# ---- rename_sequencer ----
File: src/rtl/rename_sequencer.sv
// rename_sequencer: in-order ROB tag allocation and rename map table control.
// Decode-side map writes, commit-side per-register clears when the retiring
// tag still owns its register, and a whole-table clear after a flush.
module rename_sequencer #(
  parameter int ROBsize = 16,
  parameter int tagW    = $clog2(ROBsize+1)
) (
  input  logic            clk,
  input  logic            reset,
  input  logic            dec_valid_i,
  input  logic            dec_regWrite_i,
  input  logic [4:0]      dec_rd_i,
  output logic            dec_ready_o,
  output logic [tagW-1:0] dec_tag_o,
  input  logic            commit_valid_i,
  input  logic            commit_regWrite_i,
  input  logic [4:0]      commit_rd_i,
  output logic            commit_ready_o,
  input  logic            flush_i,
  output logic [4:0]      mt_writeAddr_o,
  output logic [tagW-1:0] mt_writeData_o,
  output logic            mt_regWrite_o,
  output logic [4:0]      mt_commitReadAddr_o,
  input  logic [tagW-1:0] mt_commitReadData_i,
  output logic [31:0]     mt_resets_o,
  output logic            mt_reset_o,
  output logic [tagW-1:0] rob_count_o
);

  localparam logic [1:0] S_INIT  = 2'd0;
  localparam logic [1:0] S_RUN   = 2'd1;
  localparam logic [1:0] S_FLUSH = 2'd2;

  localparam logic [tagW-1:0] TAG_MAX = tagW'(ROBsize);
  localparam logic [tagW-1:0] TAG_ONE = tagW'(1);
  localparam logic [4:0]      REG_ZERO = 5'd31;

  logic [1:0]      state_q, state_d;
  logic [tagW-1:0] head_q, head_d;
  logic [tagW-1:0] tail_q, tail_d;
  logic [tagW-1:0] count_q, count_d;

  logic run, dec_fire, com_fire, com_clr;

  // Handshakes are only open in RUN, outside reset, and never in the flush request cycle.
  always_comb begin
    run            = (state_q == S_RUN) & ~reset;
    dec_ready_o    = run & ~flush_i & (count_q < TAG_MAX);
    commit_ready_o = run & ~flush_i & (count_q != '0);
    dec_fire       = dec_valid_i & dec_ready_o;
    com_fire       = commit_valid_i & commit_ready_o;
    com_clr        = com_fire & commit_regWrite_i & (commit_rd_i != REG_ZERO)
                     & (mt_commitReadData_i == head_q);
  end

  // Map table drive: decode write, commit clear (write wins inside the table), full clear.
  always_comb begin
    dec_tag_o           = tail_q;
    mt_writeAddr_o      = dec_rd_i;
    mt_writeData_o      = tail_q;
    mt_regWrite_o       = dec_fire & dec_regWrite_i & (dec_rd_i != REG_ZERO);
    mt_commitReadAddr_o = commit_rd_i;
    mt_resets_o         = com_clr ? (32'd1 << commit_rd_i) : 32'd0;
    mt_reset_o          = reset | (state_q != S_RUN);
    rob_count_o         = reset ? '0 : count_q;
  end

  // Next-state: pointer advance with wrap, count tracking, flush sequencing.
  always_comb begin
    state_d = state_q;
    head_d  = head_q;
    tail_d  = tail_q;
    count_d = count_q;
    case (state_q)
      S_INIT: state_d = S_RUN;
      S_FLUSH: begin
        state_d = S_RUN;
        head_d  = TAG_ONE;
        tail_d  = TAG_ONE;
        count_d = '0;
      end
      S_RUN: begin
        if (flush_i) begin
          state_d = S_FLUSH;
          head_d  = TAG_ONE;
          tail_d  = TAG_ONE;
          count_d = '0;
        end else begin
          if (dec_fire) tail_d = (tail_q == TAG_MAX) ? TAG_ONE : tail_q + TAG_ONE;
          if (com_fire) head_d = (head_q == TAG_MAX) ? TAG_ONE : head_q + TAG_ONE;
          case ({dec_fire, com_fire})
            2'b10:   count_d = count_q + TAG_ONE;
            2'b01:   count_d = count_q - TAG_ONE;
            default: count_d = count_q;
          endcase
        end
      end
      default: state_d = S_INIT;
    endcase
  end

  // State registers, synchronous reset.
  always_ff @(posedge clk) begin
    if (reset) begin
      state_q <= S_INIT;
      head_q  <= TAG_ONE;
      tail_q  <= TAG_ONE;
      count_q <= '0;
    end else begin
      state_q <= state_d;
      head_q  <= head_d;
      tail_q  <= tail_d;
      count_q <= count_d;
    end
  end

endmodule
File: config.mk
export PLATFORM = sky130hd
export DESIGN_NAME = rename_sequencer
export DESIGN_NICKNAME = d
export VERILOG_FILES = /design/src/rtl/rename_sequencer.sv
export SDC_FILE = /design/constraint.sdc
export NUM_CORES = 1
export LEC_CHECK = 0
export CORE_UTILIZATION = 43
export DETAILED_ROUTE_END_ITERATION = 16
export PLACE_DENSITY = 0.81
export SLEW_MARGIN = 10
export SYNTH_ARGS = -nofsm -noshare
export SYNTH_HDL_FRONTEND = slang
export SYNTH_SLANG_ARGS = --single-unit
File: constraint.sdc
create_clock -name clk -period 3.96 [get_ports clk]
set_input_delay 0.792 -clock clk [delete_from_list [all_inputs] [get_ports clk]]
set_output_delay 0.792 -clock clk [all_outputs]
set_load 0.01 [all_outputs]
# ---- swap_sequencer ----
**src/rtl/swap_sequencer.sv**
```systemverilog
// Two-requester round-robin arbiter and sequencer for the register-file swap
// datapath. A granted command (addr_a, addr_b) is carried out in three steps:
//   TMP <= RF[a], RF[a] <= RF[b], RF[b] <= TMP
// The register file, temp register and write-data mux live outside this block.
// Completion is reported with a registered done pulse tagged with the requester id.
//
// state   | meaning
// --------+-----------------------------------------------------------------
// IDLE    | waiting for a command; arbitration is live, no datapath activity
// LOAD_T  | temp register loads RF[a_q]
// COPY_A  | RF[a_q] is written with RF[b_q]
// WRITE_B | RF[b_q] is written with the temp register; done follows next cycle

module swap_sequencer #(
    parameter int AW = 2
) (
    input  logic          clk,
    input  logic          rst,
    input  logic [1:0]    req_valid,
    input  logic [AW-1:0] req_addr_a0,
    input  logic [AW-1:0] req_addr_b0,
    input  logic [AW-1:0] req_addr_a1,
    input  logic [AW-1:0] req_addr_b1,
    output logic [1:0]    req_ready,
    output logic          busy,
    output logic [AW-1:0] rd_addr,
    output logic [AW-1:0] wr_addr,
    output logic          wr_en,
    output logic          wdata_sel,
    output logic          tmp_load,
    output logic          done,
    output logic          done_id
);

    typedef enum logic [1:0] {
        IDLE    = 2'd0,
        LOAD_T  = 2'd1,
        COPY_A  = 2'd2,
        WRITE_B = 2'd3
    } state_t;

    state_t        state;
    state_t        state_nxt;

    logic          last_grant;
    logic [AW-1:0] a_q;
    logic [AW-1:0] b_q;
    logic          id_q;

    logic [1:0]    grant;
    logic          accept;
    logic          grant_id;
    logic [AW-1:0] sel_a;
    logic [AW-1:0] sel_b;
    logic          noop;

    // Round-robin grant, only offered in IDLE and never while reset is held
    // (the reset term keeps req_ready low even though state is already IDLE).
    always_comb begin
        grant = 2'b00;
        if (rst && (state == IDLE)) begin
            case (req_valid)
                2'b01:   grant = 2'b01;
                2'b10:   grant = 2'b10;
                2'b11:   grant = last_grant ? 2'b01 : 2'b10;
                default: grant = 2'b00;
            endcase
        end
    end

    assign req_ready = grant;
    assign accept    = |grant;
    assign grant_id  = grant[1];
    assign sel_a     = grant_id ? req_addr_a1 : req_addr_a0;
    assign sel_b     = grant_id ? req_addr_b1 : req_addr_b0;
    assign noop      = (sel_a == sel_b);
    assign busy      = (state != IDLE);

    // State register.
    always_ff @(posedge clk or negedge rst) begin
        if (!rst) begin
            state <= IDLE;
        end else begin
            state <= state_nxt;
        end
    end

    // Next-state and Moore datapath decode from state and latched addresses.
    always_comb begin
        state_nxt = state;
        rd_addr   = '0;
        wr_addr   = '0;
        wr_en     = 1'b0;
        wdata_sel = 1'b0;
        tmp_load  = 1'b0;
        case (state)
            IDLE: begin
                // A command whose two addresses match needs no datapath work.
                if (accept && !noop) begin
                    state_nxt = LOAD_T;
                end
            end
            LOAD_T: begin
                rd_addr   = a_q;
                tmp_load  = 1'b1;
                state_nxt = COPY_A;
            end
            COPY_A: begin
                rd_addr   = b_q;
                wr_addr   = a_q;
                wr_en     = 1'b1;
                state_nxt = WRITE_B;
            end
            WRITE_B: begin
                wr_addr   = b_q;
                wr_en     = 1'b1;
                wdata_sel = 1'b1;
                state_nxt = IDLE;
            end
            default: begin
                state_nxt = IDLE;
            end
        endcase
    end

    // Command latch and fairness pointer, captured only on the accept edge.
    // last_grant resets to 1 so requester 0 wins the first tie.
    always_ff @(posedge clk or negedge rst) begin
        if (!rst) begin
            a_q        <= '0;
            b_q        <= '0;
            id_q       <= 1'b0;
            last_grant <= 1'b1;
        end else if (accept) begin
            a_q        <= sel_a;
            b_q        <= sel_b;
            id_q       <= grant_id;
            last_grant <= grant_id;
        end
    end

    // Registered completion pulse: after WRITE_B, or one cycle after a no-op accept.
    always_ff @(posedge clk or negedge rst) begin
        if (!rst) begin
            done    <= 1'b0;
            done_id <= 1'b0;
        end else begin
            done <= 1'b0;
            if (state == WRITE_B) begin
                done    <= 1'b1;
                done_id <= id_q;
            end else if (accept && noop) begin
                done    <= 1'b1;
                done_id <= grant_id;
            end
        end
    end

endmodule

```
**config.mk**
```make
export PLATFORM = sky130hd
export DESIGN_NAME = swap_sequencer
export DESIGN_NICKNAME = d
export VERILOG_FILES = /design/src/rtl/swap_sequencer.sv
export SDC_FILE = /design/constraint.sdc
export NUM_CORES = 1
export LEC_CHECK = 0
export ABC_AREA = 1
export CORE_AREA = 2 2 43 45
export DETAILED_ROUTE_END_ITERATION = 10
export DIE_AREA = 0 0 45 47
export GPL_TIMING_DRIVEN = 0
export PLACE_DENSITY = 0.79
export SLEW_MARGIN = 20
export SYNTH_ARGS = -nofsm -noshare
export SYNTH_HDL_FRONTEND = slang
export SYNTH_SLANG_ARGS = --single-unit
```
**constraint.sdc**
```tcl
create_clock -name clk -period 4.76 [get_ports clk]
set_input_delay 0.952 -clock clk [delete_from_list [all_inputs] [get_ports clk]]
set_output_delay 0.952 -clock clk [all_outputs]
set_load 0.02 [all_outputs]
```
# ---- const_burst_source ----
<file path="config.mk">
export PLATFORM = sky130hd
export DESIGN_NAME = const_burst_source
export DESIGN_NICKNAME = d
export VERILOG_FILES = /design/src/rtl/const_burst_source.sv
export SDC_FILE = /design/constraint.sdc
export NUM_CORES = 1
export LEC_CHECK = 0
export CAP_MARGIN = 20
export CORE_AREA = 2 2 49 51
export DETAILED_ROUTE_END_ITERATION = 10
export DIE_AREA = 0 0 51 53
export REMOVE_ABC_BUFFERS = 1
export SLEW_MARGIN = 0
export SYNTH_ARGS = -nofsm -noshare
export SYNTH_HDL_FRONTEND = slang
export SYNTH_SLANG_ARGS = --single-unit
</file>
<file path="constraint.sdc">
create_clock -name CLK -period 2.1 [get_ports CLK]
set_input_delay 0.525 -clock CLK [delete_from_list [all_inputs] [get_ports CLK]]
set_output_delay 0.525 -clock CLK [all_outputs]
set_load 0.03 [all_outputs]
</file>
<file path="src/rtl/const_burst_source.sv">
`default_nettype none
// ============================================================================
// Module  : const_burst_source
// Brief   : Emits a counted burst of a loadable constant word over a
//           valid/ready handshake, with a one-cycle done pulse on completion.
// Revision: 1.0 - initial release
// ============================================================================
module const_burst_source #(
    parameter int unsigned      WIDTH = 1,
    parameter logic [WIDTH-1:0] VALUE = WIDTH'(1),
    parameter int unsigned      CW    = 8
) (
    input  logic             CLK,
    input  logic             ASYNCRESET,
    input  logic             load,
    input  logic [WIDTH-1:0] load_data,
    output logic             load_ready,
    input  logic             start,
    input  logic [CW-1:0]    count,
    output logic [WIDTH-1:0] O,
    output logic             O_valid,
    input  logic             O_ready,
    output logic             busy,
    output logic             done
);

    typedef enum logic [1:0] {
        S_IDLE = 2'd0,
        S_RUN  = 2'd1,
        S_FIN  = 2'd2
    } state_t;

    localparam logic [CW-1:0] c_one = CW'(1);

    state_t           r_state;
    state_t           w_state_next;
    logic [CW-1:0]    r_remaining;
    logic [CW-1:0]    w_remaining_next;
    logic [WIDTH-1:0] r_const;
    logic [WIDTH-1:0] w_const_next;

    always_ff @(posedge CLK or posedge ASYNCRESET) begin
        if (ASYNCRESET) begin
            r_state     <= S_IDLE;
            r_remaining <= '0;
            r_const     <= VALUE;
        end else begin
            r_state     <= w_state_next;
            r_remaining <= w_remaining_next;
            r_const     <= w_const_next;
        end
    end

    // Outputs are decoded from state alone, so reset clears them immediately.
    always_comb begin
        w_state_next     = r_state;
        w_remaining_next = r_remaining;
        w_const_next     = r_const;
        load_ready       = 1'b0;
        O_valid          = 1'b0;
        busy             = 1'b0;
        done             = 1'b0;
        case (r_state)
            S_IDLE: begin
                load_ready = 1'b1;
                if (load) begin
                    w_const_next = load_data;
                end
                if (start) begin
                    if (count != '0) begin
                        w_state_next     = S_RUN;
                        w_remaining_next = count;
                    end else begin
                        w_state_next = S_FIN;
                    end
                end
            end
            S_RUN: begin
                O_valid = 1'b1;
                busy    = 1'b1;
                if (O_ready) begin
                    w_remaining_next = r_remaining - c_one;
                    if (r_remaining == c_one) begin
                        w_state_next = S_FIN;
                    end
                end
            end
            S_FIN: begin
                busy         = 1'b1;
                done         = 1'b1;
                w_state_next = S_IDLE;
            end
            default: begin
                w_state_next = S_IDLE;
            end
        endcase
    end

    assign O = r_const;

endmodule
`default_nettype wire
</file>
# ---- ac_motor_svpwm_sequencer ----
## config.mk

```make
export PLATFORM = sky130hd
export DESIGN_NAME = ac_motor_svpwm_sequencer
export DESIGN_NICKNAME = d
export VERILOG_FILES = /design/src/rtl/ac_motor_svpwm_pkg.sv /design/src/rtl/ac_motor_svpwm_dwell_clamp.sv /design/src/rtl/ac_motor_svpwm_sequencer.sv
export SDC_FILE = /design/constraint.sdc
export NUM_CORES = 1
export LEC_CHECK = 0
export ABC_AREA = 1
export CAP_MARGIN = 20
export CELL_PAD_IN_SITES_DETAIL_PLACEMENT = 0
export CELL_PAD_IN_SITES_GLOBAL_PLACEMENT = 1
export CORE_MARGIN = 10
export CORE_UTILIZATION = 49
export DETAILED_ROUTE_END_ITERATION = 6
export PLACE_DENSITY_LB_ADDON = 0.1
export SYNTH_ARGS = -nofsm -noshare
export SYNTH_HDL_FRONTEND = slang
export SYNTH_HIERARCHICAL = 1
export SYNTH_SLANG_ARGS = --single-unit
```

## constraint.sdc

```tcl
create_clock -name CLK -period 12.1 [get_ports CLK]
set_input_delay 3.63 -clock CLK [delete_from_list [all_inputs] [get_ports CLK]]
set_output_delay 3.63 -clock CLK [all_outputs]
set_load 0.005 [all_outputs]
```

## src/rtl/ac_motor_svpwm_pkg.sv

```systemverilog
// Shared types and constants for the SVPWM sequencer slice.
package ac_motor_svpwm_pkg;

    // Phase within one centre-aligned PWM period: leading zero, low vector,
    // high vector, trailing zero.
    typedef enum logic [1:0] {
        PH_ZERO_A = 2'd0,
        PH_LOW    = 2'd1,
        PH_HIGH   = 2'd2,
        PH_ZERO_B = 2'd3
    } phase_t;

    // Highest legal sector number; 6 and 7 are rejected at shadow load.
    localparam int SECTOR_MAX = 5;

    // Default width of the period counter and of the dwell inputs.
    localparam int CNT_W_DEFAULT = 16;

endpackage

```

## src/rtl/ac_motor_svpwm_dwell_clamp.sv

```systemverilog
// Combinational dwell clamp: limits the low/high dwell times so they fit in
// one PWM period and splits the leftover zero time around them.
// All arithmetic is one bit wider than the inputs so tl+th never wraps.
module ac_motor_svpwm_dwell_clamp
    import ac_motor_svpwm_pkg::*;
#(
    parameter int CNT_W  = CNT_W_DEFAULT,
    parameter int PERIOD = 1000
) (
    input  logic [CNT_W-1:0] t_low,
    input  logic [CNT_W-1:0] t_high,
    output logic [CNT_W:0]   tl,
    output logic [CNT_W:0]   th,
    output logic [CNT_W:0]   t0a,
    output logic             sat
);

    localparam logic [CNT_W:0] PERIOD_X = (CNT_W + 1)'(PERIOD);

    logic [CNT_W:0] low_x;
    logic [CNT_W:0] high_x;
    logic [CNT_W:0] room_x;
    logic [CNT_W:0] t0_x;

    // Clamp low first, then high into whatever room is left; leading zero is the floor half.
    always_comb begin
        low_x  = {1'b0, t_low};
        high_x = {1'b0, t_high};
        tl     = (low_x > PERIOD_X) ? PERIOD_X : low_x;
        room_x = PERIOD_X - tl;
        th     = (high_x > room_x) ? room_x : high_x;
        t0_x   = room_x - th;
        t0a    = t0_x >> 1;
        sat    = (low_x > PERIOD_X) || (high_x > room_x);
    end

endmodule

```

## src/rtl/ac_motor_svpwm_sequencer.sv

```systemverilog
// SVPWM period sequencer: runs the period counter, holds shadow copies of the
// sector and clamped dwell times, and emits registered one-hot phase strobes
// (U_0 / U_LOW / U_HIGH) for the downstream switch controller.
//
// Handshake: none. Inputs are sampled level-wise; they only take effect at a
// shadow load (every disabled cycle, and on the enabled edge that wraps the
// counter to 0), so mid-period changes appear at the next CNT==0.
module ac_motor_svpwm_sequencer
    import ac_motor_svpwm_pkg::*;
#(
    parameter int CNT_W  = CNT_W_DEFAULT,
    parameter int PERIOD = 1000
) (
    input  logic             CLK,
    input  logic             RESET,
    input  logic             ENABLE,
    input  logic [2:0]       SECTOR_IN,
    input  logic [CNT_W-1:0] T_LOW,
    input  logic [CNT_W-1:0] T_HIGH,
    output logic [2:0]       SECTOR,
    output logic             U_0,
    output logic             U_LOW,
    output logic             U_HIGH,
    output logic             PERIOD_START,
    output logic             SAT,
    output logic             SECTOR_ERR,
    output phase_t           PHASE_DBG
);

    localparam logic [CNT_W-1:0] CNT_LAST = CNT_W'(PERIOD - 1);

    logic [CNT_W-1:0] cnt;
    logic [CNT_W-1:0] cnt_next;
    logic             load;

    logic [CNT_W:0]   tl_q;
    logic [CNT_W:0]   th_q;
    logic [CNT_W:0]   t0a_q;

    logic [CNT_W:0]   c_tl;
    logic [CNT_W:0]   c_th;
    logic [CNT_W:0]   c_t0a;
    logic             c_sat;

    logic [CNT_W:0]   tl_e;
    logic [CNT_W:0]   th_e;
    logic [CNT_W:0]   t0a_e;

    phase_t           phase_q;
    phase_t           phase_next;

    ac_motor_svpwm_dwell_clamp #(
        .CNT_W  (CNT_W),
        .PERIOD (PERIOD)
    ) u_clamp (
        .t_low  (T_LOW),
        .t_high (T_HIGH),
        .tl     (c_tl),
        .th     (c_th),
        .t0a    (c_t0a),
        .sat    (c_sat)
    );

    // Counter advance and shadow-load decision for the coming edge.
    always_comb begin
        load     = !ENABLE || (cnt == CNT_LAST);
        cnt_next = '0;
        if (ENABLE && (cnt != CNT_LAST)) begin
            cnt_next = cnt + 1'b1;
        end
    end

    // Dwell values that will be in force once the counter reaches cnt_next.
    always_comb begin
        tl_e  = load ? c_tl  : tl_q;
        th_e  = load ? c_th  : th_q;
        t0a_e = load ? c_t0a : t0a_q;
    end

    // Next-phase decode: the phase of cnt_next under the effective shadows.
    // Empty phases fall through naturally because their bounds coincide.
    always_comb begin
        logic [CNT_W:0] k;
        logic [CNT_W:0] b_low;
        logic [CNT_W:0] b_high;
        logic [CNT_W:0] b_tail;
        k          = {1'b0, cnt_next};
        b_low      = t0a_e;
        b_high     = t0a_e + tl_e;
        b_tail     = t0a_e + tl_e + th_e;
        phase_next = PH_ZERO_A;
        if (ENABLE) begin
            if (k < b_low) begin
                phase_next = PH_ZERO_A;
            end else if (k < b_high) begin
                phase_next = PH_LOW;
            end else if (k < b_tail) begin
                phase_next = PH_HIGH;
            end else begin
                phase_next = PH_ZERO_B;
            end
        end
    end

    // Counter and shadow registers.
    always_ff @(posedge CLK or posedge RESET) begin
        if (RESET) begin
            cnt        <= '0;
            tl_q       <= '0;
            th_q       <= '0;
            t0a_q      <= '0;
            SECTOR     <= 3'd0;
            SAT        <= 1'b0;
            SECTOR_ERR <= 1'b0;
        end else begin
            cnt <= cnt_next;
            if (load) begin
                tl_q  <= c_tl;
                th_q  <= c_th;
                t0a_q <= c_t0a;
                SAT   <= c_sat;
                if (SECTOR_IN <= 3'(SECTOR_MAX)) begin
                    SECTOR     <= SECTOR_IN;
                    SECTOR_ERR <= 1'b0;
                end else begin
                    SECTOR_ERR <= 1'b1;
                end
            end
        end
    end

    // Phase state and glitch-free registered one-hot strobes.
    always_ff @(posedge CLK or posedge RESET) begin
        if (RESET) begin
            phase_q      <= PH_ZERO_A;
            U_0          <= 1'b1;
            U_LOW        <= 1'b0;
            U_HIGH       <= 1'b0;
            PERIOD_START <= 1'b0;
        end else begin
            phase_q      <= phase_next;
            U_0          <= (phase_next == PH_ZERO_A) || (phase_next == PH_ZERO_B);
            U_LOW        <= (phase_next == PH_LOW);
            U_HIGH       <= (phase_next == PH_HIGH);
            PERIOD_START <= ENABLE && (cnt == CNT_LAST);
        end
    end

    assign PHASE_DBG = phase_q;

endmodule

```

# ---- free_list ----
--- src/rtl/free_list_pkg.sv ---
// Shared sizing for the rename free list: superscalar width, tag width and
// physical/architectural register counts.
package free_list_pkg;

  localparam int FL_N_WAY      = 3;
  localparam int FL_CDB_BITS   = 6;
  localparam int FL_N_PHYS_REG = 64;
  localparam int FL_N_ARCH_REG = 32;
  localparam int FL_DEPTH      = FL_N_PHYS_REG - FL_N_ARCH_REG;

  typedef logic [FL_CDB_BITS-1:0] phys_tag_t;

endpackage

--- src/rtl/free_list_slot_compact.sv ---
// Ranks the set bits of a per-slot valid vector: each slot gets the number of
// valid slots below it, plus the total number of valid slots.
module slot_compact #(
  parameter int N_WAY = 3,
  parameter int IDX_W = $clog2(N_WAY + 1)
) (
  input  logic [N_WAY-1:0]       valid,
  output logic [N_WAY*IDX_W-1:0] idx,
  output logic [IDX_W-1:0]       total
);

  logic [IDX_W-1:0] acc_s;

  // Running prefix count in slot order.
  always_comb begin
    acc_s = '0;
    idx   = '0;
    for (int i = 0; i < N_WAY; i++) begin
      idx[i*IDX_W +: IDX_W] = acc_s;
      if (valid[i]) begin
        acc_s = acc_s + IDX_W'(1);
      end else begin
        acc_s = acc_s;
      end
    end
    total = acc_s;
  end

endmodule

--- src/rtl/free_list.sv ---
// Circular free list of physical register tags: dispatch pops up to N_WAY
// tags per cycle, retiring Told tags (except x0) are pushed back.
module free_list
  import free_list_pkg::*;
#(
  parameter int N_WAY      = FL_N_WAY,
  parameter int N_PHYS_REG = FL_N_PHYS_REG,
  parameter int N_ARCH_REG = FL_N_ARCH_REG,
  parameter int TAG_W      = $clog2(N_PHYS_REG),
  parameter int DEPTH      = N_PHYS_REG - N_ARCH_REG
) (
  input  logic                      clock,
  input  logic                      reset,
  input  logic [N_WAY-1:0]          dispatch_req,
  output logic [N_WAY*TAG_W-1:0]    free_tag,
  output logic [N_WAY-1:0]          free_valid,
  input  logic [N_WAY-1:0]          retire_valid,
  input  logic [N_WAY*TAG_W-1:0]    retire_told,
  output logic [$clog2(N_WAY):0]    avail,
  output logic [$clog2(DEPTH):0]    free_count,
  output logic                      overflow_err
);

  localparam int IDX_W = $clog2(N_WAY + 1);
  localparam int AV_W  = $clog2(N_WAY) + 1;
  localparam int CNT_W = $clog2(DEPTH) + 1;
  localparam int PTR_W = $clog2(DEPTH);

  logic [TAG_W-1:0]       entries_q [DEPTH];
  logic [TAG_W-1:0]       entries_d [DEPTH];
  logic [PTR_W-1:0]       head_q, head_d, tail_q, tail_d;
  logic [CNT_W-1:0]       count_q, count_d;
  logic                   overflow_q, overflow_d;

  logic [N_WAY*IDX_W-1:0] req_idx_s, push_idx_s;
  logic [IDX_W-1:0]       req_total_s, push_total_s;
  logic [N_WAY-1:0]       push_req_s;
  logic [CNT_W-1:0]       n_grant_s, n_push_s, room_s;
  logic                   drop_s;
  logic [IDX_W-1:0]       g_rank_s, p_rank_s;

  // Pointer advance modulo DEPTH; off never exceeds N_WAY so one subtract suffices.
  function automatic logic [PTR_W-1:0] wrap_add(input logic [PTR_W-1:0] base,
                                                input logic [CNT_W-1:0] off);
    logic [CNT_W:0] sum;
    sum = (CNT_W+1)'(base) + (CNT_W+1)'(off);
    if (sum >= (CNT_W+1)'(DEPTH)) begin
      sum = sum - (CNT_W+1)'(DEPTH);
    end else begin
      sum = sum;
    end
    return sum[PTR_W-1:0];
  endfunction

  slot_compact #(.N_WAY(N_WAY), .IDX_W(IDX_W)) u_grant_rank (
    .valid (dispatch_req),
    .idx   (req_idx_s),
    .total (req_total_s)
  );

  slot_compact #(.N_WAY(N_WAY), .IDX_W(IDX_W)) u_push_rank (
    .valid (push_req_s),
    .idx   (push_idx_s),
    .total (push_total_s)
  );

  // Retire slots carrying x0 never return a tag.
  always_comb begin
    push_req_s = '0;
    for (int i = 0; i < N_WAY; i++) begin
      push_req_s[i] = retire_valid[i] & (retire_told[i*TAG_W +: TAG_W] != '0);
    end
  end

  // Grants come only from the registered count; same-cycle pushes are not bypassed.
  always_comb begin
    free_tag   = '0;
    free_valid = '0;
    g_rank_s   = '0;
    for (int i = 0; i < N_WAY; i++) begin
      g_rank_s = req_idx_s[i*IDX_W +: IDX_W];
      if (dispatch_req[i]) begin
        free_tag[i*TAG_W +: TAG_W] = entries_q[wrap_add(head_q, CNT_W'(g_rank_s))];
      end else begin
        free_tag[i*TAG_W +: TAG_W] = entries_q[wrap_add(head_q, CNT_W'(i))];
      end
      if (reset && dispatch_req[i] && (CNT_W'(g_rank_s) < count_q)) begin
        free_valid[i] = 1'b1;
      end else begin
        free_valid[i] = 1'b0;
      end
    end
    if (!reset) begin
      n_grant_s = '0;
      avail     = '0;
    end else begin
      n_grant_s = (CNT_W'(req_total_s) < count_q) ? CNT_W'(req_total_s) : count_q;
      avail     = (count_q < CNT_W'(N_WAY)) ? AV_W'(count_q) : AV_W'(N_WAY);
    end
  end

  // Pushes are accepted in slot order until the list would exceed DEPTH.
  always_comb begin
    entries_d = entries_q;
    p_rank_s  = '0;
    room_s    = CNT_W'(DEPTH) - count_q + n_grant_s;
    n_push_s  = (CNT_W'(push_total_s) < room_s) ? CNT_W'(push_total_s) : room_s;
    drop_s    = CNT_W'(push_total_s) > room_s;
    for (int i = 0; i < N_WAY; i++) begin
      p_rank_s = push_idx_s[i*IDX_W +: IDX_W];
      if (push_req_s[i] && (CNT_W'(p_rank_s) < room_s)) begin
        entries_d[wrap_add(tail_q, CNT_W'(p_rank_s))] = retire_told[i*TAG_W +: TAG_W];
      end else begin
        entries_d = entries_d;
      end
    end
    head_d     = wrap_add(head_q, n_grant_s);
    tail_d     = wrap_add(tail_q, n_push_s);
    count_d    = count_q - n_grant_s + n_push_s;
    overflow_d = overflow_q | drop_s;
  end

  // State registers; reset refills the list with the tags above the arch map.
  always_ff @(posedge clock or negedge reset) begin
    if (!reset) begin
      for (int k = 0; k < DEPTH; k++) begin
        entries_q[k] <= TAG_W'(N_ARCH_REG + k);
      end
      head_q     <= '0;
      tail_q     <= '0;
      count_q    <= CNT_W'(DEPTH);
      overflow_q <= 1'b0;
    end else begin
      entries_q  <= entries_d;
      head_q     <= head_d;
      tail_q     <= tail_d;
      count_q    <= count_d;
      overflow_q <= overflow_d;
    end
  end

  assign free_count   = count_q;
  assign overflow_err = overflow_q;

endmodule

--- config.mk ---
export PLATFORM = sky130hd
export DESIGN_NAME = free_list
export DESIGN_NICKNAME = d
export VERILOG_FILES = /design/src/rtl/free_list_pkg.sv /design/src/rtl/free_list_slot_compact.sv /design/src/rtl/free_list.sv
export SDC_FILE = /design/constraint.sdc
export NUM_CORES = 1
export LEC_CHECK = 0
export CORE_ASPECT_RATIO = 1.25
export CORE_MARGIN = 5
export CORE_UTILIZATION = 30
export CTS_CLUSTER_SIZE = 25
export DETAILED_ROUTE_END_ITERATION = 8
export GPL_ROUTABILITY_DRIVEN = 0
export HOLD_SLACK_MARGIN = 0.06
export PLACE_DENSITY = 0.58
export SYNTH_ARGS = -nofsm -noshare
export SYNTH_HDL_FRONTEND = slang
export SYNTH_SLANG_ARGS = --single-unit
--- constraint.sdc ---
create_clock -name clock -period 6.1 [get_ports clock]
set_clock_uncertainty 0.2 [all_clocks]
set_input_delay 1.525 -clock clock [delete_from_list [all_inputs] [get_ports clock]]
set_output_delay 1.525 -clock clock [all_outputs]
set_load 0.03 [all_outputs]

## Gallery

Clock network drawn from the DEF.
image #1
The bar under the picture is 20 um long.
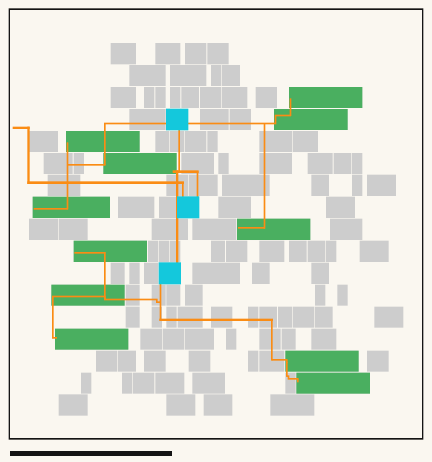
image #2
The bar under the picture is 10 um long.
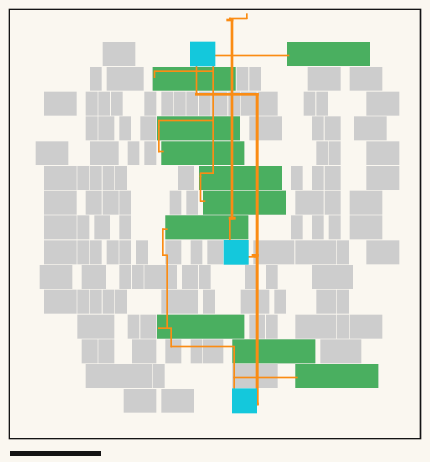
image #3
The bar under the picture is 20 um long.
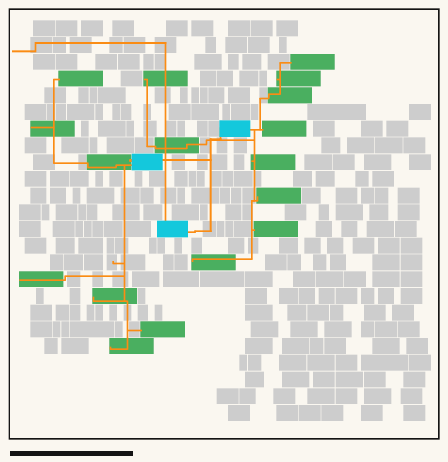
image #4
The bar under the picture is 50 um long.
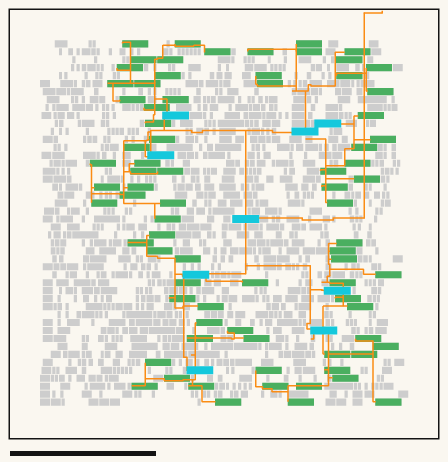
image #5
The bar under the picture is 100 um long.
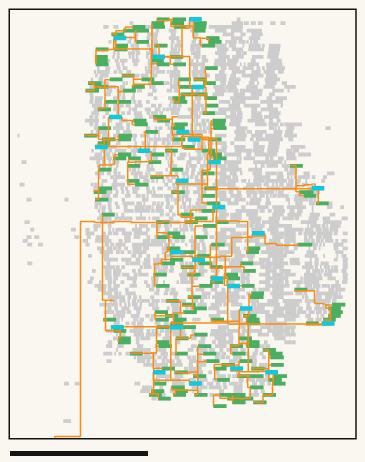
- ac_motor_svpwm_sequencer = image #4
- free_list = image #5
- rename_sequencer = image #3
- swap_sequencer = image #2
- const_burst_source = image #1

Key to image #4:
Key: clock wires = orange [length 1150 um]; flip-flops = green [count 78]; cells driving clock nets = cyan [count 9]
There are 10 routed clock nets.

**rename_sequencer: track usage over the die**

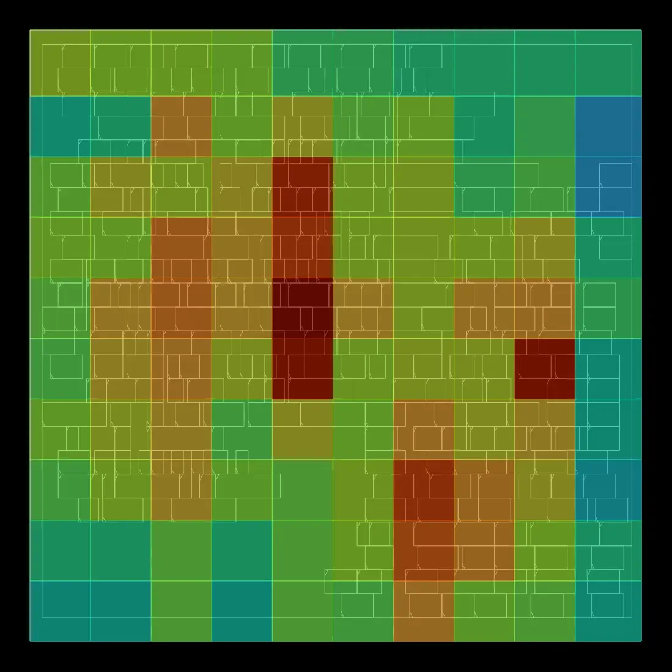
final core occ: 61.59%
drt wl/cell: 14.54 um
Tot GR Track Use: 20.71%
GR Layer Usage met2: 33.12%

==> GITHUB_STEP_SUMMARY, rename_sequencer <==
## Synthesis and layout report

| Metric | Value |
|---|---|
| Design area | 2700 sq um |
| Top cells by count | nor4_2 (22), nor2_1 (19), dfxtp_1 (17) |
| Adder-Cell Fraction of Synth Area | 9.288% |
| Cell family with most CP delay | buffers and inverters |
| Hold Vio Cnt, Final | 0 |
| # port buffers | 81 |
| Startpoint Class | input port |
| Critical hold path startpoint | state_q[1] |
| Fmax | around 260 MHz |
| Top-area cell type share of the netlist area | 17.30% |
| CTS clk-pin slew, worst paths | about 70 ps |
| Comb area share | 48.52% |
| Clock power share | between 20% and 30% |
| Logic family by area | simple AND/OR/NAND/NOR gates |
| Final non-clock buffer share | 32.81% |
| Fin Hold WS | 500.4 ps |
| H-tree depth | 1 |
| Outcome | finished, final reports clean |
| Routed length on met2 | 2314 um |
| Sw frac | 35.67% |
**free_list: supply network**

The bar under the picture is 100 um long. Pins as bars on the die edge.
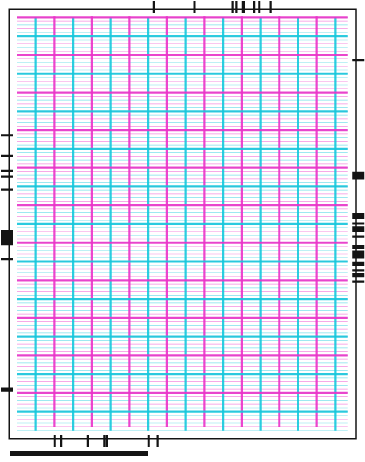
Key: VDD = magenta; VSS = cyan
111 met1 rails follow the rows. 17 straps on met4.
Core ar.: 71710 sq um
DIE WIDTH: 250.0 um
die y size: 310.0 um
Max VDD drop: 0.3568 mV

==> GITHUB_STEP_SUMMARY, free_list <==
## Synthesis and layout report

| Metric | Value |
|---|---|
| Outcome | complete, but fails checks |
| Endpoints failing setup | 1 |
| TritonCTS buffer count | 26 |
| Largest class | combinational gates |
| Post-Synth AOI/OAI Area | around a quarter |
| Number of enable flip-flop cells | 0 |
| Hold Vio Cnt, Final | 0 |
| Post-synth top flop | dfstp_2 |
| Layer with the highest usage | met2 |
| Total gr overflow | 0 |
| Post-route DRC | 22 |
| Setup ws final | -11.13 ps |
| Most numerous cell in the Yosys netlist | mux4_2 |
| Antenna Cells | 2 |
| Comb area share | 57.61% |
| Crit Path Max Fanout | 16 |
| Crit path arrival time | approximately 4400 ps |
| FF+latch area | 5379 sq um |
| Int Power | about 11 mW |
| Failing checks | design-rule violations, negative setup slack |
**ac_motor_svpwm_sequencer: cells coloured by class**

The bar under the picture is 50 um long.
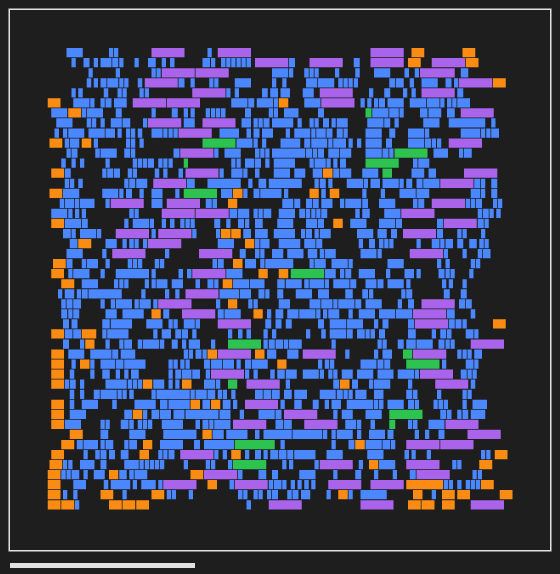
Key: flip-flops = purple [cells 78, share of their area 21%]; clock drivers and dummy loads = green [cells 16, share of their area 3.2%]; all other logic = blue [cells 986, share of their area 67%]; other buffers and delay cells = orange [cells 89, share of their area 8.8%]
fraction of area in registers: 20.65%
row count: 46
design area: 9459 sq um
final core occ: 59.98%

==> GITHUB_STEP_SUMMARY, ac_motor_svpwm_sequencer <==
## Synthesis and layout report

| Metric | Value |
|---|---|
| Bufs w/o clock | ~89 |
| Placed Instance Area | 8716 sq um |
| Post-synthesis cell area | 7802 sq um |
| Post-DP HPWL | between 15000 and 20000 um |
| Logic family by area | simple AND/OR/NAND/NOR gates |
| Setup Crit Path Kind | input port to register |
| Adder-Cell Fraction of Synth Area | 18.57% |
| Outcome | finished, final reports clean |
| Crit path top cell by count | nand2_1 |
| Slowest CP cell | clkdlybuf4s50_1 |
| First-pass GRT wire length | 33220 um |
| Placed insts | 1361 |
| First drt pass iteration count | 5 |
| Max_cap viols | 0 |
| Most frequent logic cell in the layout | nand2_1 |
| Met1 Routed Length | 9366 um |
| Top Layout Cells | nand2_1 (265), inv_1 (129), ha_1 (100) |
| Synth Area per Inst | 7.251 sq um |
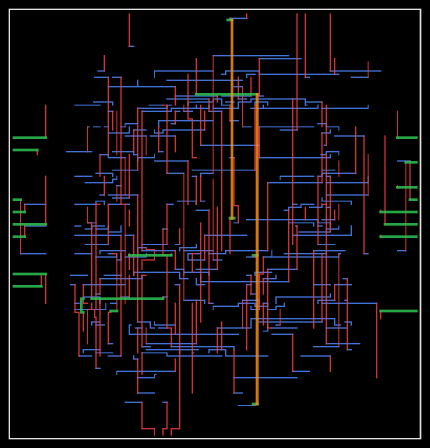
**Above:** swap_sequencer (routed metal, one colour a layer).
Key: met2 = red [wire length 742 um]; met3 = green [wire length 62.7 um]; met1 = blue [wire length 636 um]; met4 = orange [wire length 55.8 um]
Total Wirelength: 1496 um
Tot GR Track Use: 17.42%

**swap_sequencer: track usage over the die**

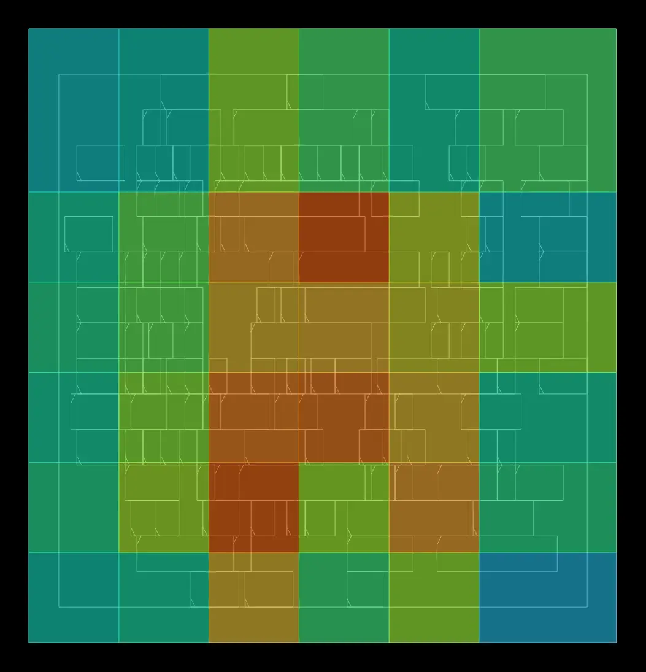
routing usage on met3: 1.154%
layer with the highest usage: met2
drt wl/cell: 9.973 um

==> GITHUB_STEP_SUMMARY, swap_sequencer <==
## Synthesis and layout report

| Metric | Value |
|---|---|
| Outcome | finished, final reports clean |
| Sequential share of power | 27.0% |
| Area Growth Syn to Fin | 38.66% |
| Post-DP HPWL | 1278 um |
| Crit Path Max Fanout | 11 |
| Cell Pwr Density | a little under 600 nW/um^2 |
| Hold Path Class | register to register |
| CTS tree | yes |
| CP Launch Point | rst |
| Top Consumer | combinational cells |
| Post-synthesis cell area | 744.5 sq um |
| FP Core Util | 45.08% |
| CTS clk-pin slew, worst paths | approximately 70 ps |
| Setup Crit Path Kind | input port to output pin |
| Max_cap viols | 0 |
| Setup ws final | slightly below 900 ps |
| TritonCTS buffer count | 3 |
| Critical hold path startpoint | id_q |
| Cell family with most CP delay | buffers and inverters |
| Mux frac, synth | 0% |
**const_burst_source: supply network**

The bar under the picture is 20 um long. Pins as bars on the die edge.
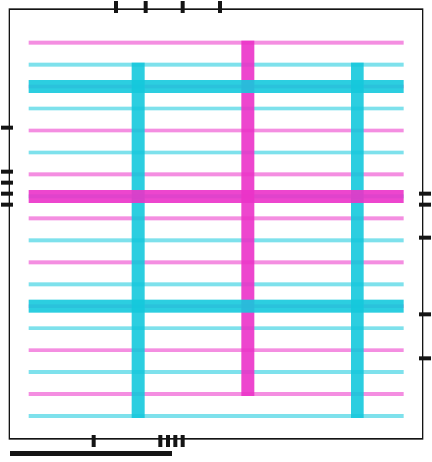
Key: VSS = cyan; VDD = magenta
18 met1 rails follow the rows. 3 straps on met5. 3 straps on met4. 19 signal pins sit on the boundary.

==> GITHUB_STEP_SUMMARY, const_burst_source <==
## Synthesis and layout report

| Metric | Value |
|---|---|
| Registers | 11 |
| P_leak | roughly 0.5 nW |
| Cell Type Count | 34 |
| Reg2reg end | r_remaining[3] |
| Placer Congestion | 0.8200 |
| Top-area cell type share of the netlist area | 30.77% |
| Setup Crit Path Kind | input port to register |
| Pre-CTS setup slack | -233.5 ps |
| Antenna-violating nets left | 0 |
| Setup total negative slack | 0 ps |
| Basic Gates by Area | 18.92% |
| WP depth | 5 |
| Comb area share | 43.12% |
| Area Growth Syn to Fin | 39.85% |
| Largest class | combinational gates |
| Clk ins delay skew pair | 270 ps |
| Adder-Cell Fraction of Synth Area | 7.692% |
| Hold_buf cts | 0 |
| Fillers | 211 |
| Fin. max-slew vios | 0 |
| FP Core Util | a little under two fifths |
| Final non-clock buffer share | 23.87% |
| Startpoint Class | input port |
| Yosys Warn Count | 0 |
| Crit Path Max Fanout | 5 |
| Max VDD drop | 0.6857 mV |
| Crit path cell chain | clkdlybuf4s50_1 -> or4_4 -> o21a_4 -> o221a_1 -> o22a_1 |
| Number of enable flip-flop cells | 0 |
| FFs w/ async S/R, synth | 100.0% |
| Drt wl/cell | 13.38 um |
| Top Layout Cells | clkdlybuf4s50_1 (14), buf_4 (14), nor2_1 (10), dfrtp_1 (10), inv_1 (9) |
| # IOs | 19 |
| Placed insts | between 100 and 150 |
| Total Wirelength | 1994 um |
| Logic family by area | AND-OR/OR-AND gates |
| Max reg flops | 8 |
| Cell taking the most area after synthesis | dfrtp_1 |
| Outcome | finished, final reports clean |
| Initial drt markers | 17 |
| Tap cells | 28 |
| Slowest CP cell | or4_4 |

# ---- coherent_dcache_ctrl ----
**coherent_dcache_ctrl: cells coloured by class**

The bar under the picture is 100 um long.
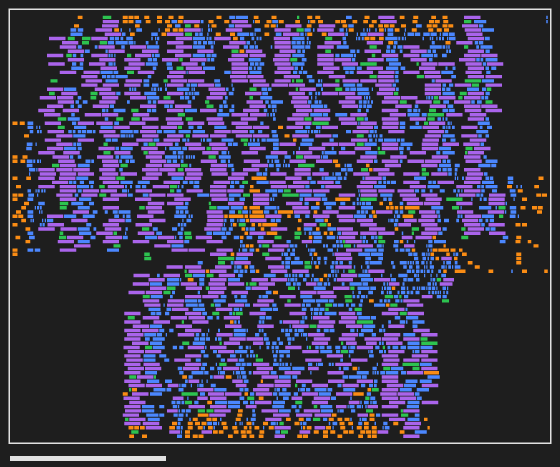

[src/rtl/coherent_dcache_ctrl.sv]
// Direct-mapped, 2-word-block L1 data cache with MSI snooping: fills, writebacks, upgrades, snoop pushes.
// Hits finish combinationally in IDLE; misses, upgrades and snoops stall dhit; bus words advance only on dwait=0.
module coherent_dcache_ctrl #(
  parameter int SETS  = 8,
  parameter int CPUID = 0
) (
  input  logic        CLK,
  input  logic        nRST,
  input  logic        dmemREN,
  input  logic        dmemWEN,
  input  logic [31:0] dmemaddr,
  input  logic [31:0] dmemstore,
  output logic [31:0] dmemload,
  output logic        dhit,
  output logic        dREN,
  output logic        dWEN,
  output logic [31:0] daddr,
  output logic [31:0] dstore,
  input  logic [31:0] dload,
  input  logic        dwait,
  output logic        cctrans,
  output logic        ccwrite,
  input  logic        ccwait,
  input  logic        ccinv,
  input  logic [31:0] ccsnoopaddr
);
  localparam int IW = $clog2(SETS);
  localparam int TW = 29 - IW;

  typedef enum logic [1:0] {ST_I, ST_S, ST_M} line_t;
  typedef enum logic [3:0] {
    IDLE, UPGRADE, WB1, WB2, RD1, RD2, SNOOP_RESP, PUSH1, PUSH2
  } state_t;

  state_t        state;
  line_t         st_q  [SETS];
  logic [TW-1:0] tag_q [SETS];
  logic [31:0]   w0_q  [SETS];
  logic [31:0]   w1_q  [SETS];
  logic [28:0]   push_blk;
  logic          push_inv;

  logic [IW-1:0] idx, sidx, pidx;
  logic [TW-1:0] tag, stag;
  logic          hit, in_m, s_hit, s_m;
  logic [31:0]   word;
  logic          snoop_busy, inv_keep, inv_ok, upg_lost;
  logic          unused_ok;

  assign idx  = dmemaddr[2+IW:3];
  assign tag  = dmemaddr[31:3+IW];
  assign sidx = ccsnoopaddr[2+IW:3];
  assign stag = ccsnoopaddr[31:3+IW];
  assign pidx = push_blk[IW-1:0];

  assign hit   = (st_q[idx] != ST_I) && (tag_q[idx] == tag);
  assign in_m  = (st_q[idx] == ST_M);
  assign word  = dmemaddr[2] ? w1_q[idx] : w0_q[idx];
  assign s_hit = (st_q[sidx] != ST_I) && (tag_q[sidx] == stag);
  assign s_m   = s_hit && (st_q[sidx] == ST_M);

  // Snoop-time invalidates are owned by SNOOP_RESP; lines mid-fill or mid-push are left alone.
  assign snoop_busy = (state == SNOOP_RESP) || ((state == IDLE) && ccwait);
  assign inv_keep   = (((state == RD1) || (state == RD2)) && (sidx == idx)) ||
                      (((state == PUSH1) || (state == PUSH2)) && (sidx == pidx));
  assign inv_ok     = ccinv && s_hit && !snoop_busy && !inv_keep;
  assign upg_lost   = !hit || (inv_ok && (sidx == idx));

  assign unused_ok = ^{dmemaddr[1:0], ccsnoopaddr[2:0], 1'(CPUID)};

  always_comb begin
    dmemload = '0;
    dhit     = 1'b0;
    dREN     = 1'b0;
    dWEN     = 1'b0;
    daddr    = '0;
    dstore   = '0;
    cctrans  = 1'b0;
    ccwrite  = 1'b0;
    if (!nRST) begin
      case (state)
        IDLE: begin
          if (!ccwait) begin
            if (dmemREN && hit) begin
              dhit     = 1'b1;
              dmemload = word;
            end else if (dmemWEN && hit && in_m) begin
              dhit = 1'b1;
            end
          end
        end
        UPGRADE: ccwrite = 1'b1;
        WB1, WB2: begin
          dWEN   = 1'b1;
          daddr  = {tag_q[idx], idx, (state == WB2), 2'b00};
          dstore = (state == WB2) ? w1_q[idx] : w0_q[idx];
        end
        RD1, RD2: begin
          dREN    = 1'b1;
          cctrans = 1'b1;
          ccwrite = dmemWEN;
          daddr   = {dmemaddr[31:3], (state == RD2), 2'b00};
        end
        SNOOP_RESP: begin
          cctrans = s_hit;
          ccwrite = s_m;
        end
        PUSH1, PUSH2: begin
          dWEN   = 1'b1;
          daddr  = {push_blk, (state == PUSH2), 2'b00};
          dstore = (state == PUSH2) ? w1_q[pidx] : w0_q[pidx];
        end
        default: ;
      endcase
    end
  end

  always_ff @(posedge CLK) begin
    if (nRST) begin
      state    <= IDLE;
      push_blk <= '0;
      push_inv <= 1'b0;
      for (int i = 0; i < SETS; i++) st_q[i] <= ST_I;
    end else begin
      if (inv_ok) st_q[sidx] <= ST_I;
      case (state)
        IDLE: begin
          if (ccwait) begin
            state <= SNOOP_RESP;
          end else if (dmemWEN && hit && in_m) begin
            if (dmemaddr[2]) w1_q[idx] <= dmemstore;
            else             w0_q[idx] <= dmemstore;
          end else if (dmemWEN && hit) begin
            state <= UPGRADE;
          end else if ((dmemREN || dmemWEN) && !hit) begin
            state <= in_m ? WB1 : RD1;
          end
        end
        UPGRADE: begin
          // Losing the S copy mid-upgrade turns the write into a full BusRdX fill.
          if (upg_lost) begin
            state <= RD1;
          end else begin
            st_q[idx] <= ST_M;
            state     <= IDLE;
          end
        end
        WB1: if (!dwait) state <= WB2;
        WB2: begin
          if (!dwait) begin
            st_q[idx] <= ST_I;
            state     <= RD1;
          end
        end
        RD1: begin
          if (!dwait) begin
            w0_q[idx] <= dload;
            state     <= RD2;
          end
        end
        RD2: begin
          if (!dwait) begin
            w1_q[idx]  <= dload;
            tag_q[idx] <= tag;
            st_q[idx]  <= dmemWEN ? ST_M : ST_S;
            state      <= IDLE;
          end
        end
        SNOOP_RESP: begin
          if (s_m) begin
            push_blk <= ccsnoopaddr[31:3];
            push_inv <= ccinv;
            state    <= PUSH1;
          end else begin
            if (s_hit && ccinv) st_q[sidx] <= ST_I;
            state <= IDLE;
          end
        end
        PUSH1: if (!dwait) state <= PUSH2;
        PUSH2: begin
          if (!dwait) begin
            st_q[pidx] <= push_inv ? ST_I : ST_S;
            state      <= IDLE;
          end
        end
        default: state <= IDLE;
      endcase
    end
  end
endmodule

[config.mk]
export PLATFORM = sky130hd
export DESIGN_NAME = coherent_dcache_ctrl
export DESIGN_NICKNAME = d
export VERILOG_FILES = /design/src/rtl/coherent_dcache_ctrl.sv
export SDC_FILE = /design/constraint.sdc
export NUM_CORES = 1
export LEC_CHECK = 0
export CAP_MARGIN = 40
export CORE_ASPECT_RATIO = 0.8
export CORE_UTILIZATION = 40
export CTS_BUF_LIST = sky130_fd_sc_hd__clkbuf_8
export CTS_CLUSTER_DIAMETER = 40
export CTS_CLUSTER_SIZE = 20
export DETAILED_ROUTE_END_ITERATION = 10
export MAX_ROUTING_LAYER = met4
export PLACE_DENSITY = 0.63
export SLEW_MARGIN = 20
export SYNTH_ARGS = -nofsm -noshare
export SYNTH_HDL_FRONTEND = slang
export SYNTH_SLANG_ARGS = --single-unit
[constraint.sdc]
create_clock -name CLK -period 12 [get_ports CLK]
set_input_delay 1.2 -clock CLK [delete_from_list [all_inputs] [get_ports CLK]]
set_output_delay 1.2 -clock CLK [all_outputs]
set_load 0.05 [all_outputs]
# ---- vector_instr_sequencer ----
[src/rtl/vector_instr_sequencer.sv]
// Instruction front end for the vector processor: buffers host instructions in a FIFO and
// presents each one on the instruction port for a fixed, opcode-dependent number of cycles.
module vector_instr_sequencer #(
  parameter int unsigned DEPTH      = 8,
  parameter int unsigned LD_CYCLES  = 10,
  parameter int unsigned ST_CYCLES  = 10,
  parameter int unsigned ADD_CYCLES = 10,
  parameter int unsigned MUL_CYCLES = 10
) (
  input  logic                         clk,
  input  logic                         rst,
  input  logic [12:0]                  in_instr,
  input  logic                         in_valid,
  output logic                         in_ready,
  input  logic                         halt,
  output logic [12:0]                  instruction,
  output logic                         exec_active,
  output logic                         retire,
  output logic [$clog2(DEPTH+1)-1:0]   fifo_count,
  output logic [15:0]                  retired_count,
  output logic                         idle
);

  localparam int unsigned PtrW   = (DEPTH > 1) ? $clog2(DEPTH) : 1;
  localparam int unsigned CntW   = $clog2(DEPTH + 1);
  localparam int unsigned MaxLs  = (LD_CYCLES > ST_CYCLES) ? LD_CYCLES : ST_CYCLES;
  localparam int unsigned MaxAm  = (ADD_CYCLES > MUL_CYCLES) ? ADD_CYCLES : MUL_CYCLES;
  localparam int unsigned MaxHold = (MaxLs > MaxAm) ? MaxLs : MaxAm;
  // Counter only ever holds HOLD-1, so MaxHold-1 must fit.
  localparam int unsigned HoldW  = (MaxHold > 1) ? $clog2(MaxHold) : 1;

  typedef enum logic [0:0] {StIdle, StExec} state_e;

  logic [12:0]      mem_q [DEPTH];
  logic [PtrW-1:0]  wr_ptr_q, rd_ptr_q;
  logic [CntW-1:0]  count_q;
  state_e           state_q;
  logic [12:0]      instr_q;
  logic [HoldW-1:0] hold_q;
  logic             exec_q;
  logic             retire_q;
  logic [15:0]      retired_q;

  logic        push, pop, fifo_empty, issue_slot;
  logic [12:0] head;

  function automatic logic [HoldW-1:0] hold_init(input logic [1:0] op);
    logic [HoldW-1:0] h;
    case (op)
      2'b00:   h = HoldW'(LD_CYCLES - 1);
      2'b01:   h = HoldW'(ST_CYCLES - 1);
      2'b10:   h = HoldW'(ADD_CYCLES - 1);
      default: h = HoldW'(MUL_CYCLES - 1);
    endcase
    return h;
  endfunction

  assign in_ready   = (count_q != CntW'(DEPTH));
  assign push       = in_valid && in_ready;
  assign fifo_empty = (count_q == '0);
  assign head       = mem_q[rd_ptr_q];
  // Issue decisions happen in IDLE, or on the final edge of a hold window.
  assign issue_slot = (state_q == StIdle) || (hold_q == '0);
  assign pop        = issue_slot && !fifo_empty && !halt;

  always_ff @(posedge clk) begin
    if (push) mem_q[wr_ptr_q] <= in_instr;
  end

  always_ff @(posedge clk or posedge rst) begin
    if (rst) begin
      wr_ptr_q <= '0;
      rd_ptr_q <= '0;
      count_q  <= '0;
    end else begin
      if (push) wr_ptr_q <= wr_ptr_q + PtrW'(1);
      if (pop)  rd_ptr_q <= rd_ptr_q + PtrW'(1);
      case ({push, pop})
        2'b10:   count_q <= count_q + CntW'(1);
        2'b01:   count_q <= count_q - CntW'(1);
        default: count_q <= count_q;
      endcase
    end
  end

  always_ff @(posedge clk or posedge rst) begin
    if (rst) begin
      state_q   <= StIdle;
      instr_q   <= '0;
      hold_q    <= '0;
      exec_q    <= 1'b0;
      retire_q  <= 1'b0;
      retired_q <= '0;
    end else begin
      retire_q <= 1'b0;
      case (state_q)
        StIdle: begin
          if (pop) begin
            instr_q <= head;
            hold_q  <= hold_init(head[12:11]);
            state_q <= StExec;
            exec_q  <= 1'b1;
          end
        end
        StExec: begin
          if (hold_q != '0) begin
            hold_q <= hold_q - HoldW'(1);
          end else begin
            retire_q  <= 1'b1;
            retired_q <= retired_q + 16'd1;
            if (pop) begin
              instr_q <= head;
              hold_q  <= hold_init(head[12:11]);
            end else begin
              state_q <= StIdle;
              exec_q  <= 1'b0;
            end
          end
        end
        default: state_q <= StIdle;
      endcase
    end
  end

  assign instruction   = instr_q;
  assign exec_active   = exec_q;
  assign retire        = retire_q;
  assign fifo_count    = count_q;
  assign retired_count = retired_q;
  assign idle          = (state_q == StIdle) && fifo_empty;

endmodule

[config.mk]
export PLATFORM = sky130hd
export DESIGN_NAME = vector_instr_sequencer
export DESIGN_NICKNAME = d
export VERILOG_FILES = /design/src/rtl/vector_instr_sequencer.sv
export SDC_FILE = /design/constraint.sdc
export NUM_CORES = 1
export LEC_CHECK = 0
export ABC_AREA = 1
export CAP_MARGIN = 10
export CORE_MARGIN = 5
export CORE_UTILIZATION = 62
export DETAILED_ROUTE_END_ITERATION = 6
export PLACE_DENSITY = 0.94
export SYNTH_ARGS = -nofsm -noshare
export SYNTH_HDL_FRONTEND = slang
export SYNTH_SLANG_ARGS = --single-unit
[constraint.sdc]
create_clock -name clk -period 5.92 [get_ports clk]
set_input_delay 0.888 -clock clk [delete_from_list [all_inputs] [get_ports clk]]
set_output_delay 0.888 -clock clk [all_outputs]
set_load 0.02 [all_outputs]
# ---- bit_serial_subtractor_flat ----
===== config.mk =====
export PLATFORM = sky130hd
export DESIGN_NAME = bit_serial_subtractor_flat
export DESIGN_NICKNAME = d
export VERILOG_FILES = /design/src/rtl/bit_serial_subtractor_if.sv /design/src/rtl/bit_serial_subtractor.sv /design/src/flat_wrapper.sv
export SDC_FILE = /design/constraint.sdc
export NUM_CORES = 1
export LEC_CHECK = 0
export ABC_AREA = 1
export ABC_CLOCK_PERIOD_IN_PS = 1450
export CORE_MARGIN = 3
export CORE_UTILIZATION = 54
export CTS_BUF_LIST = sky130_fd_sc_hd__clkbuf_8
export CTS_CLUSTER_SIZE = 16
export DETAILED_ROUTE_END_ITERATION = 8
export PLACE_DENSITY = 0.81
export SLEW_MARGIN = 20
export SYNTH_ARGS = -nofsm -noshare
export SYNTH_HDL_FRONTEND = slang
export SYNTH_SLANG_ARGS = --single-unit

===== constraint.sdc =====
create_clock -name clk -period 1.45 [get_ports clk]
set_clock_uncertainty 0.15 [all_clocks]
set_input_delay 0.145 -clock clk [delete_from_list [all_inputs] [get_ports clk]]
set_output_delay 0.145 -clock clk [all_outputs]
set_load 0.02 [all_outputs]

===== src/rtl/bit_serial_subtractor_if.sv =====
// Start/busy/done handshake bundle for bit_serial_subtractor.
// The ovf signal exists only when BIT_SERIAL_SUB_OVF_EN is defined.
interface bit_serial_subtractor_if #(
   parameter int WIDTH = 8
);
   logic             start;
   logic [WIDTH-1:0] a;
   logic [WIDTH-1:0] b;
   logic             busy;
   logic             done;
   logic [WIDTH-1:0] diff;
   logic             borrow;
`ifdef BIT_SERIAL_SUB_OVF_EN
   logic             ovf;

   modport master (output start, a, b, input busy, done, diff, borrow, ovf);
   modport slave  (input start, a, b, output busy, done, diff, borrow, ovf);
`else
   modport master (output start, a, b, input busy, done, diff, borrow);
   modport slave  (input start, a, b, output busy, done, diff, borrow);
`endif
endinterface


===== src/rtl/bit_serial_subtractor.sv =====
// Area-minimal A-B, one bit per clock LSB first, through one full-subtractor cell.
// Optional signed-overflow output enabled by defining BIT_SERIAL_SUB_OVF_EN.
module bit_serial_subtractor #(
   parameter int WIDTH = 8
) (
   input  logic                    clk,
   input  logic                    rst,
   bit_serial_subtractor_if.slave  bus
);
   localparam int CW = $clog2(WIDTH) + 1;

   typedef enum logic [1:0] {IDLE, RUN, DONE} state_t;

   state_t           state;
   logic [WIDTH-1:0] a_sh, b_sh, res_sh, diff_q;
   logic [CW-1:0]    cnt;
   logic             bflop, borrow_q, busy_q, done_q;
   logic             ai, bi, d, bout, last;
   logic [WIDTH-1:0] res_next;

   assign ai       = a_sh[0];
   assign bi       = b_sh[0];
   assign d        = ai ^ bi ^ bflop;
   assign bout     = (~ai & bi) | (~(ai ^ bi) & bflop);
   assign res_next = {d, res_sh[WIDTH-1:1]};
   assign last     = (cnt == CW'(WIDTH - 1));

`ifdef BIT_SERIAL_SUB_OVF_EN
   // Operand signs are kept apart because the shift registers lose them.
   logic a_sgn, b_sgn, ovf_q;
   assign bus.ovf = ovf_q;
`endif

   always_ff @(posedge clk) begin
      if (rst) begin
         state    <= IDLE;
         a_sh     <= '0;
         b_sh     <= '0;
         res_sh   <= '0;
         diff_q   <= '0;
         cnt      <= '0;
         bflop    <= 1'b0;
         borrow_q <= 1'b0;
         busy_q   <= 1'b0;
         done_q   <= 1'b0;
`ifdef BIT_SERIAL_SUB_OVF_EN
         a_sgn    <= 1'b0;
         b_sgn    <= 1'b0;
         ovf_q    <= 1'b0;
`endif
      end else begin
         done_q <= 1'b0;
         case (state)
            IDLE, DONE: begin
               if (bus.start) begin
                  a_sh   <= bus.a;
                  b_sh   <= bus.b;
                  res_sh <= '0;
                  bflop  <= 1'b0;
                  cnt    <= '0;
                  busy_q <= 1'b1;
                  state  <= RUN;
`ifdef BIT_SERIAL_SUB_OVF_EN
                  a_sgn  <= bus.a[WIDTH-1];
                  b_sgn  <= bus.b[WIDTH-1];
`endif
               end else begin
                  busy_q <= 1'b0;
                  state  <= IDLE;
               end
            end
            RUN: begin
               a_sh   <= a_sh >> 1;
               b_sh   <= b_sh >> 1;
               res_sh <= res_next;
               bflop  <= bout;
               cnt    <= cnt + CW'(1);
               if (last) begin
                  diff_q   <= res_next;
                  borrow_q <= bout;
                  busy_q   <= 1'b0;
                  done_q   <= 1'b1;
                  state    <= DONE;
`ifdef BIT_SERIAL_SUB_OVF_EN
                  ovf_q    <= (a_sgn ^ b_sgn) & (a_sgn ^ d);
`endif
               end
            end
            default: state <= IDLE;
         endcase
      end
   end

   assign bus.busy   = busy_q;
   assign bus.done   = done_q;
   assign bus.diff   = diff_q;
   assign bus.borrow = borrow_q;
endmodule


===== src/flat_wrapper.sv =====
// flat-port wrapper written by rule: the top's interface ports become plain ports
module bit_serial_subtractor_flat 
#(
   parameter int WIDTH = 8
)
  (clk, rst, bus_start, bus_a, bus_b, bus_busy, bus_done, bus_diff, bus_borrow);
  bit_serial_subtractor_if #(.WIDTH(WIDTH)) bus_i ();
  input  logic clk;
  input  logic rst;
  input wire logic [$bits(bus_i.start)-1:0] bus_start;
  input wire logic [$bits(bus_i.a)-1:0] bus_a;
  input wire logic [$bits(bus_i.b)-1:0] bus_b;
  output wire logic [$bits(bus_i.busy)-1:0] bus_busy;
  output wire logic [$bits(bus_i.done)-1:0] bus_done;
  output wire logic [$bits(bus_i.diff)-1:0] bus_diff;
  output wire logic [$bits(bus_i.borrow)-1:0] bus_borrow;
  assign bus_i.start = bus_start;
  assign bus_i.a = bus_a;
  assign bus_i.b = bus_b;
  assign bus_busy = bus_i.busy;
  assign bus_done = bus_i.done;
  assign bus_diff = bus_i.diff;
  assign bus_borrow = bus_i.borrow;
  bit_serial_subtractor #(.WIDTH(WIDTH)) u_core (.clk(clk), .rst(rst), .bus(bus_i));
endmodule

# ---- cache_control_nway ----
File: src/rtl/cache_control_nway_pkg.sv
`default_nettype none
// ---------------------------------------------------------------------------
// cache_pkg : controller state encoding and way-vector bit helpers (rev 1.0)
// ---------------------------------------------------------------------------
package cache_pkg;

  localparam int MAX_WAYS = 32;

  typedef enum logic [2:0] {
    S_IDLE      = 3'd0,
    S_COMPARE   = 3'd1,
    S_WT_WRITE  = 3'd2,
    S_WRITEBACK = 3'd3,
    S_ALLOCATE  = 3'd4,
    S_ERROR     = 3'd5
  } cache_state_t;

  function automatic int popcount(input logic [MAX_WAYS-1:0] v);
    int n;
    n = 0;
    for (int i = 0; i < MAX_WAYS; i++) begin
      if (v[i]) n++;
    end
    return n;
  endfunction

  // Lowest set bit wins, so this also serves as a priority encoder.
  function automatic int onehot_to_idx(input logic [MAX_WAYS-1:0] v);
    int idx;
    idx = 0;
    for (int i = MAX_WAYS - 1; i >= 0; i--) begin
      if (v[i]) idx = i;
    end
    return idx;
  endfunction

endpackage
`default_nettype wire

File: src/rtl/cache_control_nway_way_sel.sv
`default_nettype none
// ---------------------------------------------------------------------------
// cache_way_sel : hit qualification, multi-hit detect, victim choice (rev 1.0)
// ---------------------------------------------------------------------------
module cache_way_sel
  import cache_pkg::*;
#(
  parameter int WAYS = 4
) (
  input  logic [WAYS-1:0]         i_hit_way,
  input  logic [WAYS-1:0]         i_is_valid,
  input  logic [WAYS-1:0]         i_is_dirty,
  input  logic [$clog2(WAYS)-1:0] i_lru_way,
  output logic                    o_hit,
  output logic                    o_multi_hit,
  output logic [$clog2(WAYS)-1:0] o_hit_idx,
  output logic [$clog2(WAYS)-1:0] o_victim_idx,
  output logic                    o_victim_dirty
);

  localparam int IW = $clog2(WAYS);

  logic [WAYS-1:0]     w_hv;
  logic [MAX_WAYS-1:0] w_hv_ext;
  logic [MAX_WAYS-1:0] w_inv_ext;
  logic                w_any_invalid;

  // A stale tag match on an invalid way must never count as a hit.
  assign w_hv          = i_hit_way & i_is_valid;
  assign w_any_invalid = ~&i_is_valid;

  always_comb begin
    w_hv_ext              = '0;
    w_inv_ext             = '0;
    w_hv_ext[WAYS-1:0]    = w_hv;
    w_inv_ext[WAYS-1:0]   = ~i_is_valid;
  end

  assign o_hit          = |w_hv;
  assign o_multi_hit    = popcount(w_hv_ext) > 1;
  assign o_hit_idx      = IW'(onehot_to_idx(w_hv_ext));
  assign o_victim_idx   = w_any_invalid ? IW'(onehot_to_idx(w_inv_ext)) : i_lru_way;
  assign o_victim_dirty = i_is_valid[o_victim_idx] & i_is_dirty[o_victim_idx];

endmodule
`default_nettype wire

File: src/rtl/cache_control_nway.sv
`default_nettype none
// ---------------------------------------------------------------------------
// cache_control_nway : N-way set-associative cache control FSM (rev 1.0)
// ---------------------------------------------------------------------------
module cache_control_nway
  import cache_pkg::*;
#(
  parameter int WAYS         = 4,
  parameter bit WRITE_BACK   = 1'b1,
  parameter int RESP_TIMEOUT = 255
) (
  input  logic                    clk,
  input  logic                    rst,
  input  logic                    cpu_read,
  input  logic                    cpu_write,
  input  logic [WAYS-1:0]         hit_way,
  input  logic [WAYS-1:0]         is_valid,
  input  logic [WAYS-1:0]         is_dirty,
  input  logic [$clog2(WAYS)-1:0] lru_way,
  input  logic                    ca_resp,
  output logic                    cpu_mem_valid,
  output logic [WAYS-1:0]         load_data,
  output logic [WAYS-1:0]         load_tag,
  output logic                    lru_load,
  output logic [$clog2(WAYS)-1:0] lru_touch,
  output logic                    mem_read,
  output logic                    mem_write,
  output logic                    mem_addr_sel,
  output logic                    data_in_select,
  output logic [WAYS-1:0]         write_valid,
  output logic [WAYS-1:0]         set_valid,
  output logic [WAYS-1:0]         write_dirty,
  output logic [WAYS-1:0]         set_dirty,
  output logic                    error
);

  localparam int            IW         = $clog2(WAYS);
  localparam int            CW         = (RESP_TIMEOUT > 0) ? $clog2(RESP_TIMEOUT + 1) : 1;
  localparam logic [CW-1:0] c_tmo_last = (RESP_TIMEOUT > 0) ? CW'(RESP_TIMEOUT - 1) : '0;

  cache_state_t  r_state;
  logic          r_is_write;
  logic [IW-1:0] r_victim_q;
  logic [CW-1:0] r_tmo;

  logic            w_hit;
  logic            w_multi_hit;
  logic [IW-1:0]   w_hit_idx;
  logic [IW-1:0]   w_victim_idx;
  logic            w_victim_dirty;
  logic [WAYS-1:0] w_hit_oh;
  logic [WAYS-1:0] w_victim_oh;
  logic            w_tmo_expire;

  cache_way_sel #(
    .WAYS (WAYS)
  ) u_way_sel (
    .i_hit_way      (hit_way),
    .i_is_valid     (is_valid),
    .i_is_dirty     (is_dirty),
    .i_lru_way      (lru_way),
    .o_hit          (w_hit),
    .o_multi_hit    (w_multi_hit),
    .o_hit_idx      (w_hit_idx),
    .o_victim_idx   (w_victim_idx),
    .o_victim_dirty (w_victim_dirty)
  );

  assign w_hit_oh    = WAYS'(1) << w_hit_idx;
  assign w_victim_oh = WAYS'(1) << r_victim_q;

  // A response arriving on the limit cycle takes priority over the timeout.
  assign w_tmo_expire = (RESP_TIMEOUT != 0) && (r_tmo == c_tmo_last) && !ca_resp;

  always_ff @(posedge clk or negedge rst) begin
    if (!rst) begin
      r_state    <= S_IDLE;
      r_is_write <= 1'b0;
      r_victim_q <= '0;
      r_tmo      <= '0;
    end else begin
      case (r_state)
        S_IDLE: begin
          if (cpu_read || cpu_write) begin
            r_state    <= S_COMPARE;
            r_is_write <= cpu_write;
          end
        end
        S_COMPARE: begin
          if (w_multi_hit) begin
            r_state <= S_ERROR;
          end else if (w_hit) begin
            if (r_is_write && !WRITE_BACK) begin
              r_state <= S_WT_WRITE;
              r_tmo   <= '0;
            end else begin
              r_state <= S_IDLE;
            end
          end else begin
            r_victim_q <= w_victim_idx;
            r_tmo      <= '0;
            r_state    <= (WRITE_BACK && w_victim_dirty) ? S_WRITEBACK : S_ALLOCATE;
          end
        end
        S_WT_WRITE, S_WRITEBACK, S_ALLOCATE: begin
          if (ca_resp) begin
            r_tmo <= '0;
            case (r_state)
              S_WT_WRITE:  r_state <= S_IDLE;
              S_WRITEBACK: r_state <= S_ALLOCATE;
              default:     r_state <= S_COMPARE;
            endcase
          end else if (w_tmo_expire) begin
            r_state <= S_ERROR;
          end else if (RESP_TIMEOUT != 0) begin
            r_tmo <= r_tmo + 1'b1;
          end
        end
        S_ERROR: r_state <= S_ERROR;
        default: r_state <= S_ERROR;
      endcase
    end
  end

  always_comb begin
    cpu_mem_valid  = 1'b0;
    load_data      = '0;
    load_tag       = '0;
    lru_load       = 1'b0;
    lru_touch      = '0;
    mem_read       = 1'b0;
    mem_write      = 1'b0;
    mem_addr_sel   = 1'b0;
    data_in_select = 1'b0;
    write_valid    = '0;
    set_valid      = '0;
    write_dirty    = '0;
    set_dirty      = '0;
    error          = 1'b0;
    case (r_state)
      S_COMPARE: begin
        if (!w_multi_hit && w_hit) begin
          lru_load  = 1'b1;
          lru_touch = w_hit_idx;
          if (r_is_write) begin
            load_data = w_hit_oh;
            if (WRITE_BACK) begin
              write_dirty   = w_hit_oh;
              set_dirty     = w_hit_oh;
              cpu_mem_valid = 1'b1;
            end
          end else begin
            cpu_mem_valid = 1'b1;
          end
        end
      end
      S_WT_WRITE: begin
        mem_write     = 1'b1;
        cpu_mem_valid = ca_resp;
      end
      S_WRITEBACK: begin
        mem_write    = 1'b1;
        mem_addr_sel = 1'b1;
        if (ca_resp) write_dirty = w_victim_oh;
      end
      S_ALLOCATE: begin
        mem_read = 1'b1;
        if (ca_resp) begin
          load_data      = w_victim_oh;
          load_tag       = w_victim_oh;
          data_in_select = 1'b1;
          write_valid    = w_victim_oh;
          set_valid      = w_victim_oh;
          write_dirty    = w_victim_oh;
        end
      end
      S_ERROR: error = 1'b1;
      default: ;
    endcase
  end

endmodule
`default_nettype wire
File: config.mk
export PLATFORM = sky130hd
export DESIGN_NAME = cache_control_nway
export DESIGN_NICKNAME = d
export VERILOG_FILES = /design/src/rtl/cache_control_nway_pkg.sv /design/src/rtl/cache_control_nway_way_sel.sv /design/src/rtl/cache_control_nway.sv
export SDC_FILE = /design/constraint.sdc
export NUM_CORES = 1
export LEC_CHECK = 0
export ABC_CLOCK_PERIOD_IN_PS = 5360
export CAP_MARGIN = 0
export CORE_MARGIN = 4
export CORE_UTILIZATION = 45
export DETAILED_ROUTE_END_ITERATION = 7
export GPL_ROUTABILITY_DRIVEN = 0
export PLACE_DENSITY = 0.84
export SETUP_SLACK_MARGIN = 0.5
export SLEW_MARGIN = 15
export SYNTH_ARGS = -nofsm -noshare
export SYNTH_HDL_FRONTEND = slang
export SYNTH_SLANG_ARGS = --single-unit
File: constraint.sdc
create_clock -name clk -period 5.36 [get_ports clk]
set_input_delay 0.804 -clock clk [delete_from_list [all_inputs] [get_ports clk]]
set_output_delay 0.804 -clock clk [all_outputs]
set_load 0.05 [all_outputs]
**cache_control_nway: clock network drawn from the DEF**

The bar under the picture is 20 um long.
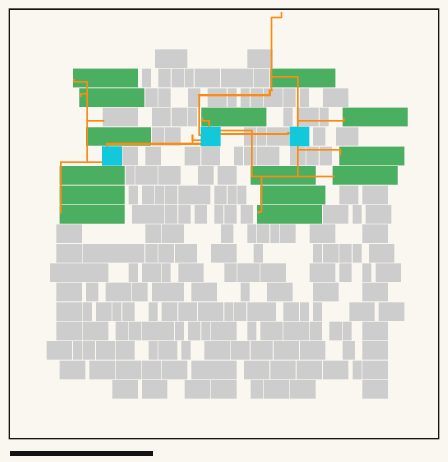
Key: cells driving clock nets = cyan [count 3]; flip-flops = green [count 14]; clock wires = orange [length 159 um]
There are 4 routed clock nets.

==> GITHUB_STEP_SUMMARY, cache_control_nway <==
## Synthesis and layout report

| Metric | Value |
|---|---|
| Layer with the highest usage | met2 |
| Outcome | finished, final reports clean |
| Final non-clock buffer share | around 30% |
| Via count | 1293 |
| Clock sink count | 14 |
| Clock power share | 12.0% |
| Drt wl/cell | roughly 15 um |
| Comb area share | 44.21% |
| Hold Vio Cnt, Final | 0 |
| Row count | 18 |
| Synth Area in XOR/XNOR | 0.7239% |
| Logic pwr share | between 60% and 70% |
| Cell taking the most area after synthesis | dfrtp_1 |
| Initial drt markers | 68 |
| Final std cells w/o fill | 228 |
| Cell family with most CP delay | buffers and inverters |
| Reg2Reg Setup Slack | 3560 ps |
| Max_cap viols | 0 |
| Design area | 1729 sq um |
| Post-CTS Setup Repair Bufs | 0 |
| Yosys Chip Area | 1210 sq um |
| Slowest stage delay, CP | 850 ps |
| # IOs | approximately 52 |
| ClkCell Share | 2.098% |
**vector_instr_sequencer: clock network drawn from the DEF**

The bar under the picture is 20 um long.
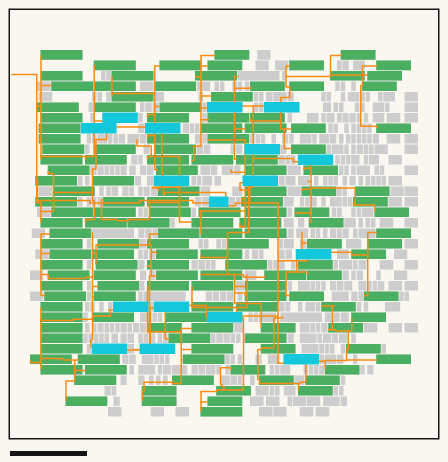
Key: flip-flops = green [count 150]; cells driving clock nets = cyan [count 17]; clock wires = orange [length 1540 um]
There are 18 routed clock nets.

==> GITHUB_STEP_SUMMARY, vector_instr_sequencer <==
## Synthesis and layout report

| Metric | Value |
|---|---|
| WP buf/inv | 1 |
| Placer Congestion | between 0.8 and 0.9 |
| Total Wirelength | 14200 um |
| Worst Setup EP | idle |
| Cell Type Count | 33 |
| Post-Synth AOI/OAI Area | 6.564% |
| Setup total negative slack | 0 ps |
| Routed wl met3 | 1210 um |
| Largest class | registers |
| Combinational power | 1.20 mW |
| Number of enable flip-flop cells | 104 |
| Synth Area per Inst | 11.01 sq um |
| Layer with the highest usage | met2 |
| Final std cells w/o fill | 772 |
| Die y size | ~110 um |
| Outcome | finished, final reports clean |
| Max reg flops | 104 |
| Mux frac, synth | 0% |
| Die area | between 10000 and 15000 sq um |
| Setup Crit Path Kind | register to output pin |
| Max_slew headroom | ~15% |
| DIE WIDTH | 110.9 um |
| Basic Gates by Area | 17.89% |
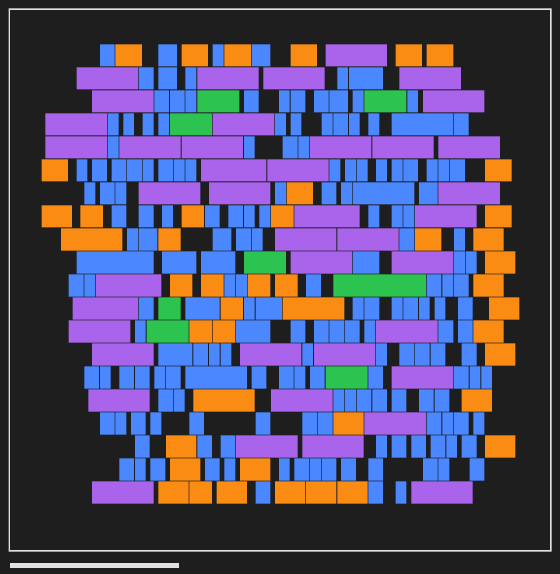
**Above:** bit_serial_subtractor_flat (cells coloured by class).
The bar under the picture is 20 um long.
Key: all other logic = blue [cells 183, share of their area 41%]; other buffers and delay cells = orange [cells 44, share of their area 18%]; clock drivers and dummy loads = green [cells 8, share of their area 5.2%]; flip-flops = purple [cells 41, share of their area 36%]
row count: 20
Core ar.: 3128 sq um
final core occ: 75.52%

==> GITHUB_STEP_SUMMARY, bit_serial_subtractor_flat <==
## Synthesis and layout report

| Metric | Value |
|---|---|
| Outcome | finished, final reports clean |
| Tot GR Track Use | 22.51% |
| Max_cap viols | 0 |
| R2r startpoint | u_core.cnt[0] |
| Post-route DRC | 0 |
| CTS max path bufs | 2 |
| Critical hold path startpoint | bus_a[7] |
| Basic Gates by Area | 32.76% |
| Fin crit period | 1448 ps |
| Initial drt markers | 159 |
| Antenna Cells | 0 |
| H-tree depth | 2 |
| Synth Area in XOR/XNOR | 0% |
| Int Power | 1.884 mW |
| Routed length on met2 | 2109 um |
| # IOs | 30 |
| Clk power | 0.954 mW |
| Placed Instance Area | between 2000 and 2500 sq um |
| Hold Path Depth | 3 |
| Post-CTS Setup Repair Bufs | 0 |
| Clock power share | 38.4% |
| Fin Hold WS | 266.9 ps |
| CTS clk-pin slew, worst paths | 80 ps |
| Cell Type Count | 20 |
**coherent_dcache_ctrl: track usage over the die**

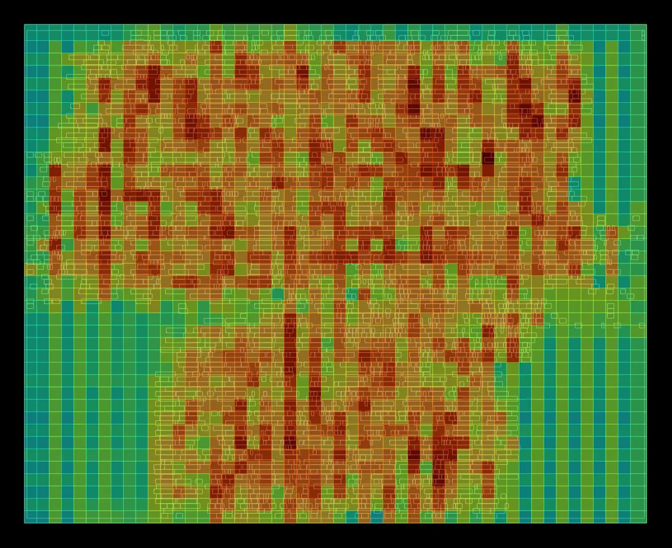
drt wl/cell: 30.88 um
final core occ: 47.83%
GR Layer Usage met2: 40.50%
Tot GR Track Use: 26.29%

Notes on 'cells coloured by class' of coherent_dcache_ctrl above:
Key: flip-flops = purple [cells 773, share of their area 53%]; clock drivers and dummy loads = green [cells 207, share of their area 6.1%]; all other logic = blue [cells 1533, share of their area 34%]; other buffers and delay cells = orange [cells 310, share of their area 7.3%]

==> GITHUB_STEP_SUMMARY, coherent_dcache_ctrl <==
## Synthesis and layout report

| Metric | Value |
|---|---|
| Slowest stage delay, CP | 870 ps |
| Via count | about 26000 |
| Setup total negative slack | 0 ps |
| ClkCell Share | 5.865% |
| Comb area share | 32.61% |
| Sequential power | 3.04 mW |
| Fin. max-slew vios | 0 |
| Mux frac, synth | 21.04% |
| Fmax | 121.8 MHz |
| Max VDD drop | 0.08552 mV |
| Core ar. | 93710 sq um |
| Sequential share of power | 46.1% |
| Post-DP HPWL | 73040 um |
| Post-synth top flop | edfxtp_1 |
| Number of enable flip-flop cells | 736 |
| Die y size | 278.1 um |
| Setup Crit Path Kind | input port to output pin |
| Initial antenna violation count | 3 |
| Total Wirelength | 125100 um |
| Outcome | finished, final reports clean |
| Antenna-violating nets left | 0 |
| Inverter count | 9 |
| Fin Hold WS | 501.2 ps |
| Post-CTS Setup Repair Bufs | 0 |
| H-tree depth | 3 |
| CP Data Required Time | 10800 ps |
| Area Growth Syn to Fin | 17.58% |


==> gallery <==
Routed metal, one colour a layer.
shot_01.png
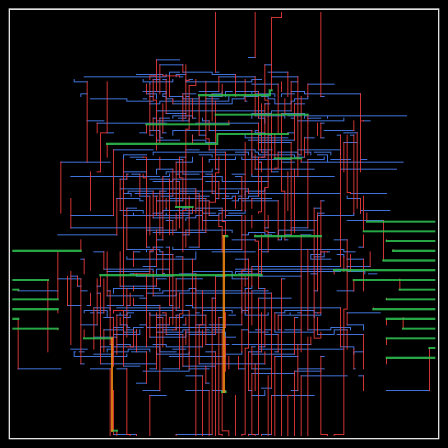
shot_02.png
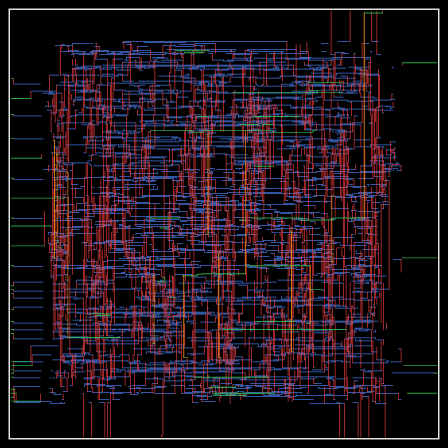
shot_03.png
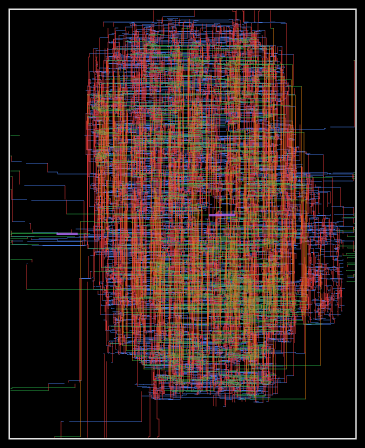
shot_04.png
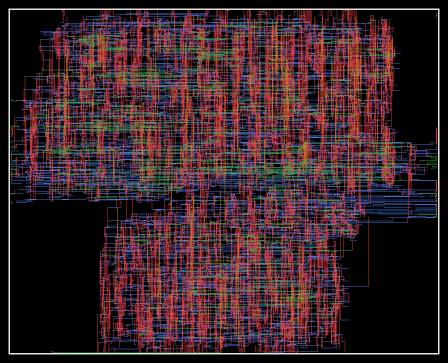
shot_05.png
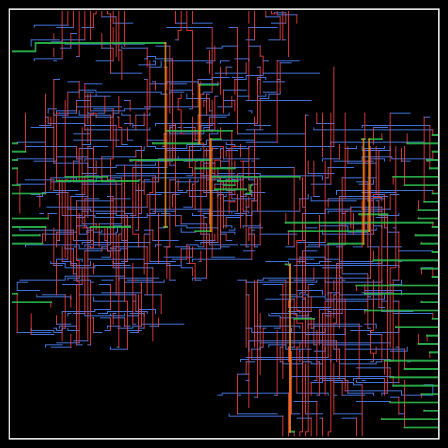
shot_06.png
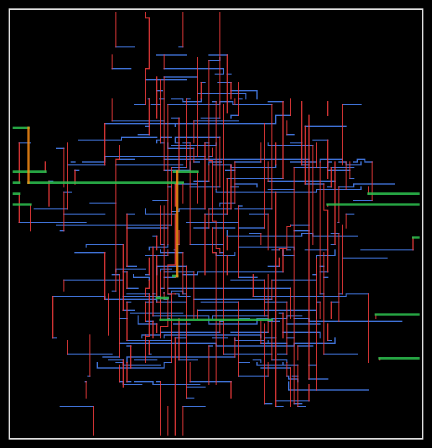
For free_list, see shot_03.png.
For const_burst_source, see shot_06.png.
For rename_sequencer, see shot_05.png.
For ac_motor_svpwm_sequencer, see shot_02.png.
For coherent_dcache_ctrl, see shot_04.png.
For cache_control_nway, see shot_01.png.

Key to shot_03.png:
Key: met3 = green [wire length 12800 um]; met1 = blue [wire length 33.6 mm]; met2 = red [wire length 46.9 mm]; met4 = orange [wire length 12200 um]; met5 = purple [wire length 31.3 um]


==> gallery <==
Supply network.
Plate I
The bar under the picture is 20 um long. Pins as bars on the die edge.
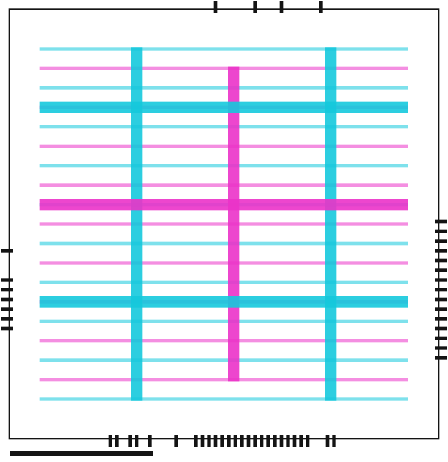
Plate II
The bar under the picture is 100 um long. Pins as bars on the die edge.
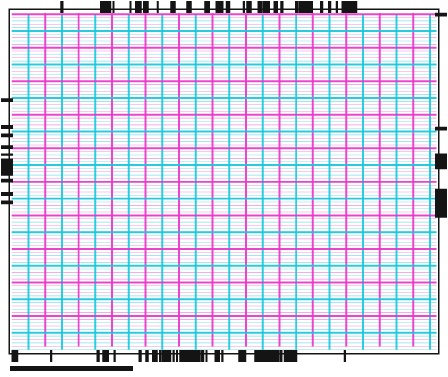
Plate III
The bar under the picture is 20 um long. Pins as bars on the die edge.
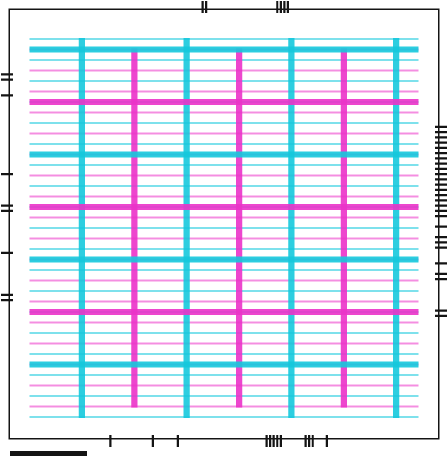
Plate IV
The bar under the picture is 10 um long. Pins as bars on the die edge.
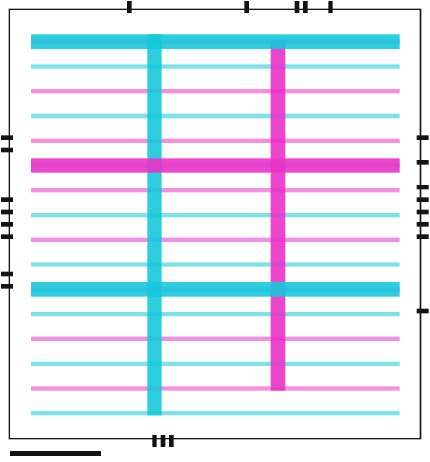
Plate V
The bar under the picture is 20 um long. Pins as bars on the die edge.
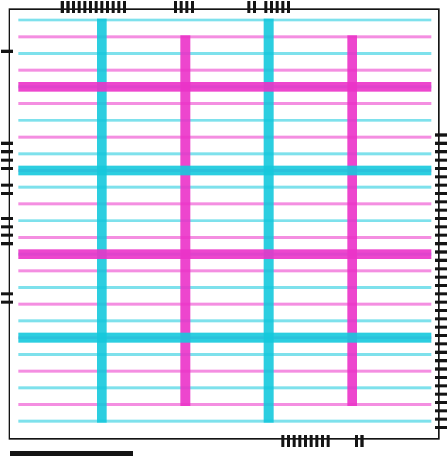
Plate VI
The bar under the picture is 20 um long. Pins as bars on the die edge.
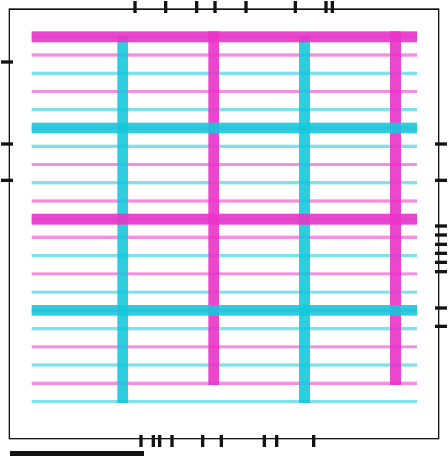
Plate V: rename_sequencer
Plate I: cache_control_nway
Plate IV: swap_sequencer
Plate III: vector_instr_sequencer
Plate II: coherent_dcache_ctrl
Plate VI: bit_serial_subtractor_flat
Of these, most pins: Plate II

Power figures rest on the tool's default switching activity, not on a simulated workload.
